==================== axi3_led_regs
axi3_led_regs/port_trees.png
Scale: 2 px per µm.
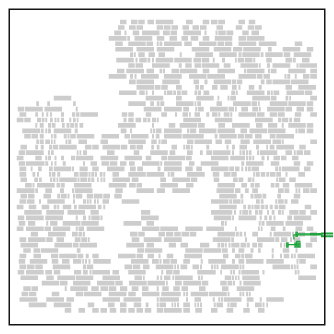

--- src/rtl/axi3_led_regs.sv ---
// AXI3 slave exposing four 32-bit registers: LED, SCRATCH, a constant ID and a free-running CYCLE counter.
// Read and write channels run as independent FSMs; the LED register drives o_led directly.
module axi3_led_regs #(
  parameter int unsigned ID_W     = 12,
  parameter logic [31:0] ID_VALUE = 32'h4C454438
) (
  input  logic            i_clk,
  input  logic            i_rst,
  input  logic            i_AWVALID,
  input  logic [ID_W-1:0] i_AWID,
  input  logic [31:0]     i_AWADDR,
  input  logic [3:0]      i_AWLEN,
  input  logic [2:0]      i_AWSIZE,
  input  logic [1:0]      i_AWBURST,
  output logic            o_AWREADY,
  input  logic            i_WVALID,
  input  logic [ID_W-1:0] i_WID,
  input  logic [31:0]     i_WDATA,
  input  logic [3:0]      i_WSTRB,
  input  logic            i_WLAST,
  output logic            o_WREADY,
  output logic            o_BVALID,
  output logic [ID_W-1:0] o_BID,
  output logic [1:0]      o_BRESP,
  input  logic            i_BREADY,
  input  logic            i_ARVALID,
  input  logic [ID_W-1:0] i_ARID,
  input  logic [31:0]     i_ARADDR,
  input  logic [3:0]      i_ARLEN,
  input  logic [2:0]      i_ARSIZE,
  input  logic [1:0]      i_ARBURST,
  output logic            o_ARREADY,
  output logic            o_RVALID,
  output logic [ID_W-1:0] o_RID,
  output logic [31:0]     o_RDATA,
  output logic [1:0]      o_RRESP,
  output logic            o_RLAST,
  input  logic            i_RREADY,
  output logic [7:0]      o_led
);

  localparam logic [1:0] RESP_OKAY   = 2'b00;
  localparam logic [1:0] RESP_SLVERR = 2'b10;
  localparam logic [1:0] RESP_DECERR = 2'b11;
  localparam logic [1:0] BURST_FIXED = 2'b00;
  localparam logic [1:0] BURST_INCR  = 2'b01;

  typedef enum logic [1:0] {W_IDLE, W_DATA, W_RESP} w_state_t;
  typedef enum logic {R_IDLE, R_DATA} r_state_t;

  w_state_t        w_state;
  r_state_t        r_state;
  logic [7:0]      led_q;
  logic [31:0]     scratch_q;
  logic [31:0]     cycle_q;
  logic [ID_W-1:0] wid_q;
  logic [31:0]     waddr_q;
  logic [3:0]      wlen_q;
  logic [2:0]      wsize_q;
  logic [1:0]      wburst_q;
  logic [3:0]      wbeat_q;
  logic [1:0]      wacc_q;
  logic [31:0]     raddr_q;
  logic [3:0]      rlen_q;
  logic [2:0]      rsize_q;
  logic [1:0]      rburst_q;
  logic [3:0]      rbeat_q;
  logic [1:0]      w_resp_c;
  logic            w_en_c;
  logic [31:0]     r_addr_c;
  logic [2:0]      r_size_c;
  logic [1:0]      r_burst_c;
  logic [1:0]      r_resp_c;
  logic [31:0]     r_data_c;
  logic            unused_wid;

  // WID is deliberately not matched against the captured AWID.
  assign unused_wid = ^i_WID;
  assign o_led      = led_q;

  // Unsupported size/burst outranks decode; codes are ordered so max() gives the worst response.
  function automatic logic [1:0] beat_resp(input logic [9:0] idx, input logic [2:0] size,
                                           input logic [1:0] burst);
    logic [1:0] r;
    if (size != 3'b010 || (burst != BURST_FIXED && burst != BURST_INCR)) r = RESP_SLVERR;
    else if (idx > 10'd3)                                                   r = RESP_DECERR;
    else                                                                    r = RESP_OKAY;
    return r;
  endfunction

  function automatic logic [1:0] worst(input logic [1:0] a, input logic [1:0] b);
    return (a > b) ? a : b;
  endfunction

  function automatic logic [31:0] step_addr(input logic [31:0] addr, input logic [1:0] burst);
    return (burst == BURST_INCR) ? addr + 32'd4 : addr;
  endfunction

  always_comb begin
    w_resp_c = beat_resp(waddr_q[11:2], wsize_q, wburst_q);
    w_en_c   = o_WREADY && i_WVALID && (w_resp_c == RESP_OKAY);
  end

  // Address of the beat being loaded onto R: the AR address in idle, otherwise the next step.
  always_comb begin
    if (r_state == R_IDLE) begin
      r_addr_c  = i_ARADDR;
      r_size_c  = i_ARSIZE;
      r_burst_c = i_ARBURST;
    end else begin
      r_addr_c  = step_addr(raddr_q, rburst_q);
      r_size_c  = rsize_q;
      r_burst_c = rburst_q;
    end
    r_resp_c = beat_resp(r_addr_c[11:2], r_size_c, r_burst_c);
    r_data_c = '0;
    if (r_resp_c == RESP_OKAY) begin
      case (r_addr_c[11:2])
        10'd0:   r_data_c = {24'd0, led_q};
        10'd1:   r_data_c = scratch_q;
        10'd2:   r_data_c = ID_VALUE;
        10'd3:   r_data_c = cycle_q;
        default: r_data_c = '0;
      endcase
    end
  end

  always_ff @(posedge i_clk or posedge i_rst) begin
    if (i_rst) begin
      led_q     <= '0;
      scratch_q <= '0;
      cycle_q   <= '0;
    end else begin
      cycle_q <= cycle_q + 32'd1;
      if (w_en_c) begin
        case (waddr_q[11:2])
          10'd0: if (i_WSTRB[0]) led_q <= i_WDATA[7:0];
          10'd1: for (int b = 0; b < 4; b++)
                   if (i_WSTRB[b]) scratch_q[8*b +: 8] <= i_WDATA[8*b +: 8];
          default: ;
        endcase
      end
    end
  end

  // Write channel FSM.
  always_ff @(posedge i_clk or posedge i_rst) begin
    if (i_rst) begin
      w_state   <= W_IDLE;
      o_AWREADY <= 1'b1;
      o_WREADY  <= 1'b0;
      o_BVALID  <= 1'b0;
      o_BID     <= '0;
      o_BRESP   <= RESP_OKAY;
      wid_q     <= '0;
      waddr_q   <= '0;
      wlen_q    <= '0;
      wsize_q   <= '0;
      wburst_q  <= '0;
      wbeat_q   <= '0;
      wacc_q    <= RESP_OKAY;
    end else begin
      case (w_state)
        W_IDLE: if (i_AWVALID) begin
          wid_q     <= i_AWID;
          waddr_q   <= i_AWADDR;
          wlen_q    <= i_AWLEN;
          wsize_q   <= i_AWSIZE;
          wburst_q  <= i_AWBURST;
          wbeat_q   <= '0;
          wacc_q    <= RESP_OKAY;
          o_AWREADY <= 1'b0;
          o_WREADY  <= 1'b1;
          w_state   <= W_DATA;
        end
        W_DATA: if (i_WVALID) begin
          waddr_q <= step_addr(waddr_q, wburst_q);
          wbeat_q <= wbeat_q + 4'd1;
          wacc_q  <= worst(wacc_q, w_resp_c);
          if (i_WLAST) begin
            o_WREADY <= 1'b0;
            o_BVALID <= 1'b1;
            o_BID    <= wid_q;
            o_BRESP  <= worst(worst(wacc_q, w_resp_c),
                              (wbeat_q != wlen_q) ? RESP_SLVERR : RESP_OKAY);
            w_state  <= W_RESP;
          end
        end
        W_RESP: if (i_BREADY) begin
          o_BVALID  <= 1'b0;
          o_AWREADY <= 1'b1;
          w_state   <= W_IDLE;
        end
        default: w_state <= W_IDLE;
      endcase
    end
  end

  // Read channel FSM: each beat is loaded on the AR handshake or the previous R handshake.
  always_ff @(posedge i_clk or posedge i_rst) begin
    if (i_rst) begin
      r_state   <= R_IDLE;
      o_ARREADY <= 1'b1;
      o_RVALID  <= 1'b0;
      o_RID     <= '0;
      o_RDATA   <= '0;
      o_RRESP   <= RESP_OKAY;
      o_RLAST   <= 1'b0;
      raddr_q   <= '0;
      rlen_q    <= '0;
      rsize_q   <= '0;
      rburst_q  <= '0;
      rbeat_q   <= '0;
    end else if (r_state == R_IDLE) begin
      if (i_ARVALID) begin
        raddr_q   <= r_addr_c;
        rlen_q    <= i_ARLEN;
        rsize_q   <= i_ARSIZE;
        rburst_q  <= i_ARBURST;
        rbeat_q   <= '0;
        o_ARREADY <= 1'b0;
        o_RVALID  <= 1'b1;
        o_RID     <= i_ARID;
        o_RDATA   <= r_data_c;
        o_RRESP   <= r_resp_c;
        o_RLAST   <= (i_ARLEN == 4'd0);
        r_state   <= R_DATA;
      end
    end else if (i_RREADY) begin
      if (o_RLAST) begin
        o_RVALID  <= 1'b0;
        o_RLAST   <= 1'b0;
        o_ARREADY <= 1'b1;
        r_state   <= R_IDLE;
      end else begin
        raddr_q <= r_addr_c;
        rbeat_q <= rbeat_q + 4'd1;
        o_RDATA <= r_data_c;
        o_RRESP <= r_resp_c;
        o_RLAST <= ((rbeat_q + 4'd1) == rlen_q);
      end
    end
  end

endmodule

--- config.mk ---
export PLATFORM = sky130hd
export DESIGN_NAME = axi3_led_regs
export DESIGN_NICKNAME = d
export VERILOG_FILES = /design/src/rtl/axi3_led_regs.sv
export SDC_FILE = /design/constraint.sdc
export NUM_CORES = 1
export LEC_CHECK = 0
export CAP_MARGIN = 30
export CORE_MARGIN = 3
export CORE_UTILIZATION = 40
export DETAILED_ROUTE_END_ITERATION = 16
export GPL_TIMING_DRIVEN = 0
export PLACE_DENSITY = 0.68
export RECOVER_POWER = 100
export SKIP_CTS_REPAIR_TIMING = 1
export SYNTH_ARGS = -nofsm -noshare
export SYNTH_HDL_FRONTEND = slang
export SYNTH_SLANG_ARGS = --single-unit
--- constraint.sdc ---
create_clock -name i_clk -period 9.1 [get_ports i_clk]
set_clock_uncertainty 0.15 [all_clocks]
set_input_delay 1.82 -clock i_clk [delete_from_list [all_inputs] [get_ports i_clk]]
set_output_delay 1.82 -clock i_clk [all_outputs]
set_load 0.01 [all_outputs]
==================== dmem_arbiter
File: config.mk
export PLATFORM = sky130hd
export DESIGN_NAME = dmem_arbiter
export DESIGN_NICKNAME = d
export VERILOG_FILES = /design/src/rtl/dmem_arbiter.sv
export SDC_FILE = /design/constraint.sdc
export NUM_CORES = 1
export LEC_CHECK = 0
export CAP_MARGIN = 15
export CORE_ASPECT_RATIO = 0.7
export CORE_MARGIN = 2
export CORE_UTILIZATION = 35
export DETAILED_ROUTE_END_ITERATION = 10
export HOLD_SLACK_MARGIN = 0.06
export PLACE_DENSITY_LB_ADDON = 0.3
export SLEW_MARGIN = 20
export SYNTH_ARGS = -nofsm -noshare
export SYNTH_HDL_FRONTEND = slang
export SYNTH_SLANG_ARGS = --single-unit
File: constraint.sdc
create_clock -name clk -period 2.15 [get_ports clk]
set_input_delay 0.3225 -clock clk [delete_from_list [all_inputs] [get_ports clk]]
set_output_delay 0.3225 -clock clk [all_outputs]
set_load 0.02 [all_outputs]
File: src/rtl/dmem_arbiter.sv
// dmem_arbiter: two-port round-robin arbiter in front of a single data RAM.
//
// Port summary
//   clk, rst                      clock, asynchronous active-high reset
//   a_* (req/wr/size/addr/wdata)  port A request, held until a_ack
//   a_ack/a_err/a_rdata           port A one-cycle response
//   b_*                           port B, identical to port A
//   ram_addr/ram_wdata/ram_we     RAM command, ram_we = {enable, size}
//   ram_rdata                     RAM read data, one cycle after address
//
// state  | meaning
// IDLE   | waiting for a request; grant and latch happen here
// ACCESS | latched command presented to the RAM
// RESP   | one-cycle ack to the granted port
module dmem_arbiter #(
    parameter int AWIDTH = 12,
    parameter int DWIDTH = 32
) (
    input  logic              clk,
    input  logic              rst,
    input  logic              a_req,
    input  logic              a_wr,
    input  logic [1:0]        a_size,
    input  logic [AWIDTH-1:0] a_addr,
    input  logic [DWIDTH-1:0] a_wdata,
    output logic              a_ack,
    output logic              a_err,
    output logic [DWIDTH-1:0] a_rdata,
    input  logic              b_req,
    input  logic              b_wr,
    input  logic [1:0]        b_size,
    input  logic [AWIDTH-1:0] b_addr,
    input  logic [DWIDTH-1:0] b_wdata,
    output logic              b_ack,
    output logic              b_err,
    output logic [DWIDTH-1:0] b_rdata,
    output logic [AWIDTH-1:0] ram_addr,
    output logic [DWIDTH-1:0] ram_wdata,
    output logic [2:0]        ram_we,
    input  logic [DWIDTH-1:0] ram_rdata
);

    typedef enum logic [1:0] {
        IDLE   = 2'd0,
        ACCESS = 2'd1,
        RESP   = 2'd2
    } state_t;

    state_t state_q, state_d;

    logic              last_b_q;   // 1 = port B received the most recent grant
    logic              port_q;     // 1 = current transaction belongs to port B
    logic              wr_q;
    logic              err_q;
    logic [1:0]        size_q;
    logic [AWIDTH-1:0] addr_q;
    logic [DWIDTH-1:0] wdata_q;

    logic              grant;
    logic              grant_b;
    logic              g_wr;
    logic [1:0]        g_size;
    logic [AWIDTH-1:0] g_addr;
    logic [DWIDTH-1:0] g_wdata;
    logic              g_err;
    logic [DWIDTH-1:0] rdata_resp;

    // B wins only if A is absent, or both request and A was served last.
    always_comb begin
        grant   = a_req | b_req;
        grant_b = b_req & (~a_req | ~last_b_q);
        g_wr    = grant_b ? b_wr    : a_wr;
        g_size  = grant_b ? b_size  : a_size;
        g_addr  = grant_b ? b_addr  : a_addr;
        g_wdata = grant_b ? b_wdata : a_wdata;
        g_err   = (g_size == 2'b11)
                | ((g_size == 2'b01) & g_addr[0])
                | ((g_size == 2'b10) & (g_addr[1:0] != 2'b00));
    end

    always_ff @(posedge clk or posedge rst) begin
        if (rst) begin
            state_q <= IDLE;
        end else begin
            state_q <= state_d;
        end
    end

    always_ff @(posedge clk or posedge rst) begin
        if (rst) begin
            last_b_q <= 1'b1;
            port_q   <= 1'b0;
            wr_q     <= 1'b0;
            err_q    <= 1'b0;
            size_q   <= 2'b00;
            addr_q   <= '0;
            wdata_q  <= '0;
        end else if ((state_q == IDLE) && grant) begin
            last_b_q <= grant_b;
            port_q   <= grant_b;
            wr_q     <= g_wr;
            err_q    <= g_err;
            size_q   <= g_size;
            addr_q   <= g_addr;
            wdata_q  <= g_wdata;
        end
    end

    always_comb begin
        state_d = state_q;
        case (state_q)
            IDLE: begin
                if (grant) begin
                    state_d = g_err ? RESP : ACCESS;
                end
            end
            ACCESS:  state_d = RESP;
            RESP:    state_d = IDLE;
            default: state_d = IDLE;
        endcase
    end

    // RAM returns data LSB-aligned; only the bytes covered by size survive.
    always_comb begin
        case (size_q)
            2'b00:   rdata_resp = {{(DWIDTH-8){1'b0}}, ram_rdata[7:0]};
            2'b01:   rdata_resp = {{(DWIDTH-16){1'b0}}, ram_rdata[15:0]};
            default: rdata_resp = ram_rdata;
        endcase
        if (wr_q || err_q) begin
            rdata_resp = '0;
        end
    end

    always_comb begin
        ram_addr  = addr_q;
        ram_wdata = wdata_q;
        ram_we    = 3'b000;
        a_ack     = 1'b0;
        a_err     = 1'b0;
        a_rdata   = '0;
        b_ack     = 1'b0;
        b_err     = 1'b0;
        b_rdata   = '0;
        if ((state_q == ACCESS) && wr_q && !err_q) begin
            ram_we = {1'b1, size_q};
        end
        if (state_q == RESP) begin
            if (port_q) begin
                b_ack   = 1'b1;
                b_err   = err_q;
                b_rdata = rdata_resp;
            end else begin
                a_ack   = 1'b1;
                a_err   = err_q;
                a_rdata = rdata_resp;
            end
        end
    end

endmodule
==================== fb_scanout_reader
[config.mk]
export PLATFORM = sky130hd
export DESIGN_NAME = fb_scanout_reader
export DESIGN_NICKNAME = d
export VERILOG_FILES = /design/src/rtl/fb_scanout_reader.sv
export SDC_FILE = /design/constraint.sdc
export NUM_CORES = 1
export LEC_CHECK = 0
export ABC_CLOCK_PERIOD_IN_PS = 2600
export CORE_ASPECT_RATIO = 1.4
export CORE_UTILIZATION = 56
export CTS_BUF_LIST = sky130_fd_sc_hd__clkbuf_8
export CTS_CLUSTER_DIAMETER = 120
export DETAILED_ROUTE_END_ITERATION = 7
export HOLD_SLACK_MARGIN = 0.08
export PLACE_DENSITY = 0.85
export SYNTH_ARGS = -nofsm -noshare
export SYNTH_HDL_FRONTEND = slang
export SYNTH_SLANG_ARGS = --single-unit
[constraint.sdc]
create_clock -name clk -period 2.6 [get_ports clk]
set_input_delay 0.52 -clock clk [delete_from_list [all_inputs] [get_ports clk]]
set_output_delay 0.52 -clock clk [all_outputs]
set_load 0.01 [all_outputs]
[src/rtl/fb_scanout_reader.sv]
// Framebuffer scanout reader: 640x480@60 VGA timing from a divided system
// clock. Each 320x240 framebuffer pixel is shown as a 2x2 block, with the
// rows flipped so that framebuffer row FB_H-1 is the top display line.
module fb_scanout_reader #(
   parameter int CLK_DIV  = 4,
   parameter int H_ACTIVE = 640,
   parameter int H_FP     = 16,
   parameter int H_SYNC   = 96,
   parameter int H_BP     = 48,
   parameter int V_ACTIVE = 480,
   parameter int V_FP     = 10,
   parameter int V_SYNC   = 2,
   parameter int V_BP     = 33,
   parameter int FB_W     = 320,
   parameter int FB_H     = 240
) (
   input  logic        clk,
   input  logic        rst,
   output logic [16:0] o_fb_r_addr,
   input  logic [11:0] i_fb_r_data,
   output logic [3:0]  o_vga_r,
   output logic [3:0]  o_vga_g,
   output logic [3:0]  o_vga_b,
   output logic        o_hsync,
   output logic        o_vsync,
   output logic        o_blank,
   output logic        o_frame_start
);
   localparam int ADDR_W  = 17;
   localparam int H_TOTAL = H_ACTIVE + H_FP + H_SYNC + H_BP;
   localparam int V_TOTAL = V_ACTIVE + V_FP + V_SYNC + V_BP;
   localparam int DIV_W   = $clog2(CLK_DIV);
   localparam int HC_W    = $clog2(H_TOTAL + 1);
   localparam int VC_W    = $clog2(V_TOTAL + 1);

   localparam logic [DIV_W-1:0]  DIV_LAST = DIV_W'(CLK_DIV - 1);
   localparam logic [HC_W-1:0]   HC_LAST  = HC_W'(H_TOTAL - 1);
   localparam logic [VC_W-1:0]   VC_LAST  = VC_W'(V_TOTAL - 1);
   localparam logic [HC_W-1:0]   HA_C     = HC_W'(H_ACTIVE);
   localparam logic [VC_W-1:0]   VA_C     = VC_W'(V_ACTIVE);
   localparam logic [VC_W-1:0]   VA_M1    = VC_W'(V_ACTIVE - 1);
   localparam logic [HC_W-1:0]   HS_BEG   = HC_W'(H_ACTIVE + H_FP);
   localparam logic [HC_W-1:0]   HS_END   = HC_W'(H_ACTIVE + H_FP + H_SYNC);
   localparam logic [VC_W-1:0]   VS_BEG   = VC_W'(V_ACTIVE + V_FP);
   localparam logic [VC_W-1:0]   VS_END   = VC_W'(V_ACTIVE + V_FP + V_SYNC);
   localparam logic [ADDR_W-1:0] ROW_INIT = ADDR_W'((FB_H - 1) * FB_W);
   localparam logic [ADDR_W-1:0] FBW_C    = ADDR_W'(FB_W);

   logic [DIV_W-1:0]  r_div;
   logic [HC_W-1:0]   r_hc;
   logic [VC_W-1:0]   r_vc;
   logic [ADDR_W-1:0] r_row_base;
   logic              r_tick_d;

   logic              w_tick;
   logic              w_hc_wrap;
   logic              w_active;
   logic [ADDR_W-1:0] w_col;

   assign w_tick    = (r_div == DIV_LAST);
   assign w_hc_wrap = (r_hc == HC_LAST);
   assign w_active  = (r_hc < HA_C) && (r_vc < VA_C);
   assign w_col     = ADDR_W'(r_hc[HC_W-1:1]);

   // Pixel-enable divider: one tick every CLK_DIV system clocks
   always_ff @(posedge clk) begin
      if (rst)         r_div <= '0;
      else if (w_tick) r_div <= '0;
      else             r_div <= r_div + 1'b1;
   end

   // Horizontal / vertical position counters, advanced once per pixel tick
   always_ff @(posedge clk) begin
      if (rst) begin
         r_hc <= '0;
         r_vc <= '0;
      end else if (w_tick) begin
         if (w_hc_wrap) begin
            r_hc <= '0;
            r_vc <= (r_vc == VC_LAST) ? '0 : r_vc + 1'b1;
         end else begin
            r_hc <= r_hc + 1'b1;
         end
      end
   end

   // Row base walks down one framebuffer row after every second active line
   // (Y flip); reloaded at the top of each frame, so no multiply is needed
   always_ff @(posedge clk) begin
      if (rst) begin
         r_row_base <= ROW_INIT;
      end else if (w_tick && w_hc_wrap) begin
         if (r_vc == VC_LAST)
            r_row_base <= ROW_INIT;
         else if (r_vc[0] && (r_vc < VA_M1))
            r_row_base <= r_row_base - FBW_C;
      end
   end

   // Address issued one clk after the tick so BRAM data settles before the
   // next tick; held outside the active area to stay inside the buffer
   always_ff @(posedge clk) begin
      if (rst) begin
         r_tick_d    <= 1'b0;
         o_fb_r_addr <= ROW_INIT;
      end else begin
         r_tick_d <= w_tick;
         if (r_tick_d && w_active)
            o_fb_r_addr <= r_row_base + w_col;
      end
   end

   // Output stage: registers the position that was current up to this tick
   always_ff @(posedge clk) begin
      if (rst) begin
         o_vga_r       <= '0;
         o_vga_g       <= '0;
         o_vga_b       <= '0;
         o_hsync       <= 1'b1;
         o_vsync       <= 1'b1;
         o_blank       <= 1'b1;
         o_frame_start <= 1'b0;
      end else begin
         o_frame_start <= w_tick && (r_hc == '0) && (r_vc == '0);
         if (w_tick) begin
            {o_vga_r, o_vga_g, o_vga_b} <= w_active ? i_fb_r_data : 12'h000;
            o_blank <= !w_active;
            o_hsync <= !((r_hc >= HS_BEG) && (r_hc < HS_END));
            o_vsync <= !((r_vc >= VS_BEG) && (r_vc < VS_END));
         end
      end
   end
endmodule
==================== rf32
===== src/rtl/rf32_pkg.sv =====
// Shared widths and types for the 32 x 32-bit MIPS register file.
package rf32_pkg;

  localparam int DATA_WIDTH = 32;
  localparam int ADDR_WIDTH = 5;
  localparam int DEPTH      = 2 ** ADDR_WIDTH;

  typedef logic [ADDR_WIDTH-1:0] rf_addr_t;
  typedef logic [DATA_WIDTH-1:0] rf_data_t;

endpackage


===== src/rtl/rf32_read_port.sv =====
// Combinational read port: a plain mux over the storage array.
// When ZERO_REG is set, address 0 is forced to read zero.
module rf32_read_port
  import rf32_pkg::*;
#(
  parameter int DW       = DATA_WIDTH,
  parameter int AW       = ADDR_WIDTH,
  parameter int ZERO_REG = 1
) (
  input  logic [AW-1:0] addr,
  input  logic [DW-1:0] regs [0:(2**AW)-1],
  output logic [DW-1:0] data
);

  always_comb begin
    data = regs[addr];
    if ((ZERO_REG != 0) && (addr == '0)) begin
      data = '0;
    end
  end

endmodule


===== src/rtl/rf32.sv =====
// Register file: synchronous write and reset, two combinational read ports,
// plus a one-cycle acknowledge of any read or write request.
module rf32
  import rf32_pkg::*;
#(
  parameter int DATA_WIDTH = rf32_pkg::DATA_WIDTH,
  parameter int ADDR_WIDTH = rf32_pkg::ADDR_WIDTH,
  parameter int ZERO_REG   = 1
) (
  input  logic                  clock,
  input  logic                  reset,
  input  logic                  read_enabled,
  input  logic [ADDR_WIDTH-1:0] read_addr_s,
  input  logic [ADDR_WIDTH-1:0] read_addr_t,
  input  logic                  write_enabled,
  input  logic [ADDR_WIDTH-1:0] write_addr,
  input  logic [DATA_WIDTH-1:0] write_data,
  output logic [DATA_WIDTH-1:0] outA,
  output logic [DATA_WIDTH-1:0] outB,
  output logic                  finish
);

  localparam int NUM_REGS = 2 ** ADDR_WIDTH;

  logic [DATA_WIDTH-1:0] register_file [0:NUM_REGS-1];
  logic                  write_accept;

  // Writes to r0 are dropped so the stored value itself stays zero.
  assign write_accept = write_enabled && !((ZERO_REG != 0) && (write_addr == '0));

  always_ff @(posedge clock) begin
    if (reset) begin
      for (int i = 0; i < NUM_REGS; i++) begin
        register_file[i] <= '0;
      end
    end else if (write_accept) begin
      register_file[write_addr] <= write_data;
    end
  end

  always_ff @(posedge clock) begin
    if (reset) begin
      finish <= 1'b0;
    end else begin
      finish <= read_enabled | write_enabled;
    end
  end

  rf32_read_port #(
    .DW       (DATA_WIDTH),
    .AW       (ADDR_WIDTH),
    .ZERO_REG (ZERO_REG)
  ) u_port_s (
    .addr (read_addr_s),
    .regs (register_file),
    .data (outA)
  );

  rf32_read_port #(
    .DW       (DATA_WIDTH),
    .AW       (ADDR_WIDTH),
    .ZERO_REG (ZERO_REG)
  ) u_port_t (
    .addr (read_addr_t),
    .regs (register_file),
    .data (outB)
  );

endmodule


===== config.mk =====
export PLATFORM = sky130hd
export DESIGN_NAME = rf32
export DESIGN_NICKNAME = d
export VERILOG_FILES = /design/src/rtl/rf32_pkg.sv /design/src/rtl/rf32_read_port.sv /design/src/rtl/rf32.sv
export SDC_FILE = /design/constraint.sdc
export NUM_CORES = 2
export LEC_CHECK = 0
export CORE_ASPECT_RATIO = 0.8
export CORE_MARGIN = 1
export CORE_UTILIZATION = 50
export CTS_CLUSTER_SIZE = 40
export DETAILED_ROUTE_END_ITERATION = 7
export HOLD_SLACK_MARGIN = 0.05
export MAX_ROUTING_LAYER = met4
export PLACE_DENSITY = 0.64
export SYNTH_ARGS = -nofsm -noshare
export SYNTH_HDL_FRONTEND = slang
export SYNTH_SLANG_ARGS = --single-unit

===== constraint.sdc =====
create_clock -name clock -period 4.3 [get_ports clock]
set_input_delay 0.43 -clock clock [delete_from_list [all_inputs] [get_ports clock]]
set_output_delay 0.43 -clock clock [all_outputs]
set_load 0.01 [all_outputs]

dmem_arbiter/pinout.png
Scale: 4 px per µm. Pins as bars across the die edge, other pins in gray.
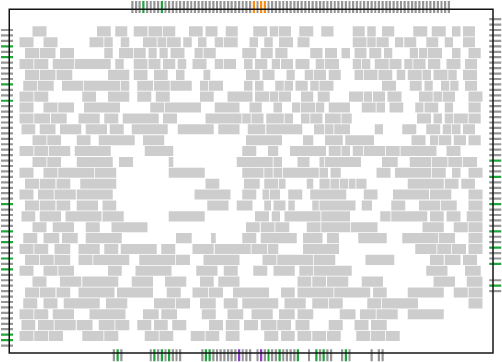
legend:
  a_wdata:
    color: green
    pins: 32
    direction: input
    edge: 12 bottom, 11 left, 7 right, 2 top
  a_size:
    color: purple
    pins: 2
    direction: input
    edge: bottom
  ram_we:
    color: orange
    pins: 3
    direction: output
    edge: top
all pins by edge: 87 top, 59 left, 50 bottom, 49 right

dmem_arbiter/sizing.png
Scale: 4 px per µm.
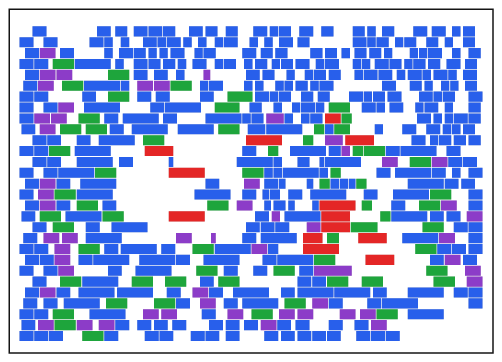
legend:
  x2:
    color: purple
    cells: 54
    share: 11%
  x1 and smaller:
    color: blue
    cells: 384
    share: 75%
  x6 and larger:
    color: red
    cells: 13
    share: 2.5%
  x3 and x4:
    color: green
    cells: 62
    share: 12%

==> Table 3: Implementation characteristics, dmem_arbiter <==
Physical implementation characteristics

Parameter                              Value

Yosys
  Number of enable flip-flop cells    0
  Part of the Yosys area used for sequential elements    0.391
  Seq cells post-synth    52

Final timing
  Endpoints failing setup    0
  Minimum setup slack in the final design    0.0828 ns
  Final Hold Viols    0
  Period utilisation layout    0.962

Routing
  WL met2    5.37 mm
  DR iter-0 viols    39

GRT
  Global-route wire length before repair    15.9 mm
  Global-route congestion overflow total    0

Floorplanning
  I/O pin count    245

Clocking
  Insertion delay to the later sink of the worst-skew pair    0.29 ns
  Cts bufs inserted    5
  Post-cts repair resize count    76

Worst setup path
  R2R Path End    ram_addr[8]
  Largest fanout of any net on the critical path    11
  R2R Setup Slk    0.53 ns

Cells and area
  Number of diodes    0

Outcome
  Outcome    finished clean
==> dmem_arbiter: area by class of cell <==
| type | instances | area, µm² |
|---|---|---|
| clock inverters | 1 | 7.51 |
| flip-flops and latches | 52 | 1300 |
| multi-input cells | 192 | 1910 |
| clock buffers | 7 | 143 |
| repair buffers | 260 | 2570 |
| well taps | 124 | 155 |
| inverters | 1 | 3.75 |
| fillers | 777 | 3050 |
==> dmem_arbiter: cells by family (layout without fill, tap and decap cells) <==
kind of cell           count (synthesis)  after routing  share of synthesized area
muxes                                 94             94                      0.371
and+or+nand+nor                       84             84                      0.158
DFF                                   52             52                      0.391
buffers and inverters                 18            269                     0.0489
AOI/OAI and AO/OA                     14             14                     0.0308
==> dmem_arbiter: power by group <==
group	switching [µW]	total [µW]	internal (µW)	leakage, µW
Sequential	338	1830	1490	0.000607
Combinational	1680	3970	2290	0.00221
Clock	335	799	464	0.0000701
==> dmem_arbiter: flip-flops by register name (all words and copies together), names as in the netlist <==
signal and flops:
ram_wdata 32, ram_addr 12, size_q 2, state_q 2
err_q 1, last_b_q 1, port_q 1, wr_q 1
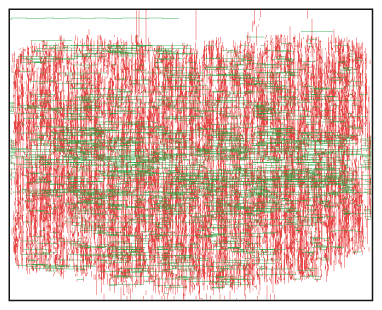
rf32/layers.png
Scale: 1 px per µm. Two of the layers only.
legend:
  M2:
    color: red
    wire_length: 88.2 mm
  M3:
    color: green
    wire_length: 26.8 mm

==> Table 3: Implementation characteristics, rf32 <==
Physical implementation characteristics

Parameter                              Value

Cells and area
  NumNets Final    5,705
  Share of post-route cells with drive strength above 1    0.169

Routing
  # DRC    0
  Total Wirelength    203 mm
  Count of nets left with antenna violations after detail routing    0
  Met3 layer wire length in the routed design    26.8 mm

Yosys
  Main logic family after synthesis    multiplexers
  Post-synthesis cell type with the largest combined area    sky130_fd_sc_hd__dfxtp_1
  Xor and xnor area share after synthesis    0
  Share of the synthesized area in the top cell type    0.396
  Leading register cell type out of synthesis    sky130_fd_sc_hd__dfxtp_1
  Mux cell area share    0.239

Worst setup path
  R2R Setup Slk    3.57 ns
  Depth of the worst register-to-register path    2
  Type of destination of the critical path    output pin
  Cells along the critical path    buf_2 > buf_4 > nor2b_4 > a221o_1 > a31oi_1 > clkdlybuf4s50_1
  R2R Path End    register_file[742]
  Largest fanout of any net on the critical path    32

Clocking
  Clock-pin slew reported for the worst setup and hold paths after clock tree synthesis    0.06 ns
  Insertion delay to the later sink of the worst-skew pair    0.71 ns
  CTS sink count    1,025
  CTS tree    done
  Setup fix buffers added after clock tree synthesis    0

Hold path
  Hold path start    read_enabled
  Hold crit path type    in2reg
  Number of cells on the worst hold path    3

Run
  Count of warning messages emitted by the tools    33
  Max-capacitance violation count    0

Outcome
  Outcome    finished clean

Final timing
  Endpoints failing setup    0
  Hold_ws    0.289 ns
  Unrepaired setup endpoints after global routing    no
  Worst relative slew slack    0.115

GRT
  Busiest metal layer after global routing    met2
  Initial antenna violation count    4
  Global-route wire length before repair    298 mm
  Met2 Resource Use GR    0.562
  GR met1 Demand/Resource    0.510

Power
  Internal Power    15,800 µW
  Leakage dissipation    0.0187 µW

Placed design
  Setup slack after placement    0.556 ns
## rf32: area by class of cell
type                       count  area (µm²)  share of cell area
clock inverter                47         543             0.00941
antenna                        4        10.0            0.000173
inverter                       2        11.3            0.000195
tap                         1391        1740              0.0301
clock buffer                 142        3010              0.0521
multi-input combinational   4186       28700               0.496
timing repair buffer         335        3240              0.0561
sequential                  1025       20500               0.355
## rf32: power by group through the flow
stage / Clock [µW] / Combinational, µW / Sequential (µW)
floorplan: 0 / 1140 / 9810
global placement: 0 / 1890 / 9820
detailed placement: 0 / 1900 / 9830
CTS: 9630 / 1910 / 9610
global route: 10100 / 2010 / 9620
finish: 9630 / 1970 / 9620
## rf32: cells by family (layout without fill, tap and decap cells)
| kind of cell | Yosys count | after routing |
|---|---|---|
| AOI/OAI and AO/OA | 1326 | 1326 |
| buffers and inverters | 624 | 526 |
| other | 0 | 4 |
| muxes | 672 | 672 |
| DFF | 1025 | 1025 |
| and+or+nand+nor | 2188 | 2188 |
## rf32: registers in the layout (all words and copies together) (netlist names)
name           cells
register_file   1024
finish             1
fb_scanout_reader/pinout.png
Scale: 4 px per µm. Pins as bars across the die edge, other pins in gray.
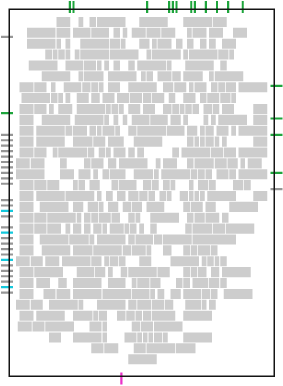
legend:
  o_fb_r_addr:
    color: green
    pins: 17
    direction: output
    edge: 12 top, 4 right, 1 left
  o_vsync:
    color: magenta
    pins: 1
    direction: output
    edge: bottom
  o_vga_b:
    color: cyan
    pins: 4
    direction: output
    edge: left
all pins by edge: 29 left, 12 top, 5 right, 1 bottom

fb_scanout_reader/layers.png
Scale: 4 px per µm. Two of the layers only.
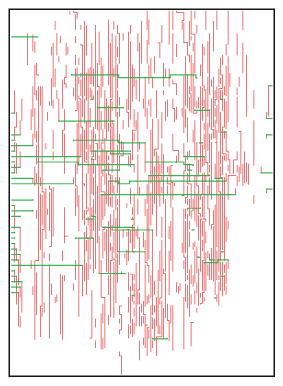
legend:
  M2:
    color: red
    wire_length: 3,830 µm
  M3:
    color: green
    wire_length: 390 µm

==> Table 3: Implementation characteristics, fb_scanout_reader <==
Physical implementation characteristics

Parameter                              Value

Clocking
  Clock root buffer master    sky130_fd_sc_hd__clkbuf_8
  Cts bufs inserted    9

Yosys
  Part of the Yosys area used for sequential elements    0.420
  Share of the synthesized area in the top cell type    0.420
  Area figure in the yosys stat output    3200 µm²
  Mux cell area share    0.00626
  Mapped cell area    3200 µm²
  Synth top area cells    sky130_fd_sc_hd__dfxtp_1 42%, sky130_fd_sc_hd__ha_1 4.3%, sky130_fd_sc_hd__xor2_1 4.1%
  Post-synthesis cell type with the largest combined area    sky130_fd_sc_hd__dfxtp_1

Cells and area
  Final core utilization    0.702
  Most area-hungry cell class in the final design    combinational gates
  Count of multi-input gates    266
  Number of fill cells in the layout    409
  Sequential cell area    1340 µm²
  Non-Clock Buffer Area Fraction    0.131
  Top flop regs    o_fb_r_addr x17, r_row_base x11
  Clock tree cell share of total cell area    0.0503
  Total area of multi-input combinational cells    1690 µm²
  Final non-filler cell total    480

Placed design
  Final RePlAce weighted congestion    0.907
  Number of cells in the design after placement    464

Routing
  DR vias/cell    5.97
  # DRC    0

GRT
  Met3 global-route usage    0.0515
  Global-route wire length before repair    12.3 mm

Final timing
  Unrepaired setup endpoints after global routing    no
  Max-slew violations    0
  Worst-case clock skew    0.00634 ns
  Endpoints failing setup    0
  Highest achievable clock rate    0.475 GHz

Power
  Leading power group    registers

Hold path
  Hold crit path type    reg2reg

Outcome
  Outcome    finished clean

Floorplanning
  Core outline area    5490 µm²

Worst setup path
  Largest fanout of any net on the critical path    12
[fb_scanout_reader: synthesized netlist by cell type, types with 3 or more instances]
master	number
sky130_fd_sc_hd__and3_1	8
sky130_fd_sc_hd__nor2_1	34
sky130_fd_sc_hd__xor2_1	15
sky130_fd_sc_hd__nand2_1	33
sky130_fd_sc_hd__a22o_1	12
sky130_fd_sc_hd__a211oi_1	7
sky130_fd_sc_hd__nand3_1	11
sky130_fd_sc_hd__o21ai_0	16
sky130_fd_sc_hd__buf_2	3
sky130_fd_sc_hd__a31oi_1	3
sky130_fd_sc_hd__dfxtp_1	67
sky130_fd_sc_hd__o211ai_1	5
sky130_fd_sc_hd__a21oi_1	20
sky130_fd_sc_hd__nand4_1	11
sky130_fd_sc_hd__nor3_1	24
sky130_fd_sc_hd__ha_1	11
sky130_fd_sc_hd__buf_6	4
sky130_fd_sc_hd__inv_1	11
sky130_fd_sc_hd__nor4_1	4
sky130_fd_sc_hd__nor2b_1	3
sky130_fd_sc_hd__xnor2_1	12
sky130_fd_sc_hd__clkbuf_1	13
axi3_led_regs/placed.png
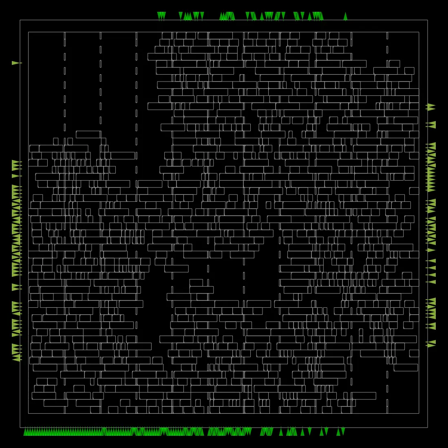
count of standard-cell rows: 54
final non-filler cell total: 1,319
number of fill cells in the layout: 1,932

About axi3_led_regs/port_trees.png:
legend:
  i_ARBURST:
    color: green
    bits: 2
    direction: input
    edge: right
    end_cells: 3
    buffers: 2
    wire: 42.5 µm

==> Table 3: Implementation characteristics, axi3_led_regs <==
Physical implementation characteristics

Parameter                              Value

Routing
  # DRC    0
  DR iter-0 viols    309
  WL met2    10.6 mm

Yosys
  Share of the synthesized area in the top cell type    0.546
  Synth top area cells    sky130_fd_sc_hd__dfrtp_1 55%, sky130_fd_sc_hd__mux2_2 9.1%, sky130_fd_sc_hd__nand2_1 5.5%

GRT
  Met3 global-route usage    0.0550
  Maximum number of pins on one net before global-route repair    88
  Initial antenna violation count    0
  Via count of the first global-routing pass    7,012

Power
  Combinational cell fraction of total power    0.351
  Power Dens Cells    274 nW/µm²
  Combinational Power    1150 µW
  Clk pwr share    0.273

Worst setup path
  Depth of the worst register-to-register path    7
  Cells along the critical path    dlygate4sd3_1 > nor2b_1 > clkbuf_1 > nor2_1 > nor2_1 > nand2_1 > nor3_1 > a22o_1
  CP endpoint    o_RDATA[7]

Run
  Max-capacitance violation count    0

Clocking
  Clock-pin slew reported for the worst setup and hold paths after clock tree synthesis    0.06 ns
  H-Tree Depth    1

Final timing
  Pin slew with the least headroom to its limit    1.41 ns

Outcome
  Outcome    finished clean

Hold path
  Hold crit path type    reg2reg
## axi3_led_regs: logic make-up after synthesis
group | synth area share
simple gates | 0.143
flops | 0.552
compound gates | 0.100
mux | 0.123
buf+inv | 0.0232
xor+xnor | 0.0432
fa+ha+maj | 0.0151
## axi3_led_regs: area by class of cell
type | count | area, µm² | share of cell area
clock inverter | 4 | 70.1 | 0.00582
tap | 280 | 350 | 0.0291
sequential | 201 | 5030 | 0.418
timing repair buffer | 181 | 1850 | 0.154
buffer | 34 | 158 | 0.0131
clock buffer | 34 | 657 | 0.0546
inverter | 14 | 53.8 | 0.00447
multi-input combinational | 571 | 3860 | 0.321
## axi3_led_regs: metrics by stage
| step | power [µW] | std cells | setup slack [ns] | cell area (µm²) | TNS, ns |
|---|---|---|---|---|---|
| after global placement | 2420 | 1279 | -1.15 | 11300 | -225.14 |
| final | 3290 | 1319 | 4.42 | 12000 | 0 |
| after CTS | 3360 | 1319 | 4.92 | 12000 | 0 |
| after floorplan | 2020 | 820 | 1.65 | 9120 | 0 |
| after global routing | 3510 | 1319 | 4.18 | 12000 | 0 |
| after detailed placement | 2440 | 1281 | 4.41 | 11300 | 0 |

==================== mu0_control
mu0_control/layers.png
Scale: 12 px per µm. Two of the layers only.
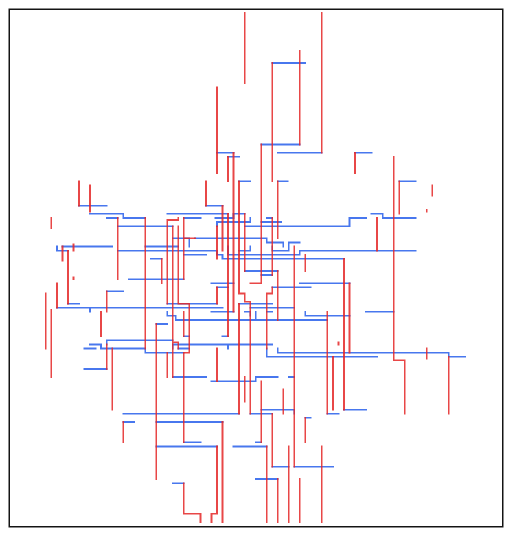

`config.mk`:
```
export PLATFORM = sky130hd
export DESIGN_NAME = mu0_control
export DESIGN_NICKNAME = d
export VERILOG_FILES = /design/src/rtl/mu0_control.sv
export SDC_FILE = /design/constraint.sdc
export NUM_CORES = 1
export LEC_CHECK = 0
export CAP_MARGIN = 20
export CORE_AREA = 2 2 39 41
export CTS_BUF_LIST = sky130_fd_sc_hd__clkbuf_2
export CTS_CLUSTER_SIZE = 24
export DETAILED_ROUTE_END_ITERATION = 7
export DIE_AREA = 0 0 41 43
export GPL_TIMING_DRIVEN = 0
export PLACE_DENSITY_LB_ADDON = 0.3
export SYNTH_ARGS = -nofsm -noshare
export SYNTH_HDL_FRONTEND = slang
export SYNTH_SLANG_ARGS = --single-unit
export TNS_END_PERCENT = 1
```
`constraint.sdc`:
```
create_clock -name Clk -period 1.51 [get_ports Clk]
set_input_delay 0.302 -clock Clk [delete_from_list [all_inputs] [get_ports Clk]]
set_output_delay 0.302 -clock Clk [all_outputs]
set_load 0.05 [all_outputs]
```
`src/rtl/mu0_control.sv`:
```
// -----------------------------------------------------------------------------
// mu0_control
//   Control unit for the 16-bit MU0 datapath. Sequences instruction fetch and
//   execute, drives every datapath select/enable line and the ALU mode, issues
//   memory read/write strobes and stalls on the Mem_Ready handshake.
//
// Ports:
//   Clk        in   system clock, all state updates on the rising edge
//   Reset      in   synchronous active-low reset
//   F[3:0]     in   opcode, IR[15:12]
//   N, Z       in   Acc negative / zero flags, sampled in the EXEC cycle
//   Mem_Ready  in   memory completes the current Rd/Wr access this cycle
//   Step       in   single-step advance (only with MU0_CTRL_STEP_EN)
//   X_sel      out  ALU X operand: 0=Acc, 1=PC
//   Y_sel      out  ALU Y operand: 0=Din, 1=IR
//   Addr_sel   out  memory address: 0=PC, 1=IR[11:0]
//   PC_En      out  PC load
//   IR_En      out  IR load
//   Acc_En     out  Acc load
//   M[1:0]     out  ALU mode: 00 Y, 01 X+Y, 10 X+1, 11 X-Y
//   Rd, Wr     out  memory read / write strobes (never both high)
//   Fetch      out  1 while in FETCH
//   Paused     out  1 while in PAUSE (only with MU0_CTRL_STEP_EN)
//   Halted     out  1 while in HALT
//
// Build option:
//   MU0_CTRL_STEP_EN  adds the single-step debug mode: after every completed
//                     instruction the FSM parks in PAUSE until a rising edge
//                     on Step.
// -----------------------------------------------------------------------------
`default_nettype none

module mu0_control (
    input  logic       Clk,
    input  logic       Reset,
    input  logic [3:0] F,
    input  logic       N,
    input  logic       Z,
    input  logic       Mem_Ready,
`ifdef MU0_CTRL_STEP_EN
    input  logic       Step,
    output logic       Paused,
`endif
    output logic       X_sel,
    output logic       Y_sel,
    output logic       Addr_sel,
    output logic       PC_En,
    output logic       IR_En,
    output logic       Acc_En,
    output logic [1:0] M,
    output logic       Rd,
    output logic       Wr,
    output logic       Fetch,
    output logic       Halted
);

    // Encoding 2'b11 is PAUSE in the stepping build and illegal otherwise;
    // the illegal code falls into the next-state default and recovers to FETCH.
    typedef enum logic [1:0] {
        S_FETCH = 2'b00,
        S_EXEC  = 2'b01,
        S_HALT  = 2'b10
`ifdef MU0_CTRL_STEP_EN
        ,
        S_PAUSE = 2'b11
`endif
    } state_t;

    localparam logic [1:0] M_Y    = 2'b00;
    localparam logic [1:0] M_ADD  = 2'b01;
    localparam logic [1:0] M_INC  = 2'b10;
    localparam logic [1:0] M_SUB  = 2'b11;

    localparam logic [3:0] OP_LDA = 4'd0;
    localparam logic [3:0] OP_STA = 4'd1;
    localparam logic [3:0] OP_ADD = 4'd2;
    localparam logic [3:0] OP_SUB = 4'd3;
    localparam logic [3:0] OP_JMP = 4'd4;
    localparam logic [3:0] OP_JGE = 4'd5;
    localparam logic [3:0] OP_JNE = 4'd6;
    localparam logic [3:0] OP_STP = 4'd7;

    state_t state;
    state_t next_state;
    state_t done_state;     // where a completed instruction goes
    logic   is_mem_op;      // opcodes 0-3 wait for Mem_Ready in EXEC

    assign is_mem_op = (F[3:2] == 2'b00);

`ifdef MU0_CTRL_STEP_EN
    logic step_q;
    logic step_rise;

    assign step_rise  = Step & ~step_q;
    assign done_state = S_PAUSE;

    always_ff @(posedge Clk) begin
        if (!Reset) step_q <= 1'b0;
        else        step_q <= Step;
    end
`else
    assign done_state = S_FETCH;
`endif

    // ------------------------------------------------------------------
    // State register
    // ------------------------------------------------------------------
    // NOTE: sequential state is written with non-blocking assignments so
    // every flop samples the pre-edge values, independent of block order.
    always_ff @(posedge Clk) begin
        if (!Reset) state <= S_FETCH;
        else        state <= next_state;
    end

    // ------------------------------------------------------------------
    // Next-state logic
    // ------------------------------------------------------------------
    always_comb begin
        next_state = S_FETCH;
        case (state)
            S_FETCH: next_state = Mem_Ready ? S_EXEC : S_FETCH;
            S_EXEC: begin
                if (is_mem_op)          next_state = Mem_Ready ? done_state : S_EXEC;
                else if (F == OP_STP)   next_state = S_HALT;
                else                    next_state = done_state;
            end
            S_HALT:  next_state = S_HALT;
`ifdef MU0_CTRL_STEP_EN
            S_PAUSE: next_state = step_rise ? S_FETCH : S_PAUSE;
`endif
            default: next_state = S_FETCH;
        endcase
    end

    // ------------------------------------------------------------------
    // Output logic
    // ------------------------------------------------------------------
    always_comb begin
        // NOTE: every output gets a default before the case so no path
        // leaves one unassigned, which would otherwise infer a latch.
        X_sel    = 1'b0;
        Y_sel    = 1'b0;
        Addr_sel = 1'b0;
        PC_En    = 1'b0;
        IR_En    = 1'b0;
        Acc_En   = 1'b0;
        M        = M_Y;
        Rd       = 1'b0;
        Wr       = 1'b0;
        Fetch    = 1'b0;
        Halted   = 1'b0;
`ifdef MU0_CTRL_STEP_EN
        Paused   = 1'b0;
`endif

        case (state)
            S_FETCH: begin
                // Selects and Rd stay stable while stalled; enables only
                // fire in the cycle the memory delivers the instruction.
                Fetch    = 1'b1;
                Addr_sel = 1'b0;
                Rd       = 1'b1;
                X_sel    = 1'b1;
                M        = M_INC;
                IR_En    = Mem_Ready;
                PC_En    = Mem_Ready;
            end
            S_EXEC: begin
                case (F)
                    OP_LDA: begin
                        Addr_sel = 1'b1;
                        Rd       = 1'b1;
                        M        = M_Y;
                        Acc_En   = Mem_Ready;
                    end
                    OP_STA: begin
                        Addr_sel = 1'b1;
                        Wr       = 1'b1;
                    end
                    OP_ADD, OP_SUB: begin
                        Addr_sel = 1'b1;
                        Rd       = 1'b1;
                        M        = (F == OP_ADD) ? M_ADD : M_SUB;
                        Acc_En   = Mem_Ready;
                    end
                    OP_JMP, OP_JGE, OP_JNE: begin
                        // Jump target comes from IR through the Y path.
                        Y_sel = 1'b1;
                        M     = M_Y;
                        case (F)
                            OP_JGE:  PC_En = ~N;
                            OP_JNE:  PC_En = ~Z;
                            default: PC_En = 1'b1;
                        endcase
                    end
                    default: ;  // STP and 8-15: nothing enabled
                endcase
            end
            S_HALT: Halted = 1'b1;
`ifdef MU0_CTRL_STEP_EN
            S_PAUSE: Paused = 1'b1;
`endif
            default: ;
        endcase

        // Reset aborts any access immediately, not at the next edge.
        if (!Reset) begin
            PC_En  = 1'b0;
            IR_En  = 1'b0;
            Acc_En = 1'b0;
            Rd     = 1'b0;
            Wr     = 1'b0;
            Halted = 1'b0;
        end
    end

endmodule

`default_nettype wire

```
==================== writeback_ctrl_flat
--- src/rtl/mips_pkg.sv ---
// -----------------------------------------------------------------------------
// mips_pkg
//   Shared types and widths for the MIPS register-file write side.
//   DATA_W   : width of one register value
//   ADDR_W   : register index width (32 registers)
//   REG_ZERO : index of the hard-wired zero register; writes to it are dropped
//   wb_req_t : one pending register write {rd, data}
//   wb_src_e : which source loads the writeback output stage this cycle
//   fwd_t    : result of a forwarding lookup {hit, data}
// -----------------------------------------------------------------------------
package mips_pkg;

  localparam int DATA_W = 32;
  localparam int ADDR_W = 5;
  localparam logic [ADDR_W-1:0] REG_ZERO = 5'd0;

  typedef struct packed {
    logic [ADDR_W-1:0] rd;
    logic [DATA_W-1:0] data;
  } wb_req_t;

  typedef enum logic [1:0] {
    SRC_NONE = 2'd0,
    SRC_ALU  = 2'd1,
    SRC_FIFO = 2'd2,
    SRC_MEM  = 2'd3
  } wb_src_e;

  typedef struct packed {
    logic              hit;
    logic [DATA_W-1:0] data;
  } fwd_t;

endpackage

--- src/rtl/writeback_ctrl_if.sv ---
// -----------------------------------------------------------------------------
// writeback_ctrl_if
//   Bundles every non-clock signal of writeback_ctrl.
//   master : pipeline side (drives ALU/MEM results and lookup indices)
//   slave  : writeback_ctrl side (drives stall/ready, the register file write
//            port rd/dataIn/regWrite and the forwarding results)
// -----------------------------------------------------------------------------
interface writeback_ctrl_if;
  import mips_pkg::*;

  // ALU result source (single cycle)
  logic              alu_valid;
  logic [ADDR_W-1:0] alu_rd;
  logic [DATA_W-1:0] alu_data;
  logic              alu_stall;

  // MEM result source (valid/ready handshake)
  logic              mem_valid;
  logic              mem_ready;
  logic [ADDR_W-1:0] mem_rd;
  logic [DATA_W-1:0] mem_data;

  // Register file write port
  logic [ADDR_W-1:0] rd;
  logic [DATA_W-1:0] dataIn;
  logic              regWrite;

  // Forwarding lookup
  logic [ADDR_W-1:0] fwd_rs;
  logic [ADDR_W-1:0] fwd_rt;
  logic              fwd_rs_hit;
  logic [DATA_W-1:0] fwd_rs_data;
  logic              fwd_rt_hit;
  logic [DATA_W-1:0] fwd_rt_data;

  modport master (
    output alu_valid, alu_rd, alu_data, mem_valid, mem_rd, mem_data,
           fwd_rs, fwd_rt,
    input  alu_stall, mem_ready, rd, dataIn, regWrite,
           fwd_rs_hit, fwd_rs_data, fwd_rt_hit, fwd_rt_data
  );

  modport slave (
    input  alu_valid, alu_rd, alu_data, mem_valid, mem_rd, mem_data,
           fwd_rs, fwd_rt,
    output alu_stall, mem_ready, rd, dataIn, regWrite,
           fwd_rs_hit, fwd_rs_data, fwd_rt_hit, fwd_rt_data
  );

endinterface

--- src/rtl/wb_fifo.sv ---
// -----------------------------------------------------------------------------
// wb_fifo
//   Synchronous FIFO of pending register writes (wb_req_t). The caller never
//   pushes when full nor pops when empty.
//   clk, rst_n      : clock, asynchronous active-low reset (empties the FIFO)
//   i_push/i_req    : append i_req at the tail
//   i_pop           : drop the head entry
//   o_count         : number of valid entries
//   o_entries[i]    : entry i positions behind the head (index 0 is the head)
//   o_entry_valid[i]: o_entries[i] holds a live entry
// -----------------------------------------------------------------------------
module wb_fifo
  import mips_pkg::*;
#(
  parameter int DEPTH = 2
) (
  input  logic                     clk,
  input  logic                     rst_n,
  input  logic                     i_push,
  input  wb_req_t                  i_req,
  input  logic                     i_pop,
  output logic [$clog2(DEPTH):0]   o_count,
  output wb_req_t                  o_entries [DEPTH],
  output logic [DEPTH-1:0]         o_entry_valid
);

  localparam int PTR_W = $clog2(DEPTH);

  logic [PTR_W-1:0] r_head;
  logic [PTR_W-1:0] r_tail;
  logic [PTR_W:0]   r_count;
  wb_req_t          r_mem [DEPTH];

  // Pointers are PTR_W bits wide and DEPTH is a power of 2, so plain
  // increment wraps modulo DEPTH.
  // NOTE: sequential state uses non-blocking (<=) so every flop samples the
  // pre-edge value of every other flop, independent of statement order.
  always_ff @(posedge clk or negedge rst_n) begin
    if (!rst_n) begin
      r_head  <= '0;
      r_tail  <= '0;
      r_count <= '0;
    end else begin
      if (i_push) r_tail <= r_tail + 1'b1;
      if (i_pop)  r_head <= r_head + 1'b1;
      case ({i_push, i_pop})
        2'b10:   r_count <= r_count + 1'b1;
        2'b01:   r_count <= r_count - 1'b1;
        default: r_count <= r_count;
      endcase
    end
  end

  // NOTE: storage is deliberately not reset; liveness comes from r_count, so
  // stale contents are never observed and the array can map onto plain RAM.
  always_ff @(posedge clk) begin
    if (i_push) r_mem[r_tail] <= i_req;
  end

  assign o_count = r_count;

  always_comb begin
    for (int i = 0; i < DEPTH; i++) begin
      o_entries[i]     = r_mem[r_head + PTR_W'(i)];
      o_entry_valid[i] = (i < int'(r_count));
    end
  end

endmodule

--- src/rtl/writeback_ctrl.sv ---
// -----------------------------------------------------------------------------
// writeback_ctrl
//   Write side of the MIPS register file. Arbitrates the single-cycle ALU
//   result against variable-latency MEM results (buffered in wb_fifo), drives
//   the registered register-file write port and answers forwarding lookups for
//   values that are in flight but not yet in the file.
//   clk, rst_n : clock, asynchronous active-low reset
//   bus        : writeback_ctrl_if.slave (ALU/MEM inputs, alu_stall,
//                mem_ready, rd/dataIn/regWrite, forwarding lookup)
//   FIFO_DEPTH   : MEM results that can wait (power of 2, >= 2)
//   STARVE_LIMIT : ALU wins a queued MEM result tolerates before forcing through
// -----------------------------------------------------------------------------
module writeback_ctrl
  import mips_pkg::*;
#(
  parameter int FIFO_DEPTH   = 2,
  parameter int STARVE_LIMIT = 4
) (
  input  logic             clk,
  input  logic             rst_n,
  writeback_ctrl_if.slave  bus
);

  localparam int CNT_W = $clog2(FIFO_DEPTH) + 1;
  localparam int AGE_W = $clog2(STARVE_LIMIT + 1);
  localparam logic [AGE_W-1:0] AGE_MAX = AGE_W'(STARVE_LIMIT);

  logic [CNT_W-1:0]      w_count;
  wb_req_t               w_entries [FIFO_DEPTH];
  logic [FIFO_DEPTH-1:0] w_entry_valid;

  logic    w_fifo_ne, w_starve, w_mem_ready;
  logic    w_alu_ok, w_mem_ok, w_push, w_pop, w_cur_v;
  wb_src_e w_src;
  wb_req_t w_win_req;

  logic [AGE_W-1:0] r_age;
  logic             r_reg_write;
  wb_req_t          r_stage;

  wb_fifo #(.DEPTH(FIFO_DEPTH)) u_fifo (
    .clk           (clk),
    .rst_n         (rst_n),
    .i_push        (w_push),
    .i_req         ('{rd: bus.mem_rd, data: bus.mem_data}),
    .i_pop         (w_pop),
    .o_count       (w_count),
    .o_entries     (w_entries),
    .o_entry_valid (w_entry_valid)
  );

  // Readiness comes from the registered count only: a full FIFO refuses even
  // when its head drains this same cycle, keeping mem_ready free of any path
  // from the arbiter.
  assign w_fifo_ne   = (w_count != '0);
  assign w_mem_ready = (w_count < CNT_W'(FIFO_DEPTH));
  assign w_starve    = w_fifo_ne && (r_age == AGE_MAX);

  // Results targeting $0 are consumed but never staged or queued.
  assign w_alu_ok = bus.alu_valid && (bus.alu_rd != REG_ZERO);
  assign w_mem_ok = bus.mem_valid && w_mem_ready && (bus.mem_rd != REG_ZERO);

  // NOTE: every signal assigned in always_comb gets a default first so no
  // path through the block leaves it unassigned and infers a latch.
  always_comb begin
    w_src     = SRC_NONE;
    w_win_req = '0;
    if (w_starve) begin
      w_src = SRC_FIFO;
    end else if (w_alu_ok) begin
      w_src = SRC_ALU;
    end else if (w_fifo_ne) begin
      w_src = SRC_FIFO;
    end else if (w_mem_ok) begin
      w_src = SRC_MEM;   // FIFO empty: bypass straight to the output stage
    end
    case (w_src)
      SRC_ALU:  w_win_req = '{rd: bus.alu_rd, data: bus.alu_data};
      SRC_MEM:  w_win_req = '{rd: bus.mem_rd, data: bus.mem_data};
      SRC_FIFO: w_win_req = w_entries[0];
      default:  w_win_req = '0;
    endcase
  end

  assign w_pop   = (w_src == SRC_FIFO);
  assign w_push  = w_mem_ok && (w_src != SRC_MEM);
  assign w_cur_v = (w_src == SRC_ALU) || (w_src == SRC_MEM);

  // Stall only while a starved head is being forced through; the ALU keeps
  // its operands for the next cycle.
  assign bus.alu_stall = w_starve;
  assign bus.mem_ready = w_mem_ready;

  // Age of the FIFO head in ALU wins; measured from the head, so any pop
  // restarts it for the next entry.
  always_ff @(posedge clk or negedge rst_n) begin
    if (!rst_n) begin
      r_age <= '0;
    end else if (w_pop || !w_fifo_ne) begin
      r_age <= '0;
    end else if ((w_src == SRC_ALU) && (r_age != AGE_MAX)) begin
      r_age <= r_age + 1'b1;
    end
  end

  // Output stage: rd/dataIn only load on a win and otherwise hold.
  always_ff @(posedge clk or negedge rst_n) begin
    if (!rst_n) begin
      r_reg_write <= 1'b0;
      r_stage     <= '0;
    end else begin
      r_reg_write <= (w_src != SRC_NONE);
      if (w_src != SRC_NONE) r_stage <= w_win_req;
    end
  end

  assign bus.rd       = r_stage.rd;
  assign bus.dataIn   = r_stage.data;
  assign bus.regWrite = r_reg_write;

  // Youngest value wins: checks run oldest-first and later matches overwrite
  // (output stage, then FIFO head towards tail, then the current winner).
  function automatic fwd_t fwd_lookup(
    input logic [ADDR_W-1:0] idx,
    input wb_req_t           cur,
    input logic              cur_v,
    input wb_req_t           ent [FIFO_DEPTH],
    input logic [FIFO_DEPTH-1:0] ent_v,
    input wb_req_t           stg,
    input logic              stg_v
  );
    fwd_t res;
    res = '0;
    if (idx != REG_ZERO) begin
      if (stg_v && (stg.rd == idx)) res = '{hit: 1'b1, data: stg.data};
      for (int i = 0; i < FIFO_DEPTH; i++) begin
        if (ent_v[i] && (ent[i].rd == idx)) res = '{hit: 1'b1, data: ent[i].data};
      end
      if (cur_v && (cur.rd == idx)) res = '{hit: 1'b1, data: cur.data};
    end
    return res;
  endfunction

  fwd_t w_fwd_rs, w_fwd_rt;

  always_comb begin
    w_fwd_rs = fwd_lookup(bus.fwd_rs, w_win_req, w_cur_v, w_entries,
                          w_entry_valid, r_stage, r_reg_write);
    w_fwd_rt = fwd_lookup(bus.fwd_rt, w_win_req, w_cur_v, w_entries,
                          w_entry_valid, r_stage, r_reg_write);
  end

  assign bus.fwd_rs_hit  = w_fwd_rs.hit;
  assign bus.fwd_rs_data = w_fwd_rs.data;
  assign bus.fwd_rt_hit  = w_fwd_rt.hit;
  assign bus.fwd_rt_data = w_fwd_rt.data;

endmodule

--- src/flat_wrapper.sv ---
// flat-port wrapper written by rule: the top's interface ports become plain ports
module writeback_ctrl_flat import mips_pkg::*;
#(
  parameter int FIFO_DEPTH   = 2,
  parameter int STARVE_LIMIT = 4
)
  (clk, rst_n, bus_alu_valid, bus_alu_rd, bus_alu_data, bus_mem_valid, bus_mem_rd, bus_mem_data, bus_fwd_rs, bus_fwd_rt, bus_alu_stall, bus_mem_ready, bus_rd, bus_dataIn, bus_regWrite, bus_fwd_rs_hit, bus_fwd_rs_data, bus_fwd_rt_hit, bus_fwd_rt_data);
  writeback_ctrl_if bus_i ();
  input  logic clk;
  input  logic rst_n;
  input wire logic [$bits(bus_i.alu_valid)-1:0] bus_alu_valid;
  input wire logic [$bits(bus_i.alu_rd)-1:0] bus_alu_rd;
  input wire logic [$bits(bus_i.alu_data)-1:0] bus_alu_data;
  input wire logic [$bits(bus_i.mem_valid)-1:0] bus_mem_valid;
  input wire logic [$bits(bus_i.mem_rd)-1:0] bus_mem_rd;
  input wire logic [$bits(bus_i.mem_data)-1:0] bus_mem_data;
  input wire logic [$bits(bus_i.fwd_rs)-1:0] bus_fwd_rs;
  input wire logic [$bits(bus_i.fwd_rt)-1:0] bus_fwd_rt;
  output wire logic [$bits(bus_i.alu_stall)-1:0] bus_alu_stall;
  output wire logic [$bits(bus_i.mem_ready)-1:0] bus_mem_ready;
  output wire logic [$bits(bus_i.rd)-1:0] bus_rd;
  output wire logic [$bits(bus_i.dataIn)-1:0] bus_dataIn;
  output wire logic [$bits(bus_i.regWrite)-1:0] bus_regWrite;
  output wire logic [$bits(bus_i.fwd_rs_hit)-1:0] bus_fwd_rs_hit;
  output wire logic [$bits(bus_i.fwd_rs_data)-1:0] bus_fwd_rs_data;
  output wire logic [$bits(bus_i.fwd_rt_hit)-1:0] bus_fwd_rt_hit;
  output wire logic [$bits(bus_i.fwd_rt_data)-1:0] bus_fwd_rt_data;
  assign bus_i.alu_valid = bus_alu_valid;
  assign bus_i.alu_rd = bus_alu_rd;
  assign bus_i.alu_data = bus_alu_data;
  assign bus_i.mem_valid = bus_mem_valid;
  assign bus_i.mem_rd = bus_mem_rd;
  assign bus_i.mem_data = bus_mem_data;
  assign bus_i.fwd_rs = bus_fwd_rs;
  assign bus_i.fwd_rt = bus_fwd_rt;
  assign bus_alu_stall = bus_i.alu_stall;
  assign bus_mem_ready = bus_i.mem_ready;
  assign bus_rd = bus_i.rd;
  assign bus_dataIn = bus_i.dataIn;
  assign bus_regWrite = bus_i.regWrite;
  assign bus_fwd_rs_hit = bus_i.fwd_rs_hit;
  assign bus_fwd_rs_data = bus_i.fwd_rs_data;
  assign bus_fwd_rt_hit = bus_i.fwd_rt_hit;
  assign bus_fwd_rt_data = bus_i.fwd_rt_data;
  writeback_ctrl #(.FIFO_DEPTH(FIFO_DEPTH), .STARVE_LIMIT(STARVE_LIMIT)) u_core (.clk(clk), .rst_n(rst_n), .bus(bus_i));
endmodule
--- config.mk ---
export PLATFORM = sky130hd
export DESIGN_NAME = writeback_ctrl_flat
export DESIGN_NICKNAME = d
export VERILOG_FILES = /design/src/rtl/mips_pkg.sv /design/src/rtl/writeback_ctrl_if.sv /design/src/rtl/wb_fifo.sv /design/src/rtl/writeback_ctrl.sv /design/src/flat_wrapper.sv
export SDC_FILE = /design/constraint.sdc
export NUM_CORES = 1
export LEC_CHECK = 0
export CORE_UTILIZATION = 48
export DETAILED_ROUTE_END_ITERATION = 8
export GPL_TIMING_DRIVEN = 0
export PLACE_DENSITY = 0.77
export SYNTH_ARGS = -nofsm -noshare
export SYNTH_HDL_FRONTEND = slang
export SYNTH_HIERARCHICAL = 1
export SYNTH_SLANG_ARGS = --single-unit
--- constraint.sdc ---
create_clock -name clk -period 6.4 [get_ports clk]
set_input_delay 0.96 -clock clk [delete_from_list [all_inputs] [get_ports clk]]
set_output_delay 0.96 -clock clk [all_outputs]
set_load 0.005 [all_outputs]

## Gallery

Cells by drive strength.
picture 1
Scale: 4 px per µm.
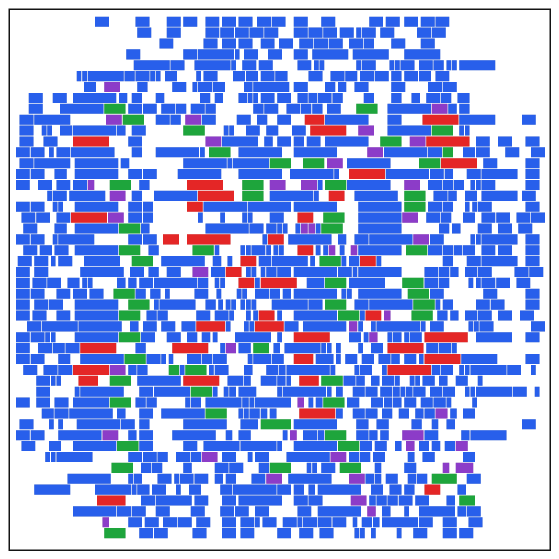
picture 2
Scale: 12 px per µm.
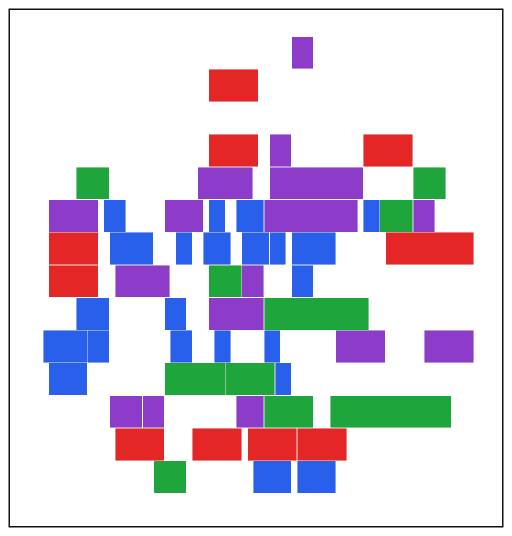
Of these, largest die: picture 1
Of these, most cells: picture 1
mu0_control is picture 2.
writeback_ctrl_flat is picture 1.

Key to picture 1:
legend:
  x6 and larger:
    color: red
    cells: 41
    share: 4.2%
  x1 and smaller:
    color: blue
    cells: 847
    share: 86%
  x2:
    color: purple
    cells: 43
    share: 4.4%
  x3 and x4:
    color: green
    cells: 56
    share: 5.7%

mu0_control/port_trees.png
Scale: 6 px per µm.
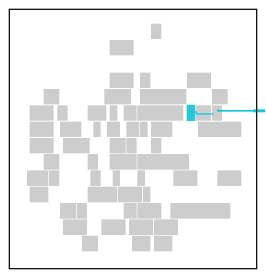
legend:
  Fetch:
    color: cyan
    bits: 1
    direction: output
    edge: right
    end_cells: 1
    buffers: 1
    wire: 10.1 µm

mu0_control/placed.png
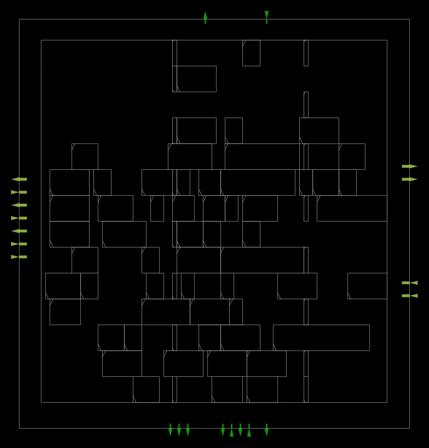
number of flip-flops and latches: 2
share of the final layout cell area in sequential cells: 0.0757
core outline area: 1380 µm²
TAP cells: 16
final non-filler cell total: 74

Notes on mu0_control/layers.png above:
legend:
  M2:
    color: red
    wire_length: 413 µm
  M1:
    color: blue
    wire_length: 297 µm

==> Table 3: Implementation characteristics, mu0_control <==
Physical implementation characteristics

Parameter                              Value

Outcome
  Outcome    finished, violations left
  Failing checks    negative setup slack

Worst setup path
  Buf/Inv on CP    3

Yosys
  Part of the Yosys area used for sequential elements    0.152
  Xor and xnor area share after synthesis    0
  Post-synthesis compound-gate area fraction    0.176

Routing
  Uppermost routed layer    met3

Final timing
  Endpoints failing setup    5
  Minimum setup slack in the final design    -0.0930 ns

Floorplanning
  I/O pin count    21

Clocking
  Setup fix buffers added after clock tree synthesis    2

Power
  Clk pwr share    0.272

Cells and area
  Leading cell types in the layout, fill and taps excluded    9 x sky130_fd_sc_hd__buf_6, 5 x sky130_fd_sc_hd__buf_4

GRT
  Busiest metal layer after global routing    met2

Placed design
  Setup slack after placement    -1.05 ns
[mu0_control: cells in the mapped netlist (2+ instances only)]
master,number
sky130_fd_sc_hd__dfxtp_1,2
sky130_fd_sc_hd__nand2_1,3
sky130_fd_sc_hd__nand2b_1,2
sky130_fd_sc_hd__nor2_1,5
sky130_fd_sc_hd__a21oi_1,3
[mu0_control: power by group through the flow]
stage          clock [µW]  sequential (µW)  combinational (µW)
2_1_floorplan           0             57.2                88.9
3_3_place_gp            0             57.4                 149
3_5_place_dp            0             57.4                 150
4_1_cts              89.2             57.1                 150
5_1_grt              96.9             57.1                 171
6_report             82.0             57.1                 162
[mu0_control: area by class of cell]
class / instances / share of cell area
Clock buffer: 3 / 0.0267
Inverter: 1 / 0.00668
Sequential cell: 2 / 0.0757
Timing Repair Buffer: 23 / 0.410
Buffer: 2 / 0.0334
Tap cell: 16 / 0.0356
Multi-Input combinational cell: 27 / 0.412
[mu0_control: path summary, 6_finish.rpt]
kind              startpoint       end  slack, ns  cells after the start
setup reg to reg    state[1]  state[1]       0.58                      3
hold reg to reg     state[0]  state[0]       0.70                      4
hold / removal     Mem_Ready  state[0]       0.56                      3
setup / recovery    state[0]     PC_En      -0.09                      5
writeback_ctrl_flat/pinout.png
Scale: 4 px per µm. Pins as bars across the die edge, other pins in gray.
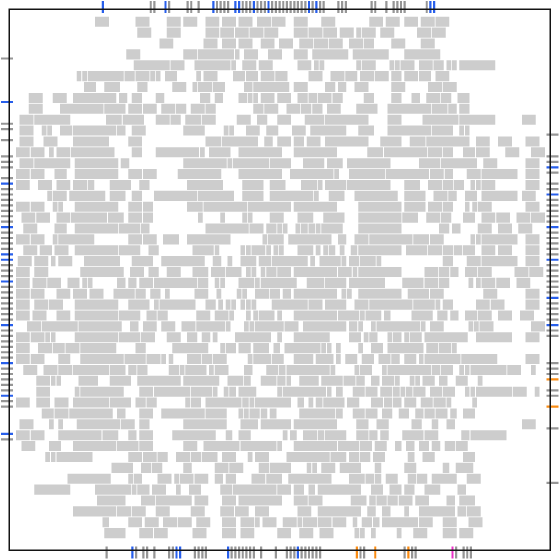
legend:
  bus_alu_valid:
    color: magenta
    pins: 1
    direction: input
    edge: bottom
  bus_fwd_rt:
    color: orange
    pins: 5
    direction: input
    edge: 3 bottom, 2 right
  bus_mem_data:
    color: blue
    pins: 32
    direction: input
    edge: 11 top, 10 left, 6 right, 5 bottom
all pins by edge: 53 left, 51 top, 47 bottom, 43 right

writeback_ctrl_flat/placed.png
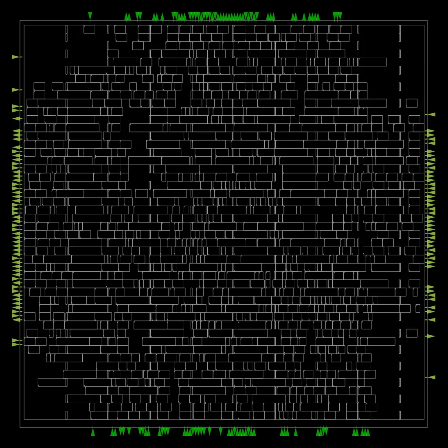
TAP cells: 225
count of standard-cell rows: 48

==> Table 3: Implementation characteristics, writeback_ctrl_flat <==
Physical implementation characteristics

Parameter                              Value

Outcome
  Outcome    finished clean

GRT
  Busiest metal layer after global routing    met2
  Initial antenna violation count    0
  GR met1 Demand/Resource    0.422

Yosys
  Synth top area cells    sky130_fd_sc_hd__edfxtp_1 26%, sky130_fd_sc_hd__dfrtp_1 13%, sky130_fd_sc_hd__mux2_4 8.9%
  Gate count after technology mapping    769
  Total nets after synthesis    862
  Main logic family after synthesis    AND-OR/OR-AND gates
  Yosys adder share    0.00738
  Leading register cell type out of synthesis    sky130_fd_sc_hd__edfxtp_1
  Part of the Yosys area used for sequential elements    0.395

Final timing
  Unrepaired setup endpoints after global routing    no
  Max-slew violations    0
  Highest achievable clock rate    0.173 GHz
  Endpoints failing setup    0
  Sum Neg Setup Slack    0 ns
  Post-layout min period    5.77 ns

Worst setup path
  R2R Setup Slk    2.61 ns
  Type of the worst setup path    in2out
  Critical path origin    bus_alu_rd[0]
  CP endpoint    bus_fwd_rt_data[14]
  Type of destination of the critical path    output pin

Clocking
  Clock root buffer master    sky130_fd_sc_hd__clkbuf_16
  Cts bufs inserted    17
  Setup fix buffers added after clock tree synthesis    0
  Insertion delay to the later sink of the worst-skew pair    0.42 ns
  CTS sink count    119

Cells and area
  Total area of multi-input combinational cells    4670 µm²
  Most area-hungry cell class in the final design    combinational gates

Placed design
  Number of cells in the design after placement    1,180
  Placement Cell Area    10,700 µm²
  Final RePlAce weighted congestion    0.882

Routing
  Met3 layer wire length in the routed design    2.79 mm
  M1 WL    11.5 mm
  Total via count after detailed routing    7,973
  WL met2    13.5 mm

Floorplanning
  Initial standard-cell utilization of the core    0.490
  Vertical die dimension    135 µm
  I/O pin count    194

Power
  Power Dens Cells    383 nW/µm²
==> writeback_ctrl_flat: report_power, final <==
| part | switching (µW) | total (µW) | internal [µW] |
|---|---|---|---|
| Combinational | 1020 | 2080 | 1070 |
| Sequential | 179 | 1210 | 1030 |
| Clock | 334 | 1030 | 691 |
==> writeback_ctrl_flat: critical path, cell delays in order <==
cell,delay (ns)
sky130_fd_sc_hd__clkdlybuf4s50_1,0.44
sky130_fd_sc_hd__or4_4,0.56
sky130_fd_sc_hd__o211a_4,0.27
sky130_fd_sc_hd__buf_6,0.15
sky130_fd_sc_hd__nor3_1,0.76
sky130_fd_sc_hd__buf_2,0.40
sky130_fd_sc_hd__a221o_1,0.23
sky130_fd_sc_hd__nand2_1,0.07
sky130_fd_sc_hd__mux2i_1,0.36
sky130_fd_sc_hd__clkdlybuf4s50_1,0.58
==> writeback_ctrl_flat: sequential cells by signal, summed over array words and instances, names as in the netlist <==
| name | cells |
|---|---|
| u_core/bus.dataIn | 32 |
| u_core/bus.rd | 5 |
| u_core/bus.regWrite | 1 |
| u_core/r_age | 3 |
| u_core/u_fifo/o_count | 2 |
| u_core/u_fifo/r_head | 1 |
| u_core/u_fifo/r_mem | 74 |
| u_core/u_fifo/r_tail | 1 |

==================== pipe_stage_elastic
### src/rtl/pipe_pkg.sv
// Shared field layout and control-bit map for the
// clocked stage boundaries of the datapath.
package pipe_pkg;

  localparam int XLEN  = 32;
  localparam int REG_W = 5;

  localparam int EXMEM_ALUOUT_OFS   = 0;
  localparam int EXMEM_MEMWDATA_OFS = EXMEM_ALUOUT_OFS + XLEN;
  localparam int EXMEM_WRITEREG_OFS = EXMEM_MEMWDATA_OFS + XLEN;
  localparam int EXMEM_PCPLUS4_OFS  = EXMEM_WRITEREG_OFS + REG_W;
  localparam int EXMEM_PCNEXT_OFS   = EXMEM_PCPLUS4_OFS + XLEN;
  localparam int EXMEM_W            = EXMEM_PCNEXT_OFS + XLEN;

  localparam int IFID_W  = 2 * XLEN;
  localparam int IDEX_W  = 4 * XLEN + 3 * REG_W;
  localparam int MEMWB_W = 3 * XLEN + REG_W;

  localparam int CTRL_BRANCH     = 0;
  localparam int CTRL_JUMP       = 1;
  localparam int CTRL_JUMPTOREG  = 2;
  localparam int CTRL_ZERO       = 3;
  localparam int CTRL_LINK       = 4;
  localparam int CTRL_MEMWRITE   = 5;
  localparam int CTRL_MEMTOREG   = 6;
  localparam int CTRL_REGWRITEEN = 7;
  localparam int CTRL_BITS       = 8;

  // Field order puts aluout in the LSBs, matching the offsets above.
  typedef struct packed {
    logic [XLEN-1:0]  pcnext;
    logic [XLEN-1:0]  pcplus4;
    logic [REG_W-1:0] writereg;
    logic [XLEN-1:0]  memwritedata;
    logic [XLEN-1:0]  aluout;
  } ex_mem_t;

endpackage

### src/rtl/pipe_stage_entry.sv
// One valid+ctrl+data holding register.
// Valid and ctrl reset; data is left unreset.
module pipe_stage_entry #(
  parameter int DATA_W = 133,
  parameter int CTRL_W = 8
) (
  input  logic              clk,
  input  logic              reset,
  input  logic              load,
  input  logic              clear,
  input  logic [CTRL_W-1:0] d_ctrl,
  input  logic [DATA_W-1:0] d_data,
  output logic              q_valid,
  output logic [CTRL_W-1:0] q_ctrl,
  output logic [DATA_W-1:0] q_data
);

  always_ff @(posedge clk or negedge reset) begin
    if (!reset) begin
      q_valid <= 1'b0;
      q_ctrl  <= '0;
    end else if (clear) begin
      q_valid <= 1'b0;
      q_ctrl  <= '0;
    end else if (load) begin
      q_valid <= 1'b1;
      q_ctrl  <= d_ctrl;
    end
  end

  always_ff @(posedge clk) begin
    if (load && !clear)
      q_data <= d_data;
  end

endmodule

### src/rtl/pipe_stage_elastic.sv
// Elastic pipeline stage: valid/ready, flush,
// optional skid entry and saturating stall counter.
module pipe_stage_elastic
  import pipe_pkg::*;
#(
  parameter int DATA_W = EXMEM_W,
  parameter int CTRL_W = CTRL_BITS,
  parameter bit SKID   = 1'b1,
  parameter int CNT_W  = 16
) (
  input  logic              clk,
  input  logic              reset,
  input  logic              in_valid,
  output logic              in_ready,
  input  logic [CTRL_W-1:0] in_ctrl,
  input  logic [DATA_W-1:0] in_data,
  output logic              out_valid,
  input  logic              out_ready,
  output logic [CTRL_W-1:0] out_ctrl,
  output logic [DATA_W-1:0] out_data,
  input  logic              flush,
  output logic [CNT_W-1:0]  stall_cnt
);

  logic              main_valid;
  logic [CTRL_W-1:0] main_ctrl;
  logic [DATA_W-1:0] main_data;
  logic              skid_valid;
  logic [CTRL_W-1:0] skid_ctrl;
  logic [DATA_W-1:0] skid_data;

  logic accept;
  logic emit;
  logic main_load;
  logic main_clear;

  assign accept = in_valid & in_ready;
  assign emit   = main_valid & out_ready;

  // A held skid entry always refills main first to keep order.
  assign main_load = ~flush &
    (skid_valid ? emit : (accept & (~main_valid | emit)));
  assign main_clear = flush | (emit & ~main_load);

  pipe_stage_entry #(
    .DATA_W (DATA_W),
    .CTRL_W (CTRL_W)
  ) u_main (
    .clk     (clk),
    .reset   (reset),
    .load    (main_load),
    .clear   (main_clear),
    .d_ctrl  (skid_valid ? skid_ctrl : in_ctrl),
    .d_data  (skid_valid ? skid_data : in_data),
    .q_valid (main_valid),
    .q_ctrl  (main_ctrl),
    .q_data  (main_data)
  );

  generate
    if (SKID) begin : g_skid
      logic skid_load;
      logic skid_clear;

      assign skid_load = ~flush & main_valid & ~skid_valid &
                         accept & ~emit;
      assign skid_clear = flush | (skid_valid & emit);

      pipe_stage_entry #(
        .DATA_W (DATA_W),
        .CTRL_W (CTRL_W)
      ) u_skid (
        .clk     (clk),
        .reset   (reset),
        .load    (skid_load),
        .clear   (skid_clear),
        .d_ctrl  (in_ctrl),
        .d_data  (in_data),
        .q_valid (skid_valid),
        .q_ctrl  (skid_ctrl),
        .q_data  (skid_data)
      );

      assign in_ready = ~skid_valid;
    end else begin : g_noskid
      assign skid_valid = 1'b0;
      assign skid_ctrl  = '0;
      assign skid_data  = '0;
      assign in_ready   = ~main_valid | out_ready;
    end
  endgenerate

  assign out_valid = main_valid;
  assign out_ctrl  = main_ctrl & {CTRL_W{main_valid}};
  assign out_data  = main_data;

  always_ff @(posedge clk or negedge reset) begin
    if (!reset)
      stall_cnt <= '0;
    else if (main_valid && !out_ready && !flush && stall_cnt != '1)
      stall_cnt <= stall_cnt + 1'b1;
  end

endmodule

### config.mk
export PLATFORM = sky130hd
export DESIGN_NAME = pipe_stage_elastic
export DESIGN_NICKNAME = d
export VERILOG_FILES = /design/src/rtl/pipe_pkg.sv /design/src/rtl/pipe_stage_entry.sv /design/src/rtl/pipe_stage_elastic.sv
export SDC_FILE = /design/constraint.sdc
export NUM_CORES = 1
export LEC_CHECK = 0
export CAP_MARGIN = 20
export CORE_ASPECT_RATIO = 1.1
export CORE_MARGIN = 3
export CORE_UTILIZATION = 43
export DETAILED_ROUTE_END_ITERATION = 8
export HOLD_SLACK_MARGIN = 0.15
export PLACE_DENSITY = 0.75
export RECOVER_POWER = 100
export SETUP_SLACK_MARGIN = 0.4
export SYNTH_ARGS = -nofsm -noshare
export SYNTH_HDL_FRONTEND = slang
export SYNTH_SLANG_ARGS = --single-unit
### constraint.sdc
create_clock -name clk -period 5.01 [get_ports clk]
set_input_delay 0.7515 -clock clk [delete_from_list [all_inputs] [get_ports clk]]
set_output_delay 0.7515 -clock clk [all_outputs]
set_load 0.02 [all_outputs]
==================== hazard_control_unit_v4
<file path="config.mk">
export PLATFORM = sky130hd
export DESIGN_NAME = hazard_control_unit_v4
export DESIGN_NICKNAME = d
export VERILOG_FILES = /design/src/rtl/riscv_pipe_pkg.sv /design/src/rtl/hz_src_match.sv /design/src/rtl/hazard_control_unit_v4.sv
export SDC_FILE = /design/constraint.sdc
export NUM_CORES = 1
export LEC_CHECK = 0
export CAP_MARGIN = 15
export CORE_MARGIN = 2
export CORE_UTILIZATION = 42
export DETAILED_ROUTE_END_ITERATION = 16
export GPL_TIMING_DRIVEN = 0
export PLACE_DENSITY = 0.77
export SLEW_MARGIN = 20
export SYNTH_ARGS = -nofsm -noshare
export SYNTH_HDL_FRONTEND = slang
export SYNTH_SLANG_ARGS = --single-unit
</file>
<file path="constraint.sdc">
create_clock -name clk -period 2.22 [get_ports clk]
set_clock_uncertainty 0.1 [all_clocks]
set_input_delay 0.222 -clock clk [delete_from_list [all_inputs] [get_ports clk]]
set_output_delay 0.222 -clock clk [all_outputs]
set_load 0.02 [all_outputs]
</file>
<file path="src/rtl/riscv_pipe_pkg.sv">
// Shared encodings for the RV32 pipeline hazard logic: operand-forward selects
// and the hazard controller state type.
package riscv_pipe_pkg;

  localparam logic [1:0] FWD_RF  = 2'b00;
  localparam logic [1:0] FWD_EXM = 2'b01;
  localparam logic [1:0] FWD_WBA = 2'b10;
  localparam logic [1:0] FWD_WBM = 2'b11;

  typedef enum logic [1:0] {
    ST_RUN,
    ST_STALL,
    ST_FLUSH,
    ST_WAIT
  } hz_state_t;

endpackage

</file>
<file path="src/rtl/hz_src_match.sv">
// Per-operand RAW hazard decode: compares one ID source against the EX/MEM/WB
// producers and picks the youngest match.
module hz_src_match
  import riscv_pipe_pkg::*;
#(
  parameter int REG_AW = 5,
  parameter int FWD_EN = 1
) (
  input  logic [REG_AW-1:0] rs,
  input  logic              rs_use,
  input  logic [REG_AW-1:0] ex_rd,
  input  logic              ex_wr,
  input  logic              ex_ld,
  input  logic [REG_AW-1:0] mem_rd,
  input  logic              mem_wr,
  input  logic              mem_ld,
  input  logic [REG_AW-1:0] wb_rd,
  input  logic              wb_wr,
  output logic [1:0]        sel,
  output logic              byp,
  output logic              load_use,
  output logic              hazard
);

  logic m_ex, m_mem, m_wb;

  assign m_ex  = rs_use && ex_wr  && (ex_rd  != '0) && (ex_rd  == rs);
  assign m_mem = rs_use && mem_wr && (mem_rd != '0) && (mem_rd == rs);
  assign m_wb  = rs_use && wb_wr  && (wb_rd  != '0) && (wb_rd  == rs);

  // Without forwarding, any in-flight producer ahead of WB must be waited out.
  always_comb begin
    sel      = FWD_RF;
    byp      = 1'b0;
    load_use = 1'b0;
    hazard   = 1'b0;
    if (m_ex) begin
      if (FWD_EN != 0) begin
        sel      = FWD_EXM;
        load_use = ex_ld;
      end else begin
        hazard = 1'b1;
      end
    end else if (m_mem) begin
      if (FWD_EN != 0) sel = mem_ld ? FWD_WBM : FWD_WBA;
      else hazard = 1'b1;
    end else if (m_wb) begin
      byp = 1'b1;
    end
  end

endmodule

</file>
<file path="src/rtl/hazard_control_unit_v4.sv">
// Unified hazard controller: forward-select registers, stall/flush/freeze FSM
// and saturating stall/flush performance counters.
//
// state    | meaning
// ST_RUN   | normal issue; acts on freeze, taken branch or hazard this cycle
// ST_STALL | multi-cycle load-use bubble, seq_cnt cycles remaining
// ST_FLUSH | late-redirect flush after a taken branch, seq_cnt cycles remaining
// ST_WAIT  | data memory busy; saved_state resumes when dmem_ready returns
module hazard_control_unit_v4
  import riscv_pipe_pkg::*;
#(
  parameter int REG_AW     = 5,
  parameter int LOAD_STALL = 1,
  parameter int BR_EXTRA   = 0,
  parameter int FWD_EN     = 1,
  parameter int CNT_W      = 16
) (
  input  logic              clk,
  input  logic              reset,
  input  logic [REG_AW-1:0] id_rs1,
  input  logic [REG_AW-1:0] id_rs2,
  input  logic              id_use1,
  input  logic              id_use2,
  input  logic [REG_AW-1:0] ex_rd,
  input  logic              ex_wr,
  input  logic              ex_ld,
  input  logic [REG_AW-1:0] mem_rd,
  input  logic              mem_wr,
  input  logic              mem_ld,
  input  logic [REG_AW-1:0] wb_rd,
  input  logic              wb_wr,
  input  logic              br_taken,
  input  logic              dmem_ready,
  output logic [1:0]        rs1_src,
  output logic [1:0]        rs2_src,
  output logic              rf_byp1,
  output logic              rf_byp2,
  output logic              pc_hold,
  output logic              ifid_hold,
  output logic              idex_bubble,
  output logic              ifid_flush,
  output logic              idex_flush,
  output logic              freeze,
  output logic [CNT_W-1:0]  stall_cnt,
  output logic [CNT_W-1:0]  flush_cnt
);

  localparam int CNT_MAX = (LOAD_STALL > BR_EXTRA) ? LOAD_STALL : BR_EXTRA;
  localparam int SW      = (CNT_MAX < 2) ? 1 : $clog2(CNT_MAX + 1);

  hz_state_t     state, state_nx, saved_state, saved_nx, eff_state;
  logic [SW-1:0] seq_cnt, cnt_nx;
  logic [1:0]    sel1, sel2;
  logic          byp1, byp2, lu1, lu2, hz1, hz2, hazard, take_br;

  hz_src_match #(.REG_AW(REG_AW), .FWD_EN(FWD_EN)) u_match1 (
    .rs(id_rs1), .rs_use(id_use1),
    .ex_rd(ex_rd), .ex_wr(ex_wr), .ex_ld(ex_ld),
    .mem_rd(mem_rd), .mem_wr(mem_wr), .mem_ld(mem_ld),
    .wb_rd(wb_rd), .wb_wr(wb_wr),
    .sel(sel1), .byp(byp1), .load_use(lu1), .hazard(hz1)
  );

  hz_src_match #(.REG_AW(REG_AW), .FWD_EN(FWD_EN)) u_match2 (
    .rs(id_rs2), .rs_use(id_use2),
    .ex_rd(ex_rd), .ex_wr(ex_wr), .ex_ld(ex_ld),
    .mem_rd(mem_rd), .mem_wr(mem_wr), .mem_ld(mem_ld),
    .wb_rd(wb_rd), .wb_wr(wb_wr),
    .sel(sel2), .byp(byp2), .load_use(lu2), .hazard(hz2)
  );

  assign hazard = lu1 | lu2 | hz1 | hz2;

  // The cycle dmem_ready returns, the pipe moves again under the saved state.
  assign eff_state = (state == ST_WAIT) ? saved_state : state;
  assign take_br   = dmem_ready && br_taken &&
                     ((eff_state == ST_RUN) || (eff_state == ST_STALL));

  always_ff @(posedge clk or negedge reset) begin
    if (!reset) begin
      state       <= ST_RUN;
      saved_state <= ST_RUN;
      seq_cnt     <= '0;
    end else begin
      state       <= state_nx;
      saved_state <= saved_nx;
      seq_cnt     <= cnt_nx;
    end
  end

  always_comb begin
    state_nx    = state;
    saved_nx    = saved_state;
    cnt_nx      = seq_cnt;
    pc_hold     = 1'b0;
    idex_bubble = 1'b0;
    ifid_flush  = 1'b0;
    idex_flush  = 1'b0;
    freeze      = 1'b0;
    if (!dmem_ready) begin
      freeze = 1'b1;
      if (state != ST_WAIT) begin
        saved_nx = state;
        state_nx = ST_WAIT;
      end
    end else if (take_br) begin
      ifid_flush = 1'b1;
      idex_flush = 1'b1;
      if (BR_EXTRA > 0) begin
        state_nx = ST_FLUSH;
        cnt_nx   = SW'(BR_EXTRA);
      end else begin
        state_nx = ST_RUN;
        cnt_nx   = '0;
      end
    end else begin
      state_nx = eff_state;
      case (eff_state)
        ST_RUN: begin
          if (hazard) begin
            pc_hold     = 1'b1;
            idex_bubble = 1'b1;
            if (LOAD_STALL > 1) begin
              state_nx = ST_STALL;
              cnt_nx   = SW'(LOAD_STALL - 1);
            end
          end
        end
        ST_STALL: begin
          pc_hold     = 1'b1;
          idex_bubble = 1'b1;
          if (seq_cnt == SW'(1)) begin
            state_nx = ST_RUN;
            cnt_nx   = '0;
          end else begin
            cnt_nx = seq_cnt - 1'b1;
          end
        end
        ST_FLUSH: begin
          ifid_flush = 1'b1;
          idex_flush = 1'b1;
          if (seq_cnt == SW'(1)) begin
            state_nx = ST_RUN;
            cnt_nx   = '0;
          end else begin
            cnt_nx = seq_cnt - 1'b1;
          end
        end
        default: state_nx = ST_RUN;
      endcase
    end
  end

  assign ifid_hold = pc_hold;
  assign rf_byp1   = byp1 & ~freeze;
  assign rf_byp2   = byp2 & ~freeze;

  always_ff @(posedge clk or negedge reset) begin
    if (!reset) begin
      rs1_src <= FWD_RF;
      rs2_src <= FWD_RF;
    end else if (!freeze) begin
      if (idex_bubble || idex_flush) begin
        rs1_src <= FWD_RF;
        rs2_src <= FWD_RF;
      end else begin
        rs1_src <= sel1;
        rs2_src <= sel2;
      end
    end
  end

  always_ff @(posedge clk or negedge reset) begin
    if (!reset) begin
      stall_cnt <= '0;
      flush_cnt <= '0;
    end else begin
      if ((pc_hold || freeze) && (stall_cnt != '1)) stall_cnt <= stall_cnt + 1'b1;
      if (take_br && (flush_cnt != '1)) flush_cnt <= flush_cnt + 1'b1;
    end
  end

endmodule

</file>
==================== mult_share_arbiter
===== config.mk =====
export PLATFORM = sky130hd
export DESIGN_NAME = mult_share_arbiter
export DESIGN_NICKNAME = d
export VERILOG_FILES = /design/src/rtl/mult_share_arbiter.sv
export SDC_FILE = /design/constraint.sdc
export NUM_CORES = 1
export LEC_CHECK = 0
export ABC_CLOCK_PERIOD_IN_PS = 7300
export CORE_MARGIN = 10
export CORE_UTILIZATION = 45
export DETAILED_ROUTE_END_ITERATION = 10
export HOLD_SLACK_MARGIN = 0.02
export PLACE_DENSITY_LB_ADDON = 0.15
export REMOVE_ABC_BUFFERS = 1
export SLEW_MARGIN = 40
export SYNTH_ARGS = -nofsm -noshare
export SYNTH_HDL_FRONTEND = slang
export SYNTH_SLANG_ARGS = --single-unit

===== constraint.sdc =====
create_clock -name CLK -period 7.3 [get_ports CLK]
set_input_delay 0.73 -clock CLK [delete_from_list [all_inputs] [get_ports CLK]]
set_output_delay 0.73 -clock CLK [all_outputs]
set_load 0.05 [all_outputs]

===== src/rtl/mult_share_arbiter.sv =====
`default_nettype none
// ============================================================================
// Module   : mult_share_arbiter
// Purpose  : Round-robin sharing of one iterative multiplier among NUM_REQ
//            requesters. Optional macro MULT_ARB_ZERO_BYPASS_EN short-cuts
//            zero-operand requests.
// Revision : 1.0  initial release
// ============================================================================
module mult_share_arbiter #(
  parameter int NUM_REQ    = 4,
  parameter int WIDTH_IN   = 8,
  parameter int WIDTH_OUT  = 16,
  parameter int SETTLE_CYC = 2
) (
  input  logic                         CLK,
  input  logic                         RST,
  input  logic [NUM_REQ-1:0]           req_valid,
  output logic [NUM_REQ-1:0]           req_ready,
  input  logic [NUM_REQ*WIDTH_IN-1:0]  req_multiplicand,
  input  logic [NUM_REQ*WIDTH_IN-1:0]  req_multiplier,
  output logic [WIDTH_IN-1:0]          mul_multiplicand,
  output logic [WIDTH_IN-1:0]          mul_multiplier,
  input  logic [WIDTH_OUT-1:0]         mul_product,
  output logic                         rsp_valid,
  input  logic                         rsp_ready,
  output logic [$clog2(NUM_REQ)-1:0]   rsp_id,
  output logic [WIDTH_OUT-1:0]         rsp_product,
  output logic                         busy
);

  localparam int c_id_w  = $clog2(NUM_REQ);
  localparam int c_cnt_w = $clog2(2**WIDTH_IN + SETTLE_CYC);

  typedef enum logic [1:0] {
    S_IDLE = 2'd0,
    S_WAIT = 2'd1,
    S_RESP = 2'd2
  } state_t;

  state_t               r_state;
  logic [c_id_w-1:0]    r_last_grant;
  logic [c_cnt_w-1:0]   r_cnt;
  logic [WIDTH_IN-1:0]  r_mul_mcand;
  logic [WIDTH_IN-1:0]  r_mul_mplier;
  logic                 r_rsp_valid;
  logic [c_id_w-1:0]    r_rsp_id;
  logic [WIDTH_OUT-1:0] r_rsp_product;
  logic                 r_busy;
`ifdef MULT_ARB_ZERO_BYPASS_EN
  logic                 r_zero;
`endif

  logic                 w_found;
  logic [c_id_w-1:0]    w_idx;
  logic [c_id_w-1:0]    w_grant_idx;
  logic [WIDTH_IN-1:0]  w_sel_mcand;
  logic [WIDTH_IN-1:0]  w_sel_mplier;

  // Rotating search starting just above the previous winner.
  always_comb begin
    w_found     = 1'b0;
    w_grant_idx = '0;
    w_idx       = r_last_grant;
    req_ready   = '0;
    for (int k = 0; k < NUM_REQ; k++) begin
      w_idx = (w_idx == c_id_w'(NUM_REQ - 1)) ? '0 : w_idx + 1'b1;
      if (!w_found && req_valid[w_idx]) begin
        w_found     = 1'b1;
        w_grant_idx = w_idx;
      end
    end
    if (r_state != S_IDLE) begin
      w_found = 1'b0;
    end
    if (w_found) begin
      req_ready[w_grant_idx] = 1'b1;
    end
  end

  assign w_sel_mcand  = req_multiplicand[w_grant_idx*WIDTH_IN +: WIDTH_IN];
  assign w_sel_mplier = req_multiplier[w_grant_idx*WIDTH_IN +: WIDTH_IN];

  always_ff @(posedge CLK or posedge RST) begin
    if (RST) begin
      r_state       <= S_IDLE;
      r_last_grant  <= c_id_w'(NUM_REQ - 1);
      r_cnt         <= '0;
      r_mul_mcand   <= '0;
      r_mul_mplier  <= '0;
      r_rsp_valid   <= 1'b0;
      r_rsp_id      <= '0;
      r_rsp_product <= '0;
      r_busy        <= 1'b0;
`ifdef MULT_ARB_ZERO_BYPASS_EN
      r_zero        <= 1'b0;
`endif
    end else begin
      case (r_state)
        S_IDLE: begin
          if (w_found) begin
            r_last_grant <= w_grant_idx;
            r_rsp_id     <= w_grant_idx;
            r_busy       <= 1'b1;
            r_state      <= S_WAIT;
`ifdef MULT_ARB_ZERO_BYPASS_EN
            // A zero operand needs no multiplier run; one WAIT pass with cnt=0.
            r_zero <= (w_sel_mcand == '0) || (w_sel_mplier == '0);
            if ((w_sel_mcand == '0) || (w_sel_mplier == '0)) begin
              r_cnt <= '0;
            end else begin
              r_mul_mcand  <= w_sel_mcand;
              r_mul_mplier <= w_sel_mplier;
              r_cnt        <= c_cnt_w'(w_sel_mplier) + c_cnt_w'(SETTLE_CYC);
            end
`else
            r_mul_mcand  <= w_sel_mcand;
            r_mul_mplier <= w_sel_mplier;
            r_cnt        <= c_cnt_w'(w_sel_mplier) + c_cnt_w'(SETTLE_CYC);
`endif
          end
        end
        S_WAIT: begin
          if (r_cnt != '0) begin
            r_cnt <= r_cnt - c_cnt_w'(1);
          end else begin
`ifdef MULT_ARB_ZERO_BYPASS_EN
            r_rsp_product <= r_zero ? '0 : mul_product;
`else
            r_rsp_product <= mul_product;
`endif
            r_rsp_valid <= 1'b1;
            r_state     <= S_RESP;
          end
        end
        S_RESP: begin
          if (rsp_ready) begin
            r_rsp_valid <= 1'b0;
            r_busy      <= 1'b0;
            r_state     <= S_IDLE;
          end
        end
        default: r_state <= S_IDLE;
      endcase
    end
  end

  assign mul_multiplicand = r_mul_mcand;
  assign mul_multiplier   = r_mul_mplier;
  assign rsp_valid        = r_rsp_valid;
  assign rsp_id           = r_rsp_id;
  assign rsp_product      = r_rsp_product;
  assign busy             = r_busy;

endmodule
`default_nettype wire


==================== collision_scanner
<file path="config.mk">
export PLATFORM = sky130hd
export DESIGN_NAME = collision_scanner
export DESIGN_NICKNAME = d
export VERILOG_FILES = /design/src/rtl/collision_scanner.sv
export SDC_FILE = /design/constraint.sdc
export NUM_CORES = 1
export LEC_CHECK = 0
export CORE_ASPECT_RATIO = 0.75
export CORE_MARGIN = 4
export CORE_UTILIZATION = 54
export CTS_CLUSTER_SIZE = 10
export DETAILED_ROUTE_END_ITERATION = 10
export PLACE_DENSITY = 0.84
export REMOVE_ABC_BUFFERS = 1
export SLEW_MARGIN = 20
export SYNTH_ARGS = -nofsm -noshare
export SYNTH_HDL_FRONTEND = slang
export SYNTH_SLANG_ARGS = --single-unit
</file>
<file path="constraint.sdc">
create_clock -name clk -period 6.1 [get_ports clk]
set_input_delay 1.22 -clock clk [delete_from_list [all_inputs] [get_ports clk]]
set_output_delay 1.22 -clock clk [all_outputs]
set_load 0.02 [all_outputs]
</file>
<file path="src/rtl/collision_scanner.sv">
// Frame-strobed bird/pipe collision scanner: snapshots the scene, checks one pipe per clock.
// Optional pass-score counter is built when COLLISION_SCORE_EN is defined.
module collision_scanner #(
  parameter int unsigned COORD_W   = 10,
  parameter int unsigned NUM_PIPES = 4,
  parameter int unsigned SCREEN_H  = 480,
  parameter int unsigned SCORE_W   = 8
) (
  input  logic                           clk,
  input  logic                           reset_n,
  input  logic                           frame_start,
  input  logic                           clear,
  input  logic [COORD_W-1:0]             bird_x,
  input  logic [COORD_W-1:0]             bird_y,
  input  logic [COORD_W-1:0]             bird_hw,
  input  logic [COORD_W-1:0]             bird_hh,
  input  logic [NUM_PIPES*COORD_W-1:0]   pipe_x,
  input  logic [COORD_W-1:0]             pipe_hw,
  input  logic [NUM_PIPES*COORD_W-1:0]   gap_top,
  input  logic [NUM_PIPES*COORD_W-1:0]   gap_bot,
  output logic                           busy,
  output logic                           done,
  output logic                           hit,
  output logic [NUM_PIPES-1:0]           hit_mask,
  output logic                           bound_hit,
  output logic                           crashed,
  output logic [SCORE_W-1:0]             score,
  output logic                           overrun
);

  localparam int unsigned EW    = COORD_W + 2;
  localparam int unsigned IDX_W = (NUM_PIPES > 1) ? $clog2(NUM_PIPES) : 1;
  localparam logic [IDX_W-1:0]     LAST_IDX = IDX_W'(NUM_PIPES - 1);
  localparam logic signed [EW-1:0] FLOOR_Y  = EW'(SCREEN_H - 1);

  typedef enum logic [1:0] {IDLE, SCAN, DONE} state_t;

  state_t                         state_q, state_d;
  logic [IDX_W-1:0]               idx_q, idx_d;
  logic [COORD_W-1:0]             bx_q, bx_d, by_q, by_d, bhw_q, bhw_d, bhh_q, bhh_d, phw_q, phw_d;
  logic [NUM_PIPES*COORD_W-1:0]   px_q, px_d, gt_q, gt_d, gb_q, gb_d;
  logic [NUM_PIPES-1:0]           acc_q, acc_d, hit_mask_q, hit_mask_d;
  logic                           hit_q, hit_d, bound_hit_q, bound_hit_d;
  logic                           crashed_q, crashed_d, overrun_q, overrun_d;

  logic signed [EW-1:0] b_l, b_r, b_t, b_b, p_l, p_r, g_t, g_b;
  logic                 collide, bound;

  function automatic logic signed [EW-1:0] ext(input logic [COORD_W-1:0] v);
    return signed'({2'b00, v});
  endfunction

  always_comb begin
    b_l = ext(bx_q) - ext(bhw_q);
    b_r = ext(bx_q) + ext(bhw_q);
    b_t = ext(by_q) - ext(bhh_q);
    b_b = ext(by_q) + ext(bhh_q);
    p_l = ext(px_q[idx_q*COORD_W +: COORD_W]) - ext(phw_q);
    p_r = ext(px_q[idx_q*COORD_W +: COORD_W]) + ext(phw_q);
    g_t = ext(gt_q[idx_q*COORD_W +: COORD_W]);
    g_b = ext(gb_q[idx_q*COORD_W +: COORD_W]);
    collide = (b_r > p_l) && (b_l < p_r) && ((b_t < g_t) || (b_b > g_b));
    // Sign bit of the widened top edge means the bird pokes above y = 0.
    bound   = b_t[EW-1] || (b_b > FLOOR_Y);
  end

  always_comb begin
    state_d     = state_q;
    idx_d       = idx_q;
    bx_d        = bx_q;
    by_d        = by_q;
    bhw_d       = bhw_q;
    bhh_d       = bhh_q;
    phw_d       = phw_q;
    px_d        = px_q;
    gt_d        = gt_q;
    gb_d        = gb_q;
    acc_d       = acc_q;
    hit_mask_d  = hit_mask_q;
    hit_d       = hit_q;
    bound_hit_d = bound_hit_q;
    crashed_d   = crashed_q;
    overrun_d   = overrun_q;

    unique case (state_q)
      IDLE: begin
        if (frame_start) begin
          bx_d    = bird_x;
          by_d    = bird_y;
          bhw_d   = bird_hw;
          bhh_d   = bird_hh;
          phw_d   = pipe_hw;
          px_d    = pipe_x;
          gt_d    = gap_top;
          gb_d    = gap_bot;
          acc_d   = '0;
          idx_d   = '0;
          state_d = SCAN;
        end
      end
      SCAN: begin
        acc_d[idx_q] = collide;
        if (idx_q == LAST_IDX) begin
          // Results are registered on entry to DONE so they are valid while done is high.
          state_d     = DONE;
          hit_mask_d  = acc_d;
          hit_d       = |acc_d;
          bound_hit_d = bound;
          crashed_d   = crashed_q | (|acc_d) | bound;
        end else begin
          idx_d = idx_q + 1'b1;
        end
      end
      DONE:    state_d = IDLE;
      default: state_d = IDLE;
    endcase

    if (frame_start && (state_q != IDLE)) overrun_d = 1'b1;
    if (clear) begin
      crashed_d = 1'b0;
      overrun_d = 1'b0;
    end
  end

  always_ff @(posedge clk or negedge reset_n) begin
    if (!reset_n) begin
      state_q     <= IDLE;
      idx_q       <= '0;
      bx_q        <= '0;
      by_q        <= '0;
      bhw_q       <= '0;
      bhh_q       <= '0;
      phw_q       <= '0;
      px_q        <= '0;
      gt_q        <= '0;
      gb_q        <= '0;
      acc_q       <= '0;
      hit_mask_q  <= '0;
      hit_q       <= 1'b0;
      bound_hit_q <= 1'b0;
      crashed_q   <= 1'b0;
      overrun_q   <= 1'b0;
    end else begin
      state_q     <= state_d;
      idx_q       <= idx_d;
      bx_q        <= bx_d;
      by_q        <= by_d;
      bhw_q       <= bhw_d;
      bhh_q       <= bhh_d;
      phw_q       <= phw_d;
      px_q        <= px_d;
      gt_q        <= gt_d;
      gb_q        <= gb_d;
      acc_q       <= acc_d;
      hit_mask_q  <= hit_mask_d;
      hit_q       <= hit_d;
      bound_hit_q <= bound_hit_d;
      crashed_q   <= crashed_d;
      overrun_q   <= overrun_d;
    end
  end

`ifdef COLLISION_SCORE_EN
  logic [NUM_PIPES-1:0] passed_q, passed_d;
  logic [SCORE_W-1:0]   score_q, score_d;

  // passed[i] re-arms once the pipe is seen to the right of the bird again (respawn).
  always_comb begin
    passed_d = passed_q;
    score_d  = score_q;
    if ((state_q == SCAN) && !crashed_q) begin
      if (b_l >= p_r) begin
        if (!passed_q[idx_q]) begin
          passed_d[idx_q] = 1'b1;
          if (score_q != '1) score_d = score_q + 1'b1;
        end
      end else begin
        passed_d[idx_q] = 1'b0;
      end
    end
    if (clear) begin
      passed_d = '0;
      score_d  = '0;
    end
  end

  always_ff @(posedge clk or negedge reset_n) begin
    if (!reset_n) begin
      passed_q <= '0;
      score_q  <= '0;
    end else begin
      passed_q <= passed_d;
      score_q  <= score_d;
    end
  end

  assign score = score_q;
`else
  assign score = '0;
`endif

  assign busy      = (state_q != IDLE);
  assign done      = (state_q == DONE);
  assign hit       = hit_q;
  assign hit_mask  = hit_mask_q;
  assign bound_hit = bound_hit_q;
  assign crashed   = crashed_q;
  assign overrun   = overrun_q;

endmodule
</file>

## Gallery

Cells by drive strength.
(a)
Scale: 6 px per µm.
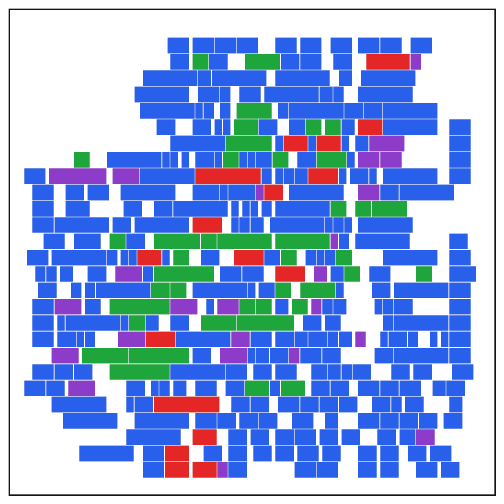
(b)
Scale: 3 px per µm.
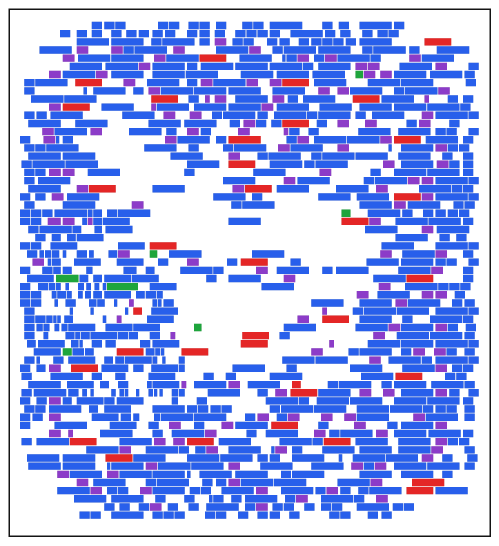
(c)
Scale: 3 px per µm.
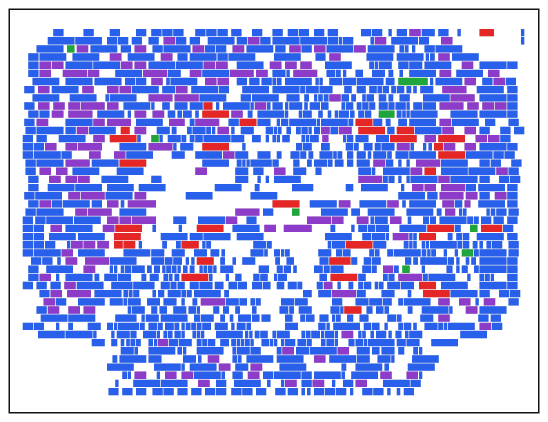
(d)
Scale: 4 px per µm.
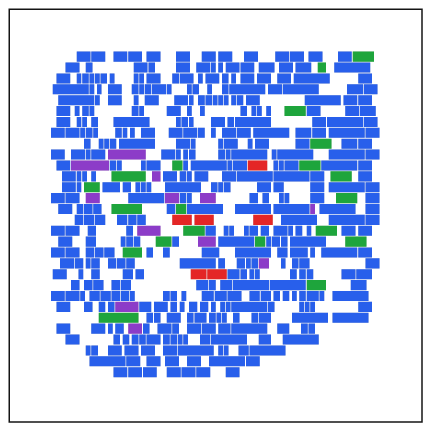
Of these, most cells: (c)
Of these, largest die: (b)
- (a) = hazard_control_unit_v4
- (d) = mult_share_arbiter
- (b) = pipe_stage_elastic
- (c) = collision_scanner

hazard_control_unit_v4/layers.png
Scale: 6 px per µm. Two of the layers only.
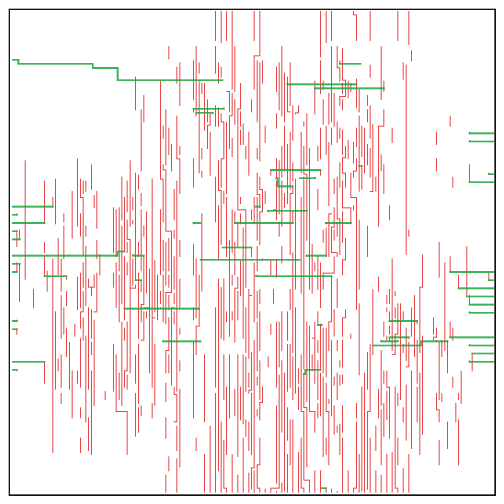
legend:
  M3:
    color: green
    wire_length: 300 µm
  M2:
    color: red
    wire_length: 3,590 µm

hazard_control_unit_v4/pinout.png
Scale: 6 px per µm. Pins as bars across the die edge, other pins in gray.
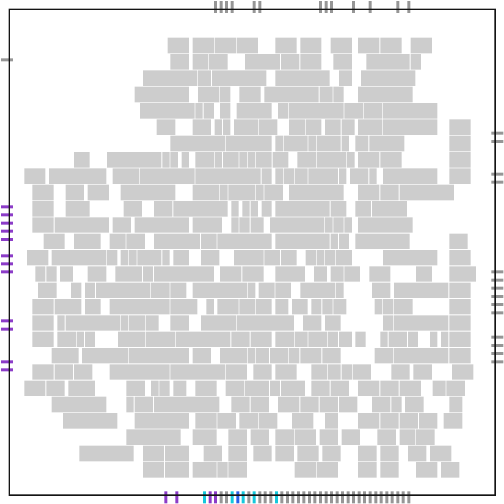
legend:
  stall_cnt:
    color: purple
    pins: 16
    direction: output
    edge: 12 left, 4 bottom
  idex_bubble:
    color: blue
    pins: 1
    direction: output
    edge: bottom
  ex_rd:
    color: cyan
    pins: 5
    direction: input
    edge: bottom

==> Table 3: Implementation characteristics, hazard_control_unit_v4 <==
Physical implementation characteristics

Parameter                              Value

Outcome
  Outcome    finished, violations left
  Failing checks    negative setup slack

Worst setup path
  Critical path origin    stall_cnt[9]

Cells and area
  Most area-hungry cell class in the final design    combinational gates
  Final Cell Area    3950 µm²
  Count of multi-input gates    192
  Nonclk inv count    12
  Number of fill cells in the layout    414
  Count of plain and timing-repair buffers    109

Routing
  # DRC    0

Final timing
  Minimum setup slack in the final design    -0.0696 ns
  Endpoints failing setup    16
  Hold_ws    0.214 ns

Clocking
  H-Tree Depth    2
  Hold-fix buffers, CTS    1
  Clock root buffer master    sky130_fd_sc_hd__clkbuf_8

GRT
  Global-route wire length before repair    10.9 mm
  Initial antenna violation count    0

Floorplanning
  Die boundary width    80.7 µm
  Core outline area    5610 µm²

Placed design
  Final RePlAce weighted congestion    0.837

Run
  Count of warning messages emitted by the tools    30
## hazard_control_unit_v4: worst register-to-register path, delay by kind of cell, from the launching register on
kind	cells	cell delay, ns
AND/OR/NAND/NOR	3	0.90
flip-flops	1	0.46
buffers and inverters	1	0.27
XOR/XNOR	1	0.17
AND-OR/OR-AND	2	0.25
## hazard_control_unit_v4: routing by layer
layer	up-vias	routed length, µm	track usage
met2	80	3590	0.367
li1	1115	-	-
met4	0	116	0.0593
met3	13	300	0.0337
met1	1183	2950	0.279
met5	-	0	0
## hazard_control_unit_v4: stage by stage
| stage | utilization |
|---|---|
| global route | 0.704 |
| detailed placement | 0.601 |
| finish | 0.704 |
| floorplan | - |
| CTS | 0.657 |
| global placement | 0.598 |
## hazard_control_unit_v4: cell families (layout without fill, tap and decap cells)
family                   count (synthesis)  count (layout)  synth area share
buffers and inverters                   18             129            0.0339
AND/OR/NAND/NOR                         83              83             0.176
XOR/XNOR                                60              60             0.213
flip-flops                              41              41             0.415
AND-OR/OR-AND                           43              43             0.133
multiplexers                             1               1           0.00455
adder cells (fa/ha/maj)                  5               5            0.0253
pipe_stage_elastic/placed.png
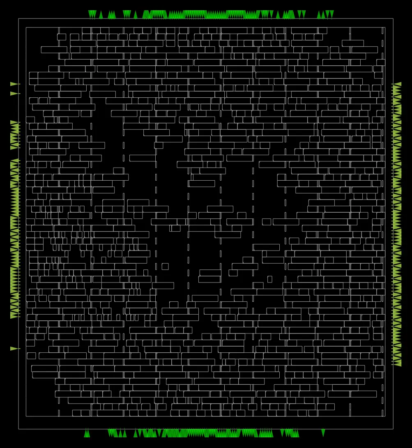
number of flip-flops and latches: 300
final non-filler cell total: 1,256
TAP cells: 346
share of the final layout cell area in sequential cells: 0.568

pipe_stage_elastic/port_trees.png
Scale: 1.5 px per µm.
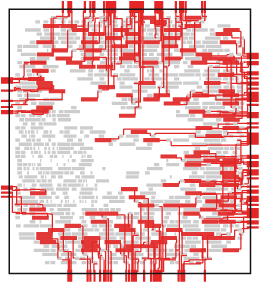
legend:
  out_data:
    color: red
    bits: 133
    direction: output
    edge: 52 right, 39 top, 30 bottom, 12 left
    end_cells: 133
    buffers: 133
    wire: 4,370 µm

==> Table 3: Implementation characteristics, pipe_stage_elastic <==
Physical implementation characteristics

Parameter                              Value

Floorplanning
  Die boundary width    160 µm

Routing
  Total Wirelength    24.3 mm
  DR iter-0 viols    528
  Wire length per cell after detailed routing    19.3 µm
  Uppermost routed layer    met5
  First-pass DRT Iterations    4

Placed design
  Setup slack after placement    1.66 ns
  Sum of net half-perimeters after detailed placement    16.3 mm

Worst setup path
  Required arrival time at the worst endpoint    5.10 ns
  Startpoint of the worst-slack reg-to-reg timing path    g_skid.u_skid.q_valid
  R2R Setup Slk    1.25 ns

Final timing
  Max-slew violations    179

Run
  Max-capacitance violation count    4
  Count of warning messages emitted by the tools    26

Yosys
  Yosys Warn Count    0
  Part of the Yosys area used for sequential elements    0.790
  Total cells reported by yosys after synthesis    558
  Cell Type Count    39

GRT
  GR met1 Demand/Resource    0.220

Clocking
  CTS tree    done

Outcome
  Outcome    finished, violations left
  Failing checks    max-capacitance violations, max-slew violations

Cells and area
  Nonclk inv count    3
[pipe_stage_elastic: metrics by stage]
stage / util / hold slack [ns] / instance area [µm²]
global placement: 0.577 / 0.460 / 14700
finish: 0.612 / 0.471 / 15600
global route: 0.612 / 0.514 / 15600
detailed placement: 0.577 / 0.465 / 14700
CTS: 0.614 / 0.480 / 15600
floorplan: - / 0.442 / 11200
[pipe_stage_elastic: worst reg2reg max path, cell delays in order, from the launching register on]
cell                       delay, ns
sky130_fd_sc_hd__dfrtp_4        0.73
sky130_fd_sc_hd__nand2b_1       0.35
sky130_fd_sc_hd__a221o_1        0.49
sky130_fd_sc_hd__inv_6          0.61
sky130_fd_sc_hd__clkbuf_2       1.14
[pipe_stage_elastic: cells by family (layout without fill, tap and decap cells)]
kind of cell,Yosys count,after routing
compound gates,26,26
fa+ha+maj,1,1
other cells,0,4
xor+xnor,13,13
simple gates,53,53
mux,144,144
flops,300,300
buf+inv,21,369
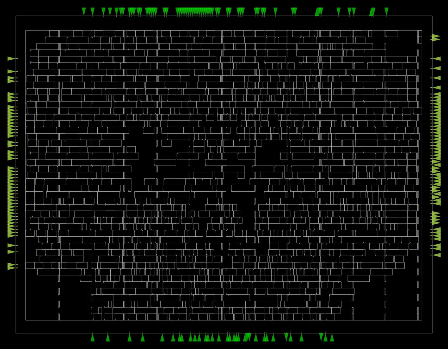
collision_scanner/placed.png
final non-filler cell total: 1,482
number of fill cells in the layout: 1,544
share of the final layout cell area in sequential cells: 0.331
count of standard-cell rows: 45
core outline area: 20,500 µm²

collision_scanner/pinout.png
Scale: 3 px per µm. Pins as bars across the die edge, other pins in gray.
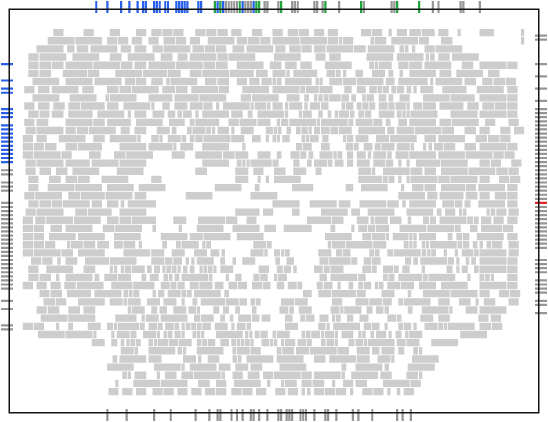
legend:
  bird_hh:
    color: green
    pins: 10
    direction: input
    edge: top
  gap_top:
    color: blue
    pins: 40
    direction: input
    edge: 23 top, 17 left
  busy:
    color: red
    pins: 1
    direction: output
    edge: right
all pins by edge: 59 top, 52 right, 48 left, 33 bottom

==> Table 3: Implementation characteristics, collision_scanner <==
Physical implementation characteristics

Parameter                              Value

GRT
  Met2 Resource Use GR    0.340
  Global-route congestion overflow total    0
  GR met1 Demand/Resource    0.349

Cells and area
  Non-Clock Buffer Area Fraction    0.135
  Most area-hungry cell class in the final design    combinational gates
  Clock tree buffer count of the final layout    17
  Top flop regs    gb_q x40, gt_q x40, px_q x40
  Area overhead of the layout relative to synthesis    23.0%
  Share of post-route cells with drive strength above 1    0.189

Yosys
  Share of the synthesized area in the top cell type    0.407
  Cell Type Count    68
  Mapped cell area    11,400 µm²
  Leading register cell type out of synthesis    sky130_fd_sc_hd__dfrtp_1
  Total cells reported by yosys after synthesis    1,027
  Yosys adder share    0.122
  Gate count after technology mapping    1,027
  Part of the Yosys area used for sequential elements    0.407
  Post-synthesis cell type with the largest combined area    sky130_fd_sc_hd__dfrtp_1

Worst setup path
  R2R Setup Slk    1.12 ns
  Data arrival time of the critical path    5.29 ns

Floorplanning
  Chip Footprint    23,600 µm²
  Initial standard-cell utilization of the core    0.558

Routing
  Total Wirelength    26.8 mm
  Uppermost routed layer    met4
  # DRC    0

Outcome
  Outcome    finished clean

Clocking
  Clock root buffer master    sky130_fd_sc_hd__clkbuf_16
  Setup fix buffers added after clock tree synthesis    0
  Longest Clk Path Bufs    2
  Clock-pin slew reported for the worst setup and hold paths after clock tree synthesis    0.08 ns

Placed design
  Placement Cell Area    13,400 µm²
  Final RePlAce weighted congestion    0.859
  Number of cells in the design after placement    1,449

Run
  Count of warning messages emitted by the tools    59

Final timing
  Highest achievable clock rate    0.201 GHz
  Hold_ws    0.493 ns
  Final Hold Viols    0
-- collision_scanner: worst max-delay path: stages (launching register included) --
cell and delay, ns:
sky130_fd_sc_hd__dfrtp_2 0.69, sky130_fd_sc_hd__mux4_2 0.59, sky130_fd_sc_hd__inv_1 0.08, sky130_fd_sc_hd__ha_1 0.17, sky130_fd_sc_hd__inv_1 0.06, sky130_fd_sc_hd__fa_1 0.42, sky130_fd_sc_hd__a211oi_1 0.27, sky130_fd_sc_hd__o21ai_0 0.16
sky130_fd_sc_hd__and2_1 0.20, sky130_fd_sc_hd__nor2_1 0.16, sky130_fd_sc_hd__o21bai_1 0.09, sky130_fd_sc_hd__a21oi_1 0.18, sky130_fd_sc_hd__xor2_1 0.17, sky130_fd_sc_hd__ha_1 0.27, sky130_fd_sc_hd__a21oi_1 0.14, sky130_fd_sc_hd__a21boi_0 0.09
sky130_fd_sc_hd__a2111oi_0 0.36, sky130_fd_sc_hd__a21oi_1 0.16, sky130_fd_sc_hd__a221o_1 0.33, sky130_fd_sc_hd__nand3_2 0.17, sky130_fd_sc_hd__o21ai_1 0.10
mult_share_arbiter/layers.png
Scale: 4 px per µm. Two of the layers only.
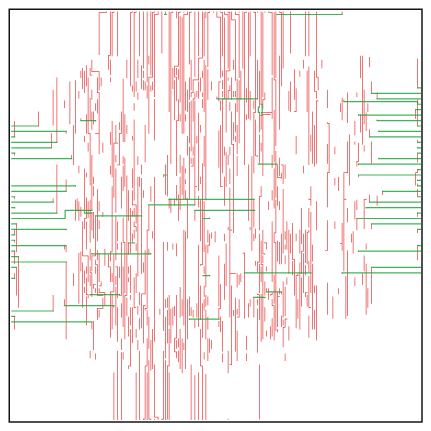
legend:
  M3:
    color: green
    wire_length: 635 µm
  M2:
    color: red
    wire_length: 4,730 µm

mult_share_arbiter/placed.png
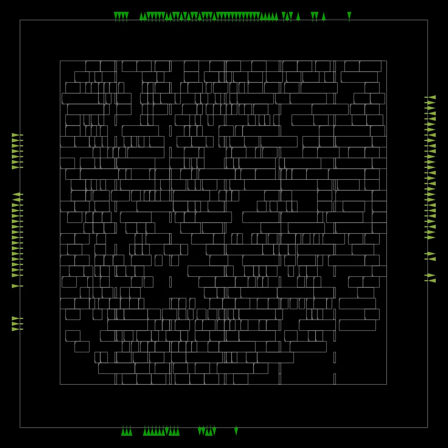
core outline area: 6720 µm²
number of fill cells in the layout: 553
final non-filler cell total: 544

==> Table 3: Implementation characteristics, mult_share_arbiter <==
Physical implementation characteristics

Parameter                              Value

Outcome
  Outcome    finished clean

Floorplanning
  I/O pin count    127
  Vertical die dimension    103 µm

Worst setup path
  Type of the worst setup path    in2out

Yosys
  Area figure in the yosys stat output    3080 µm²
  Yosys Warn Count    0
  Leading register cell type out of synthesis    sky130_fd_sc_hd__dfrtp_1
  Total cells reported by yosys after synthesis    354
  Cell Type Count    55

Cells and area
  Most area-hungry cell class in the final design    combinational gates
  Total area of multi-input combinational cells    1710 µm²

Placed design
  Count of port buffers added during placement    126

Final timing
  Final Hold Viols    0

GRT
  Initial antenna violation count    0
[mult_share_arbiter: final timing paths]
check	endpoint	slack [ns]	depth (start not counted)
hold reg to reg	mul_multiplier[3]	0.48	2
setup / recovery	req_ready[3]	2.82	7
max in group asynchronous	mul_multiplier[5]	6.03	2
setup reg to reg	r_cnt[5]	3.76	9
min in group asynchronous	rsp_product[0]	0.84	2
hold / removal	mul_multiplier[3]	0.48	2
[mult_share_arbiter: layer usage]
metal,up-vias,routed length (µm),GRT usage
met5,-,0,0
met4,0,104,0.0374
met3,8,635,0.0416
met2,97,4730,0.300
met1,1364,3900,0.213
li1,1478,-,-
[mult_share_arbiter: state kept, by name, indices dropped and copies added (netlist names)]
register and flops:
r_last_grant 2, r_cnt 9, mul_multiplicand 8, mul_multiplier 8, rsp_valid 1, busy 1, r_state 2, rsp_product 16
rsp_id 2


## Gallery

Port wiring.
Plate I
Scale: 3 px per µm.
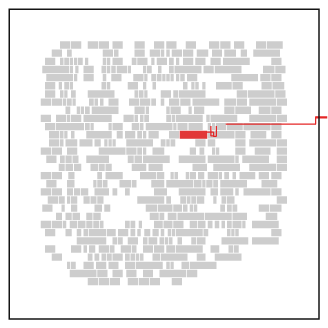
Plate II
Scale: 1 px per µm.
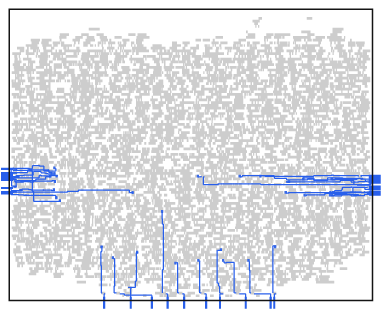
Plate III
Scale: 2 px per µm.
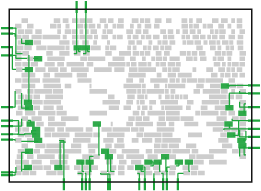
Plate IV
Scale: 3 px per µm.
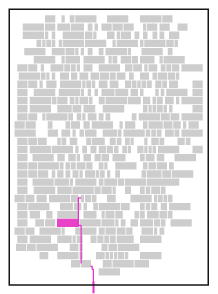
Plate V
Scale: 3 px per µm.
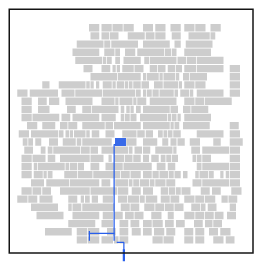
Plate VI
Scale: 2 px per µm.
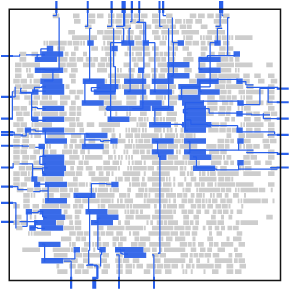
dmem_arbiter: Plate III
rf32: Plate II
fb_scanout_reader: Plate IV
hazard_control_unit_v4: Plate V
writeback_ctrl_flat: Plate VI
mult_share_arbiter: Plate I

Key to Plate VI:
legend:
  bus_mem_data:
    color: blue
    bits: 32
    direction: input
    edge: 11 top, 10 left, 6 right, 5 bottom
    end_cells: 96
    buffers: 32
    wire: 1,600 µm


==> notes/layouts.md <==
Pictures saved along the way, in no particular order.

Routed metal, one color a layer.
panel A
Scale: 3 px per µm. Two of the layers only.
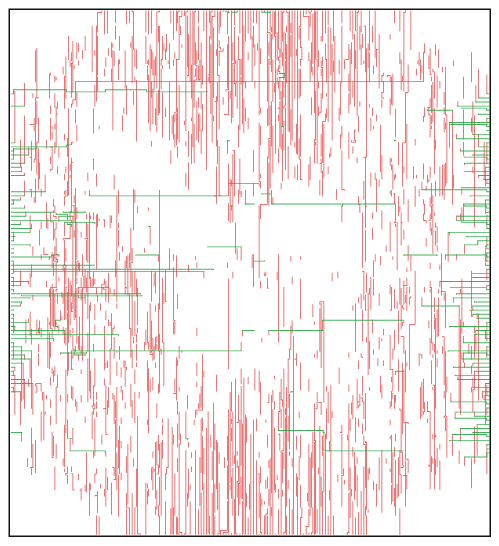
panel B
Scale: 4 px per µm. Two of the layers only.
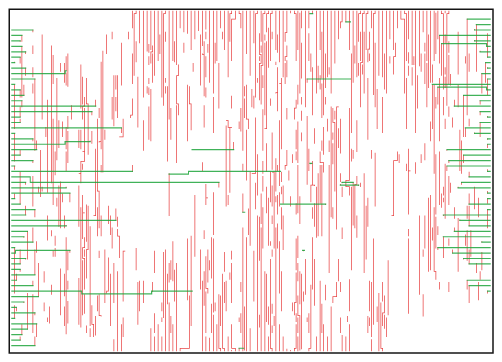
panel C
Scale: 3 px per µm. Two of the layers only.
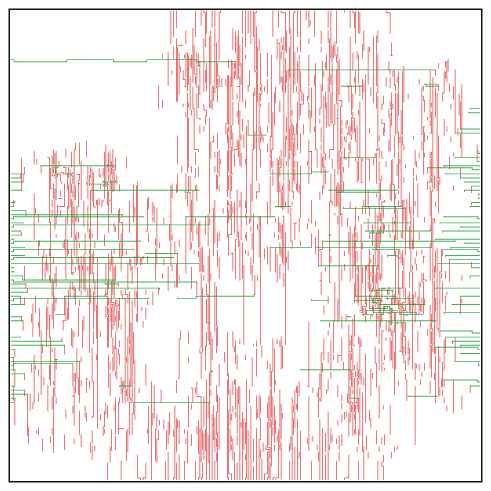
panel D
Scale: 3 px per µm. Two of the layers only.
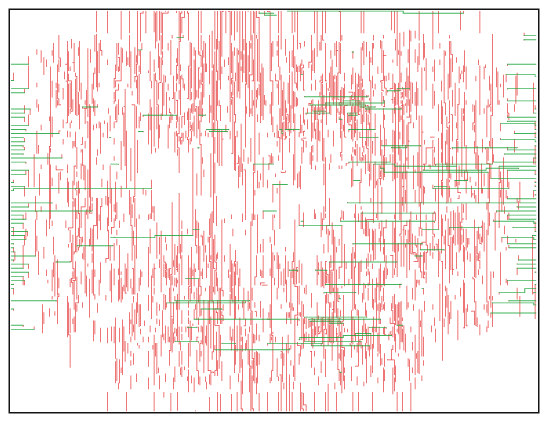
panel E
Scale: 4 px per µm. Two of the layers only.
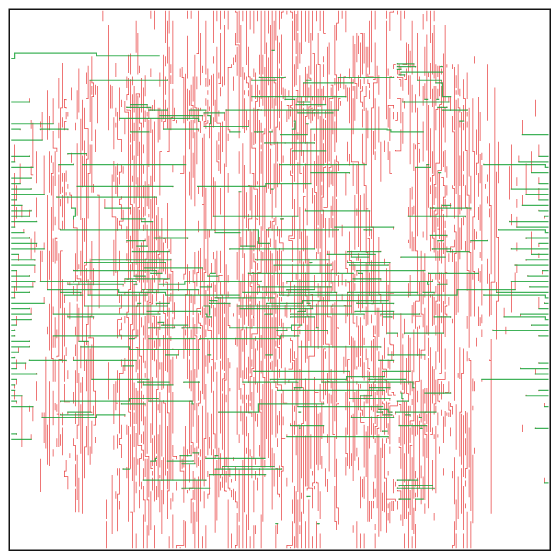
Panel C comes from axi3_led_regs.
Panel B comes from dmem_arbiter.
Panel D comes from collision_scanner.
Panel A comes from pipe_stage_elastic.
Panel E comes from writeback_ctrl_flat.

Power and IR drop assume default switching activity.
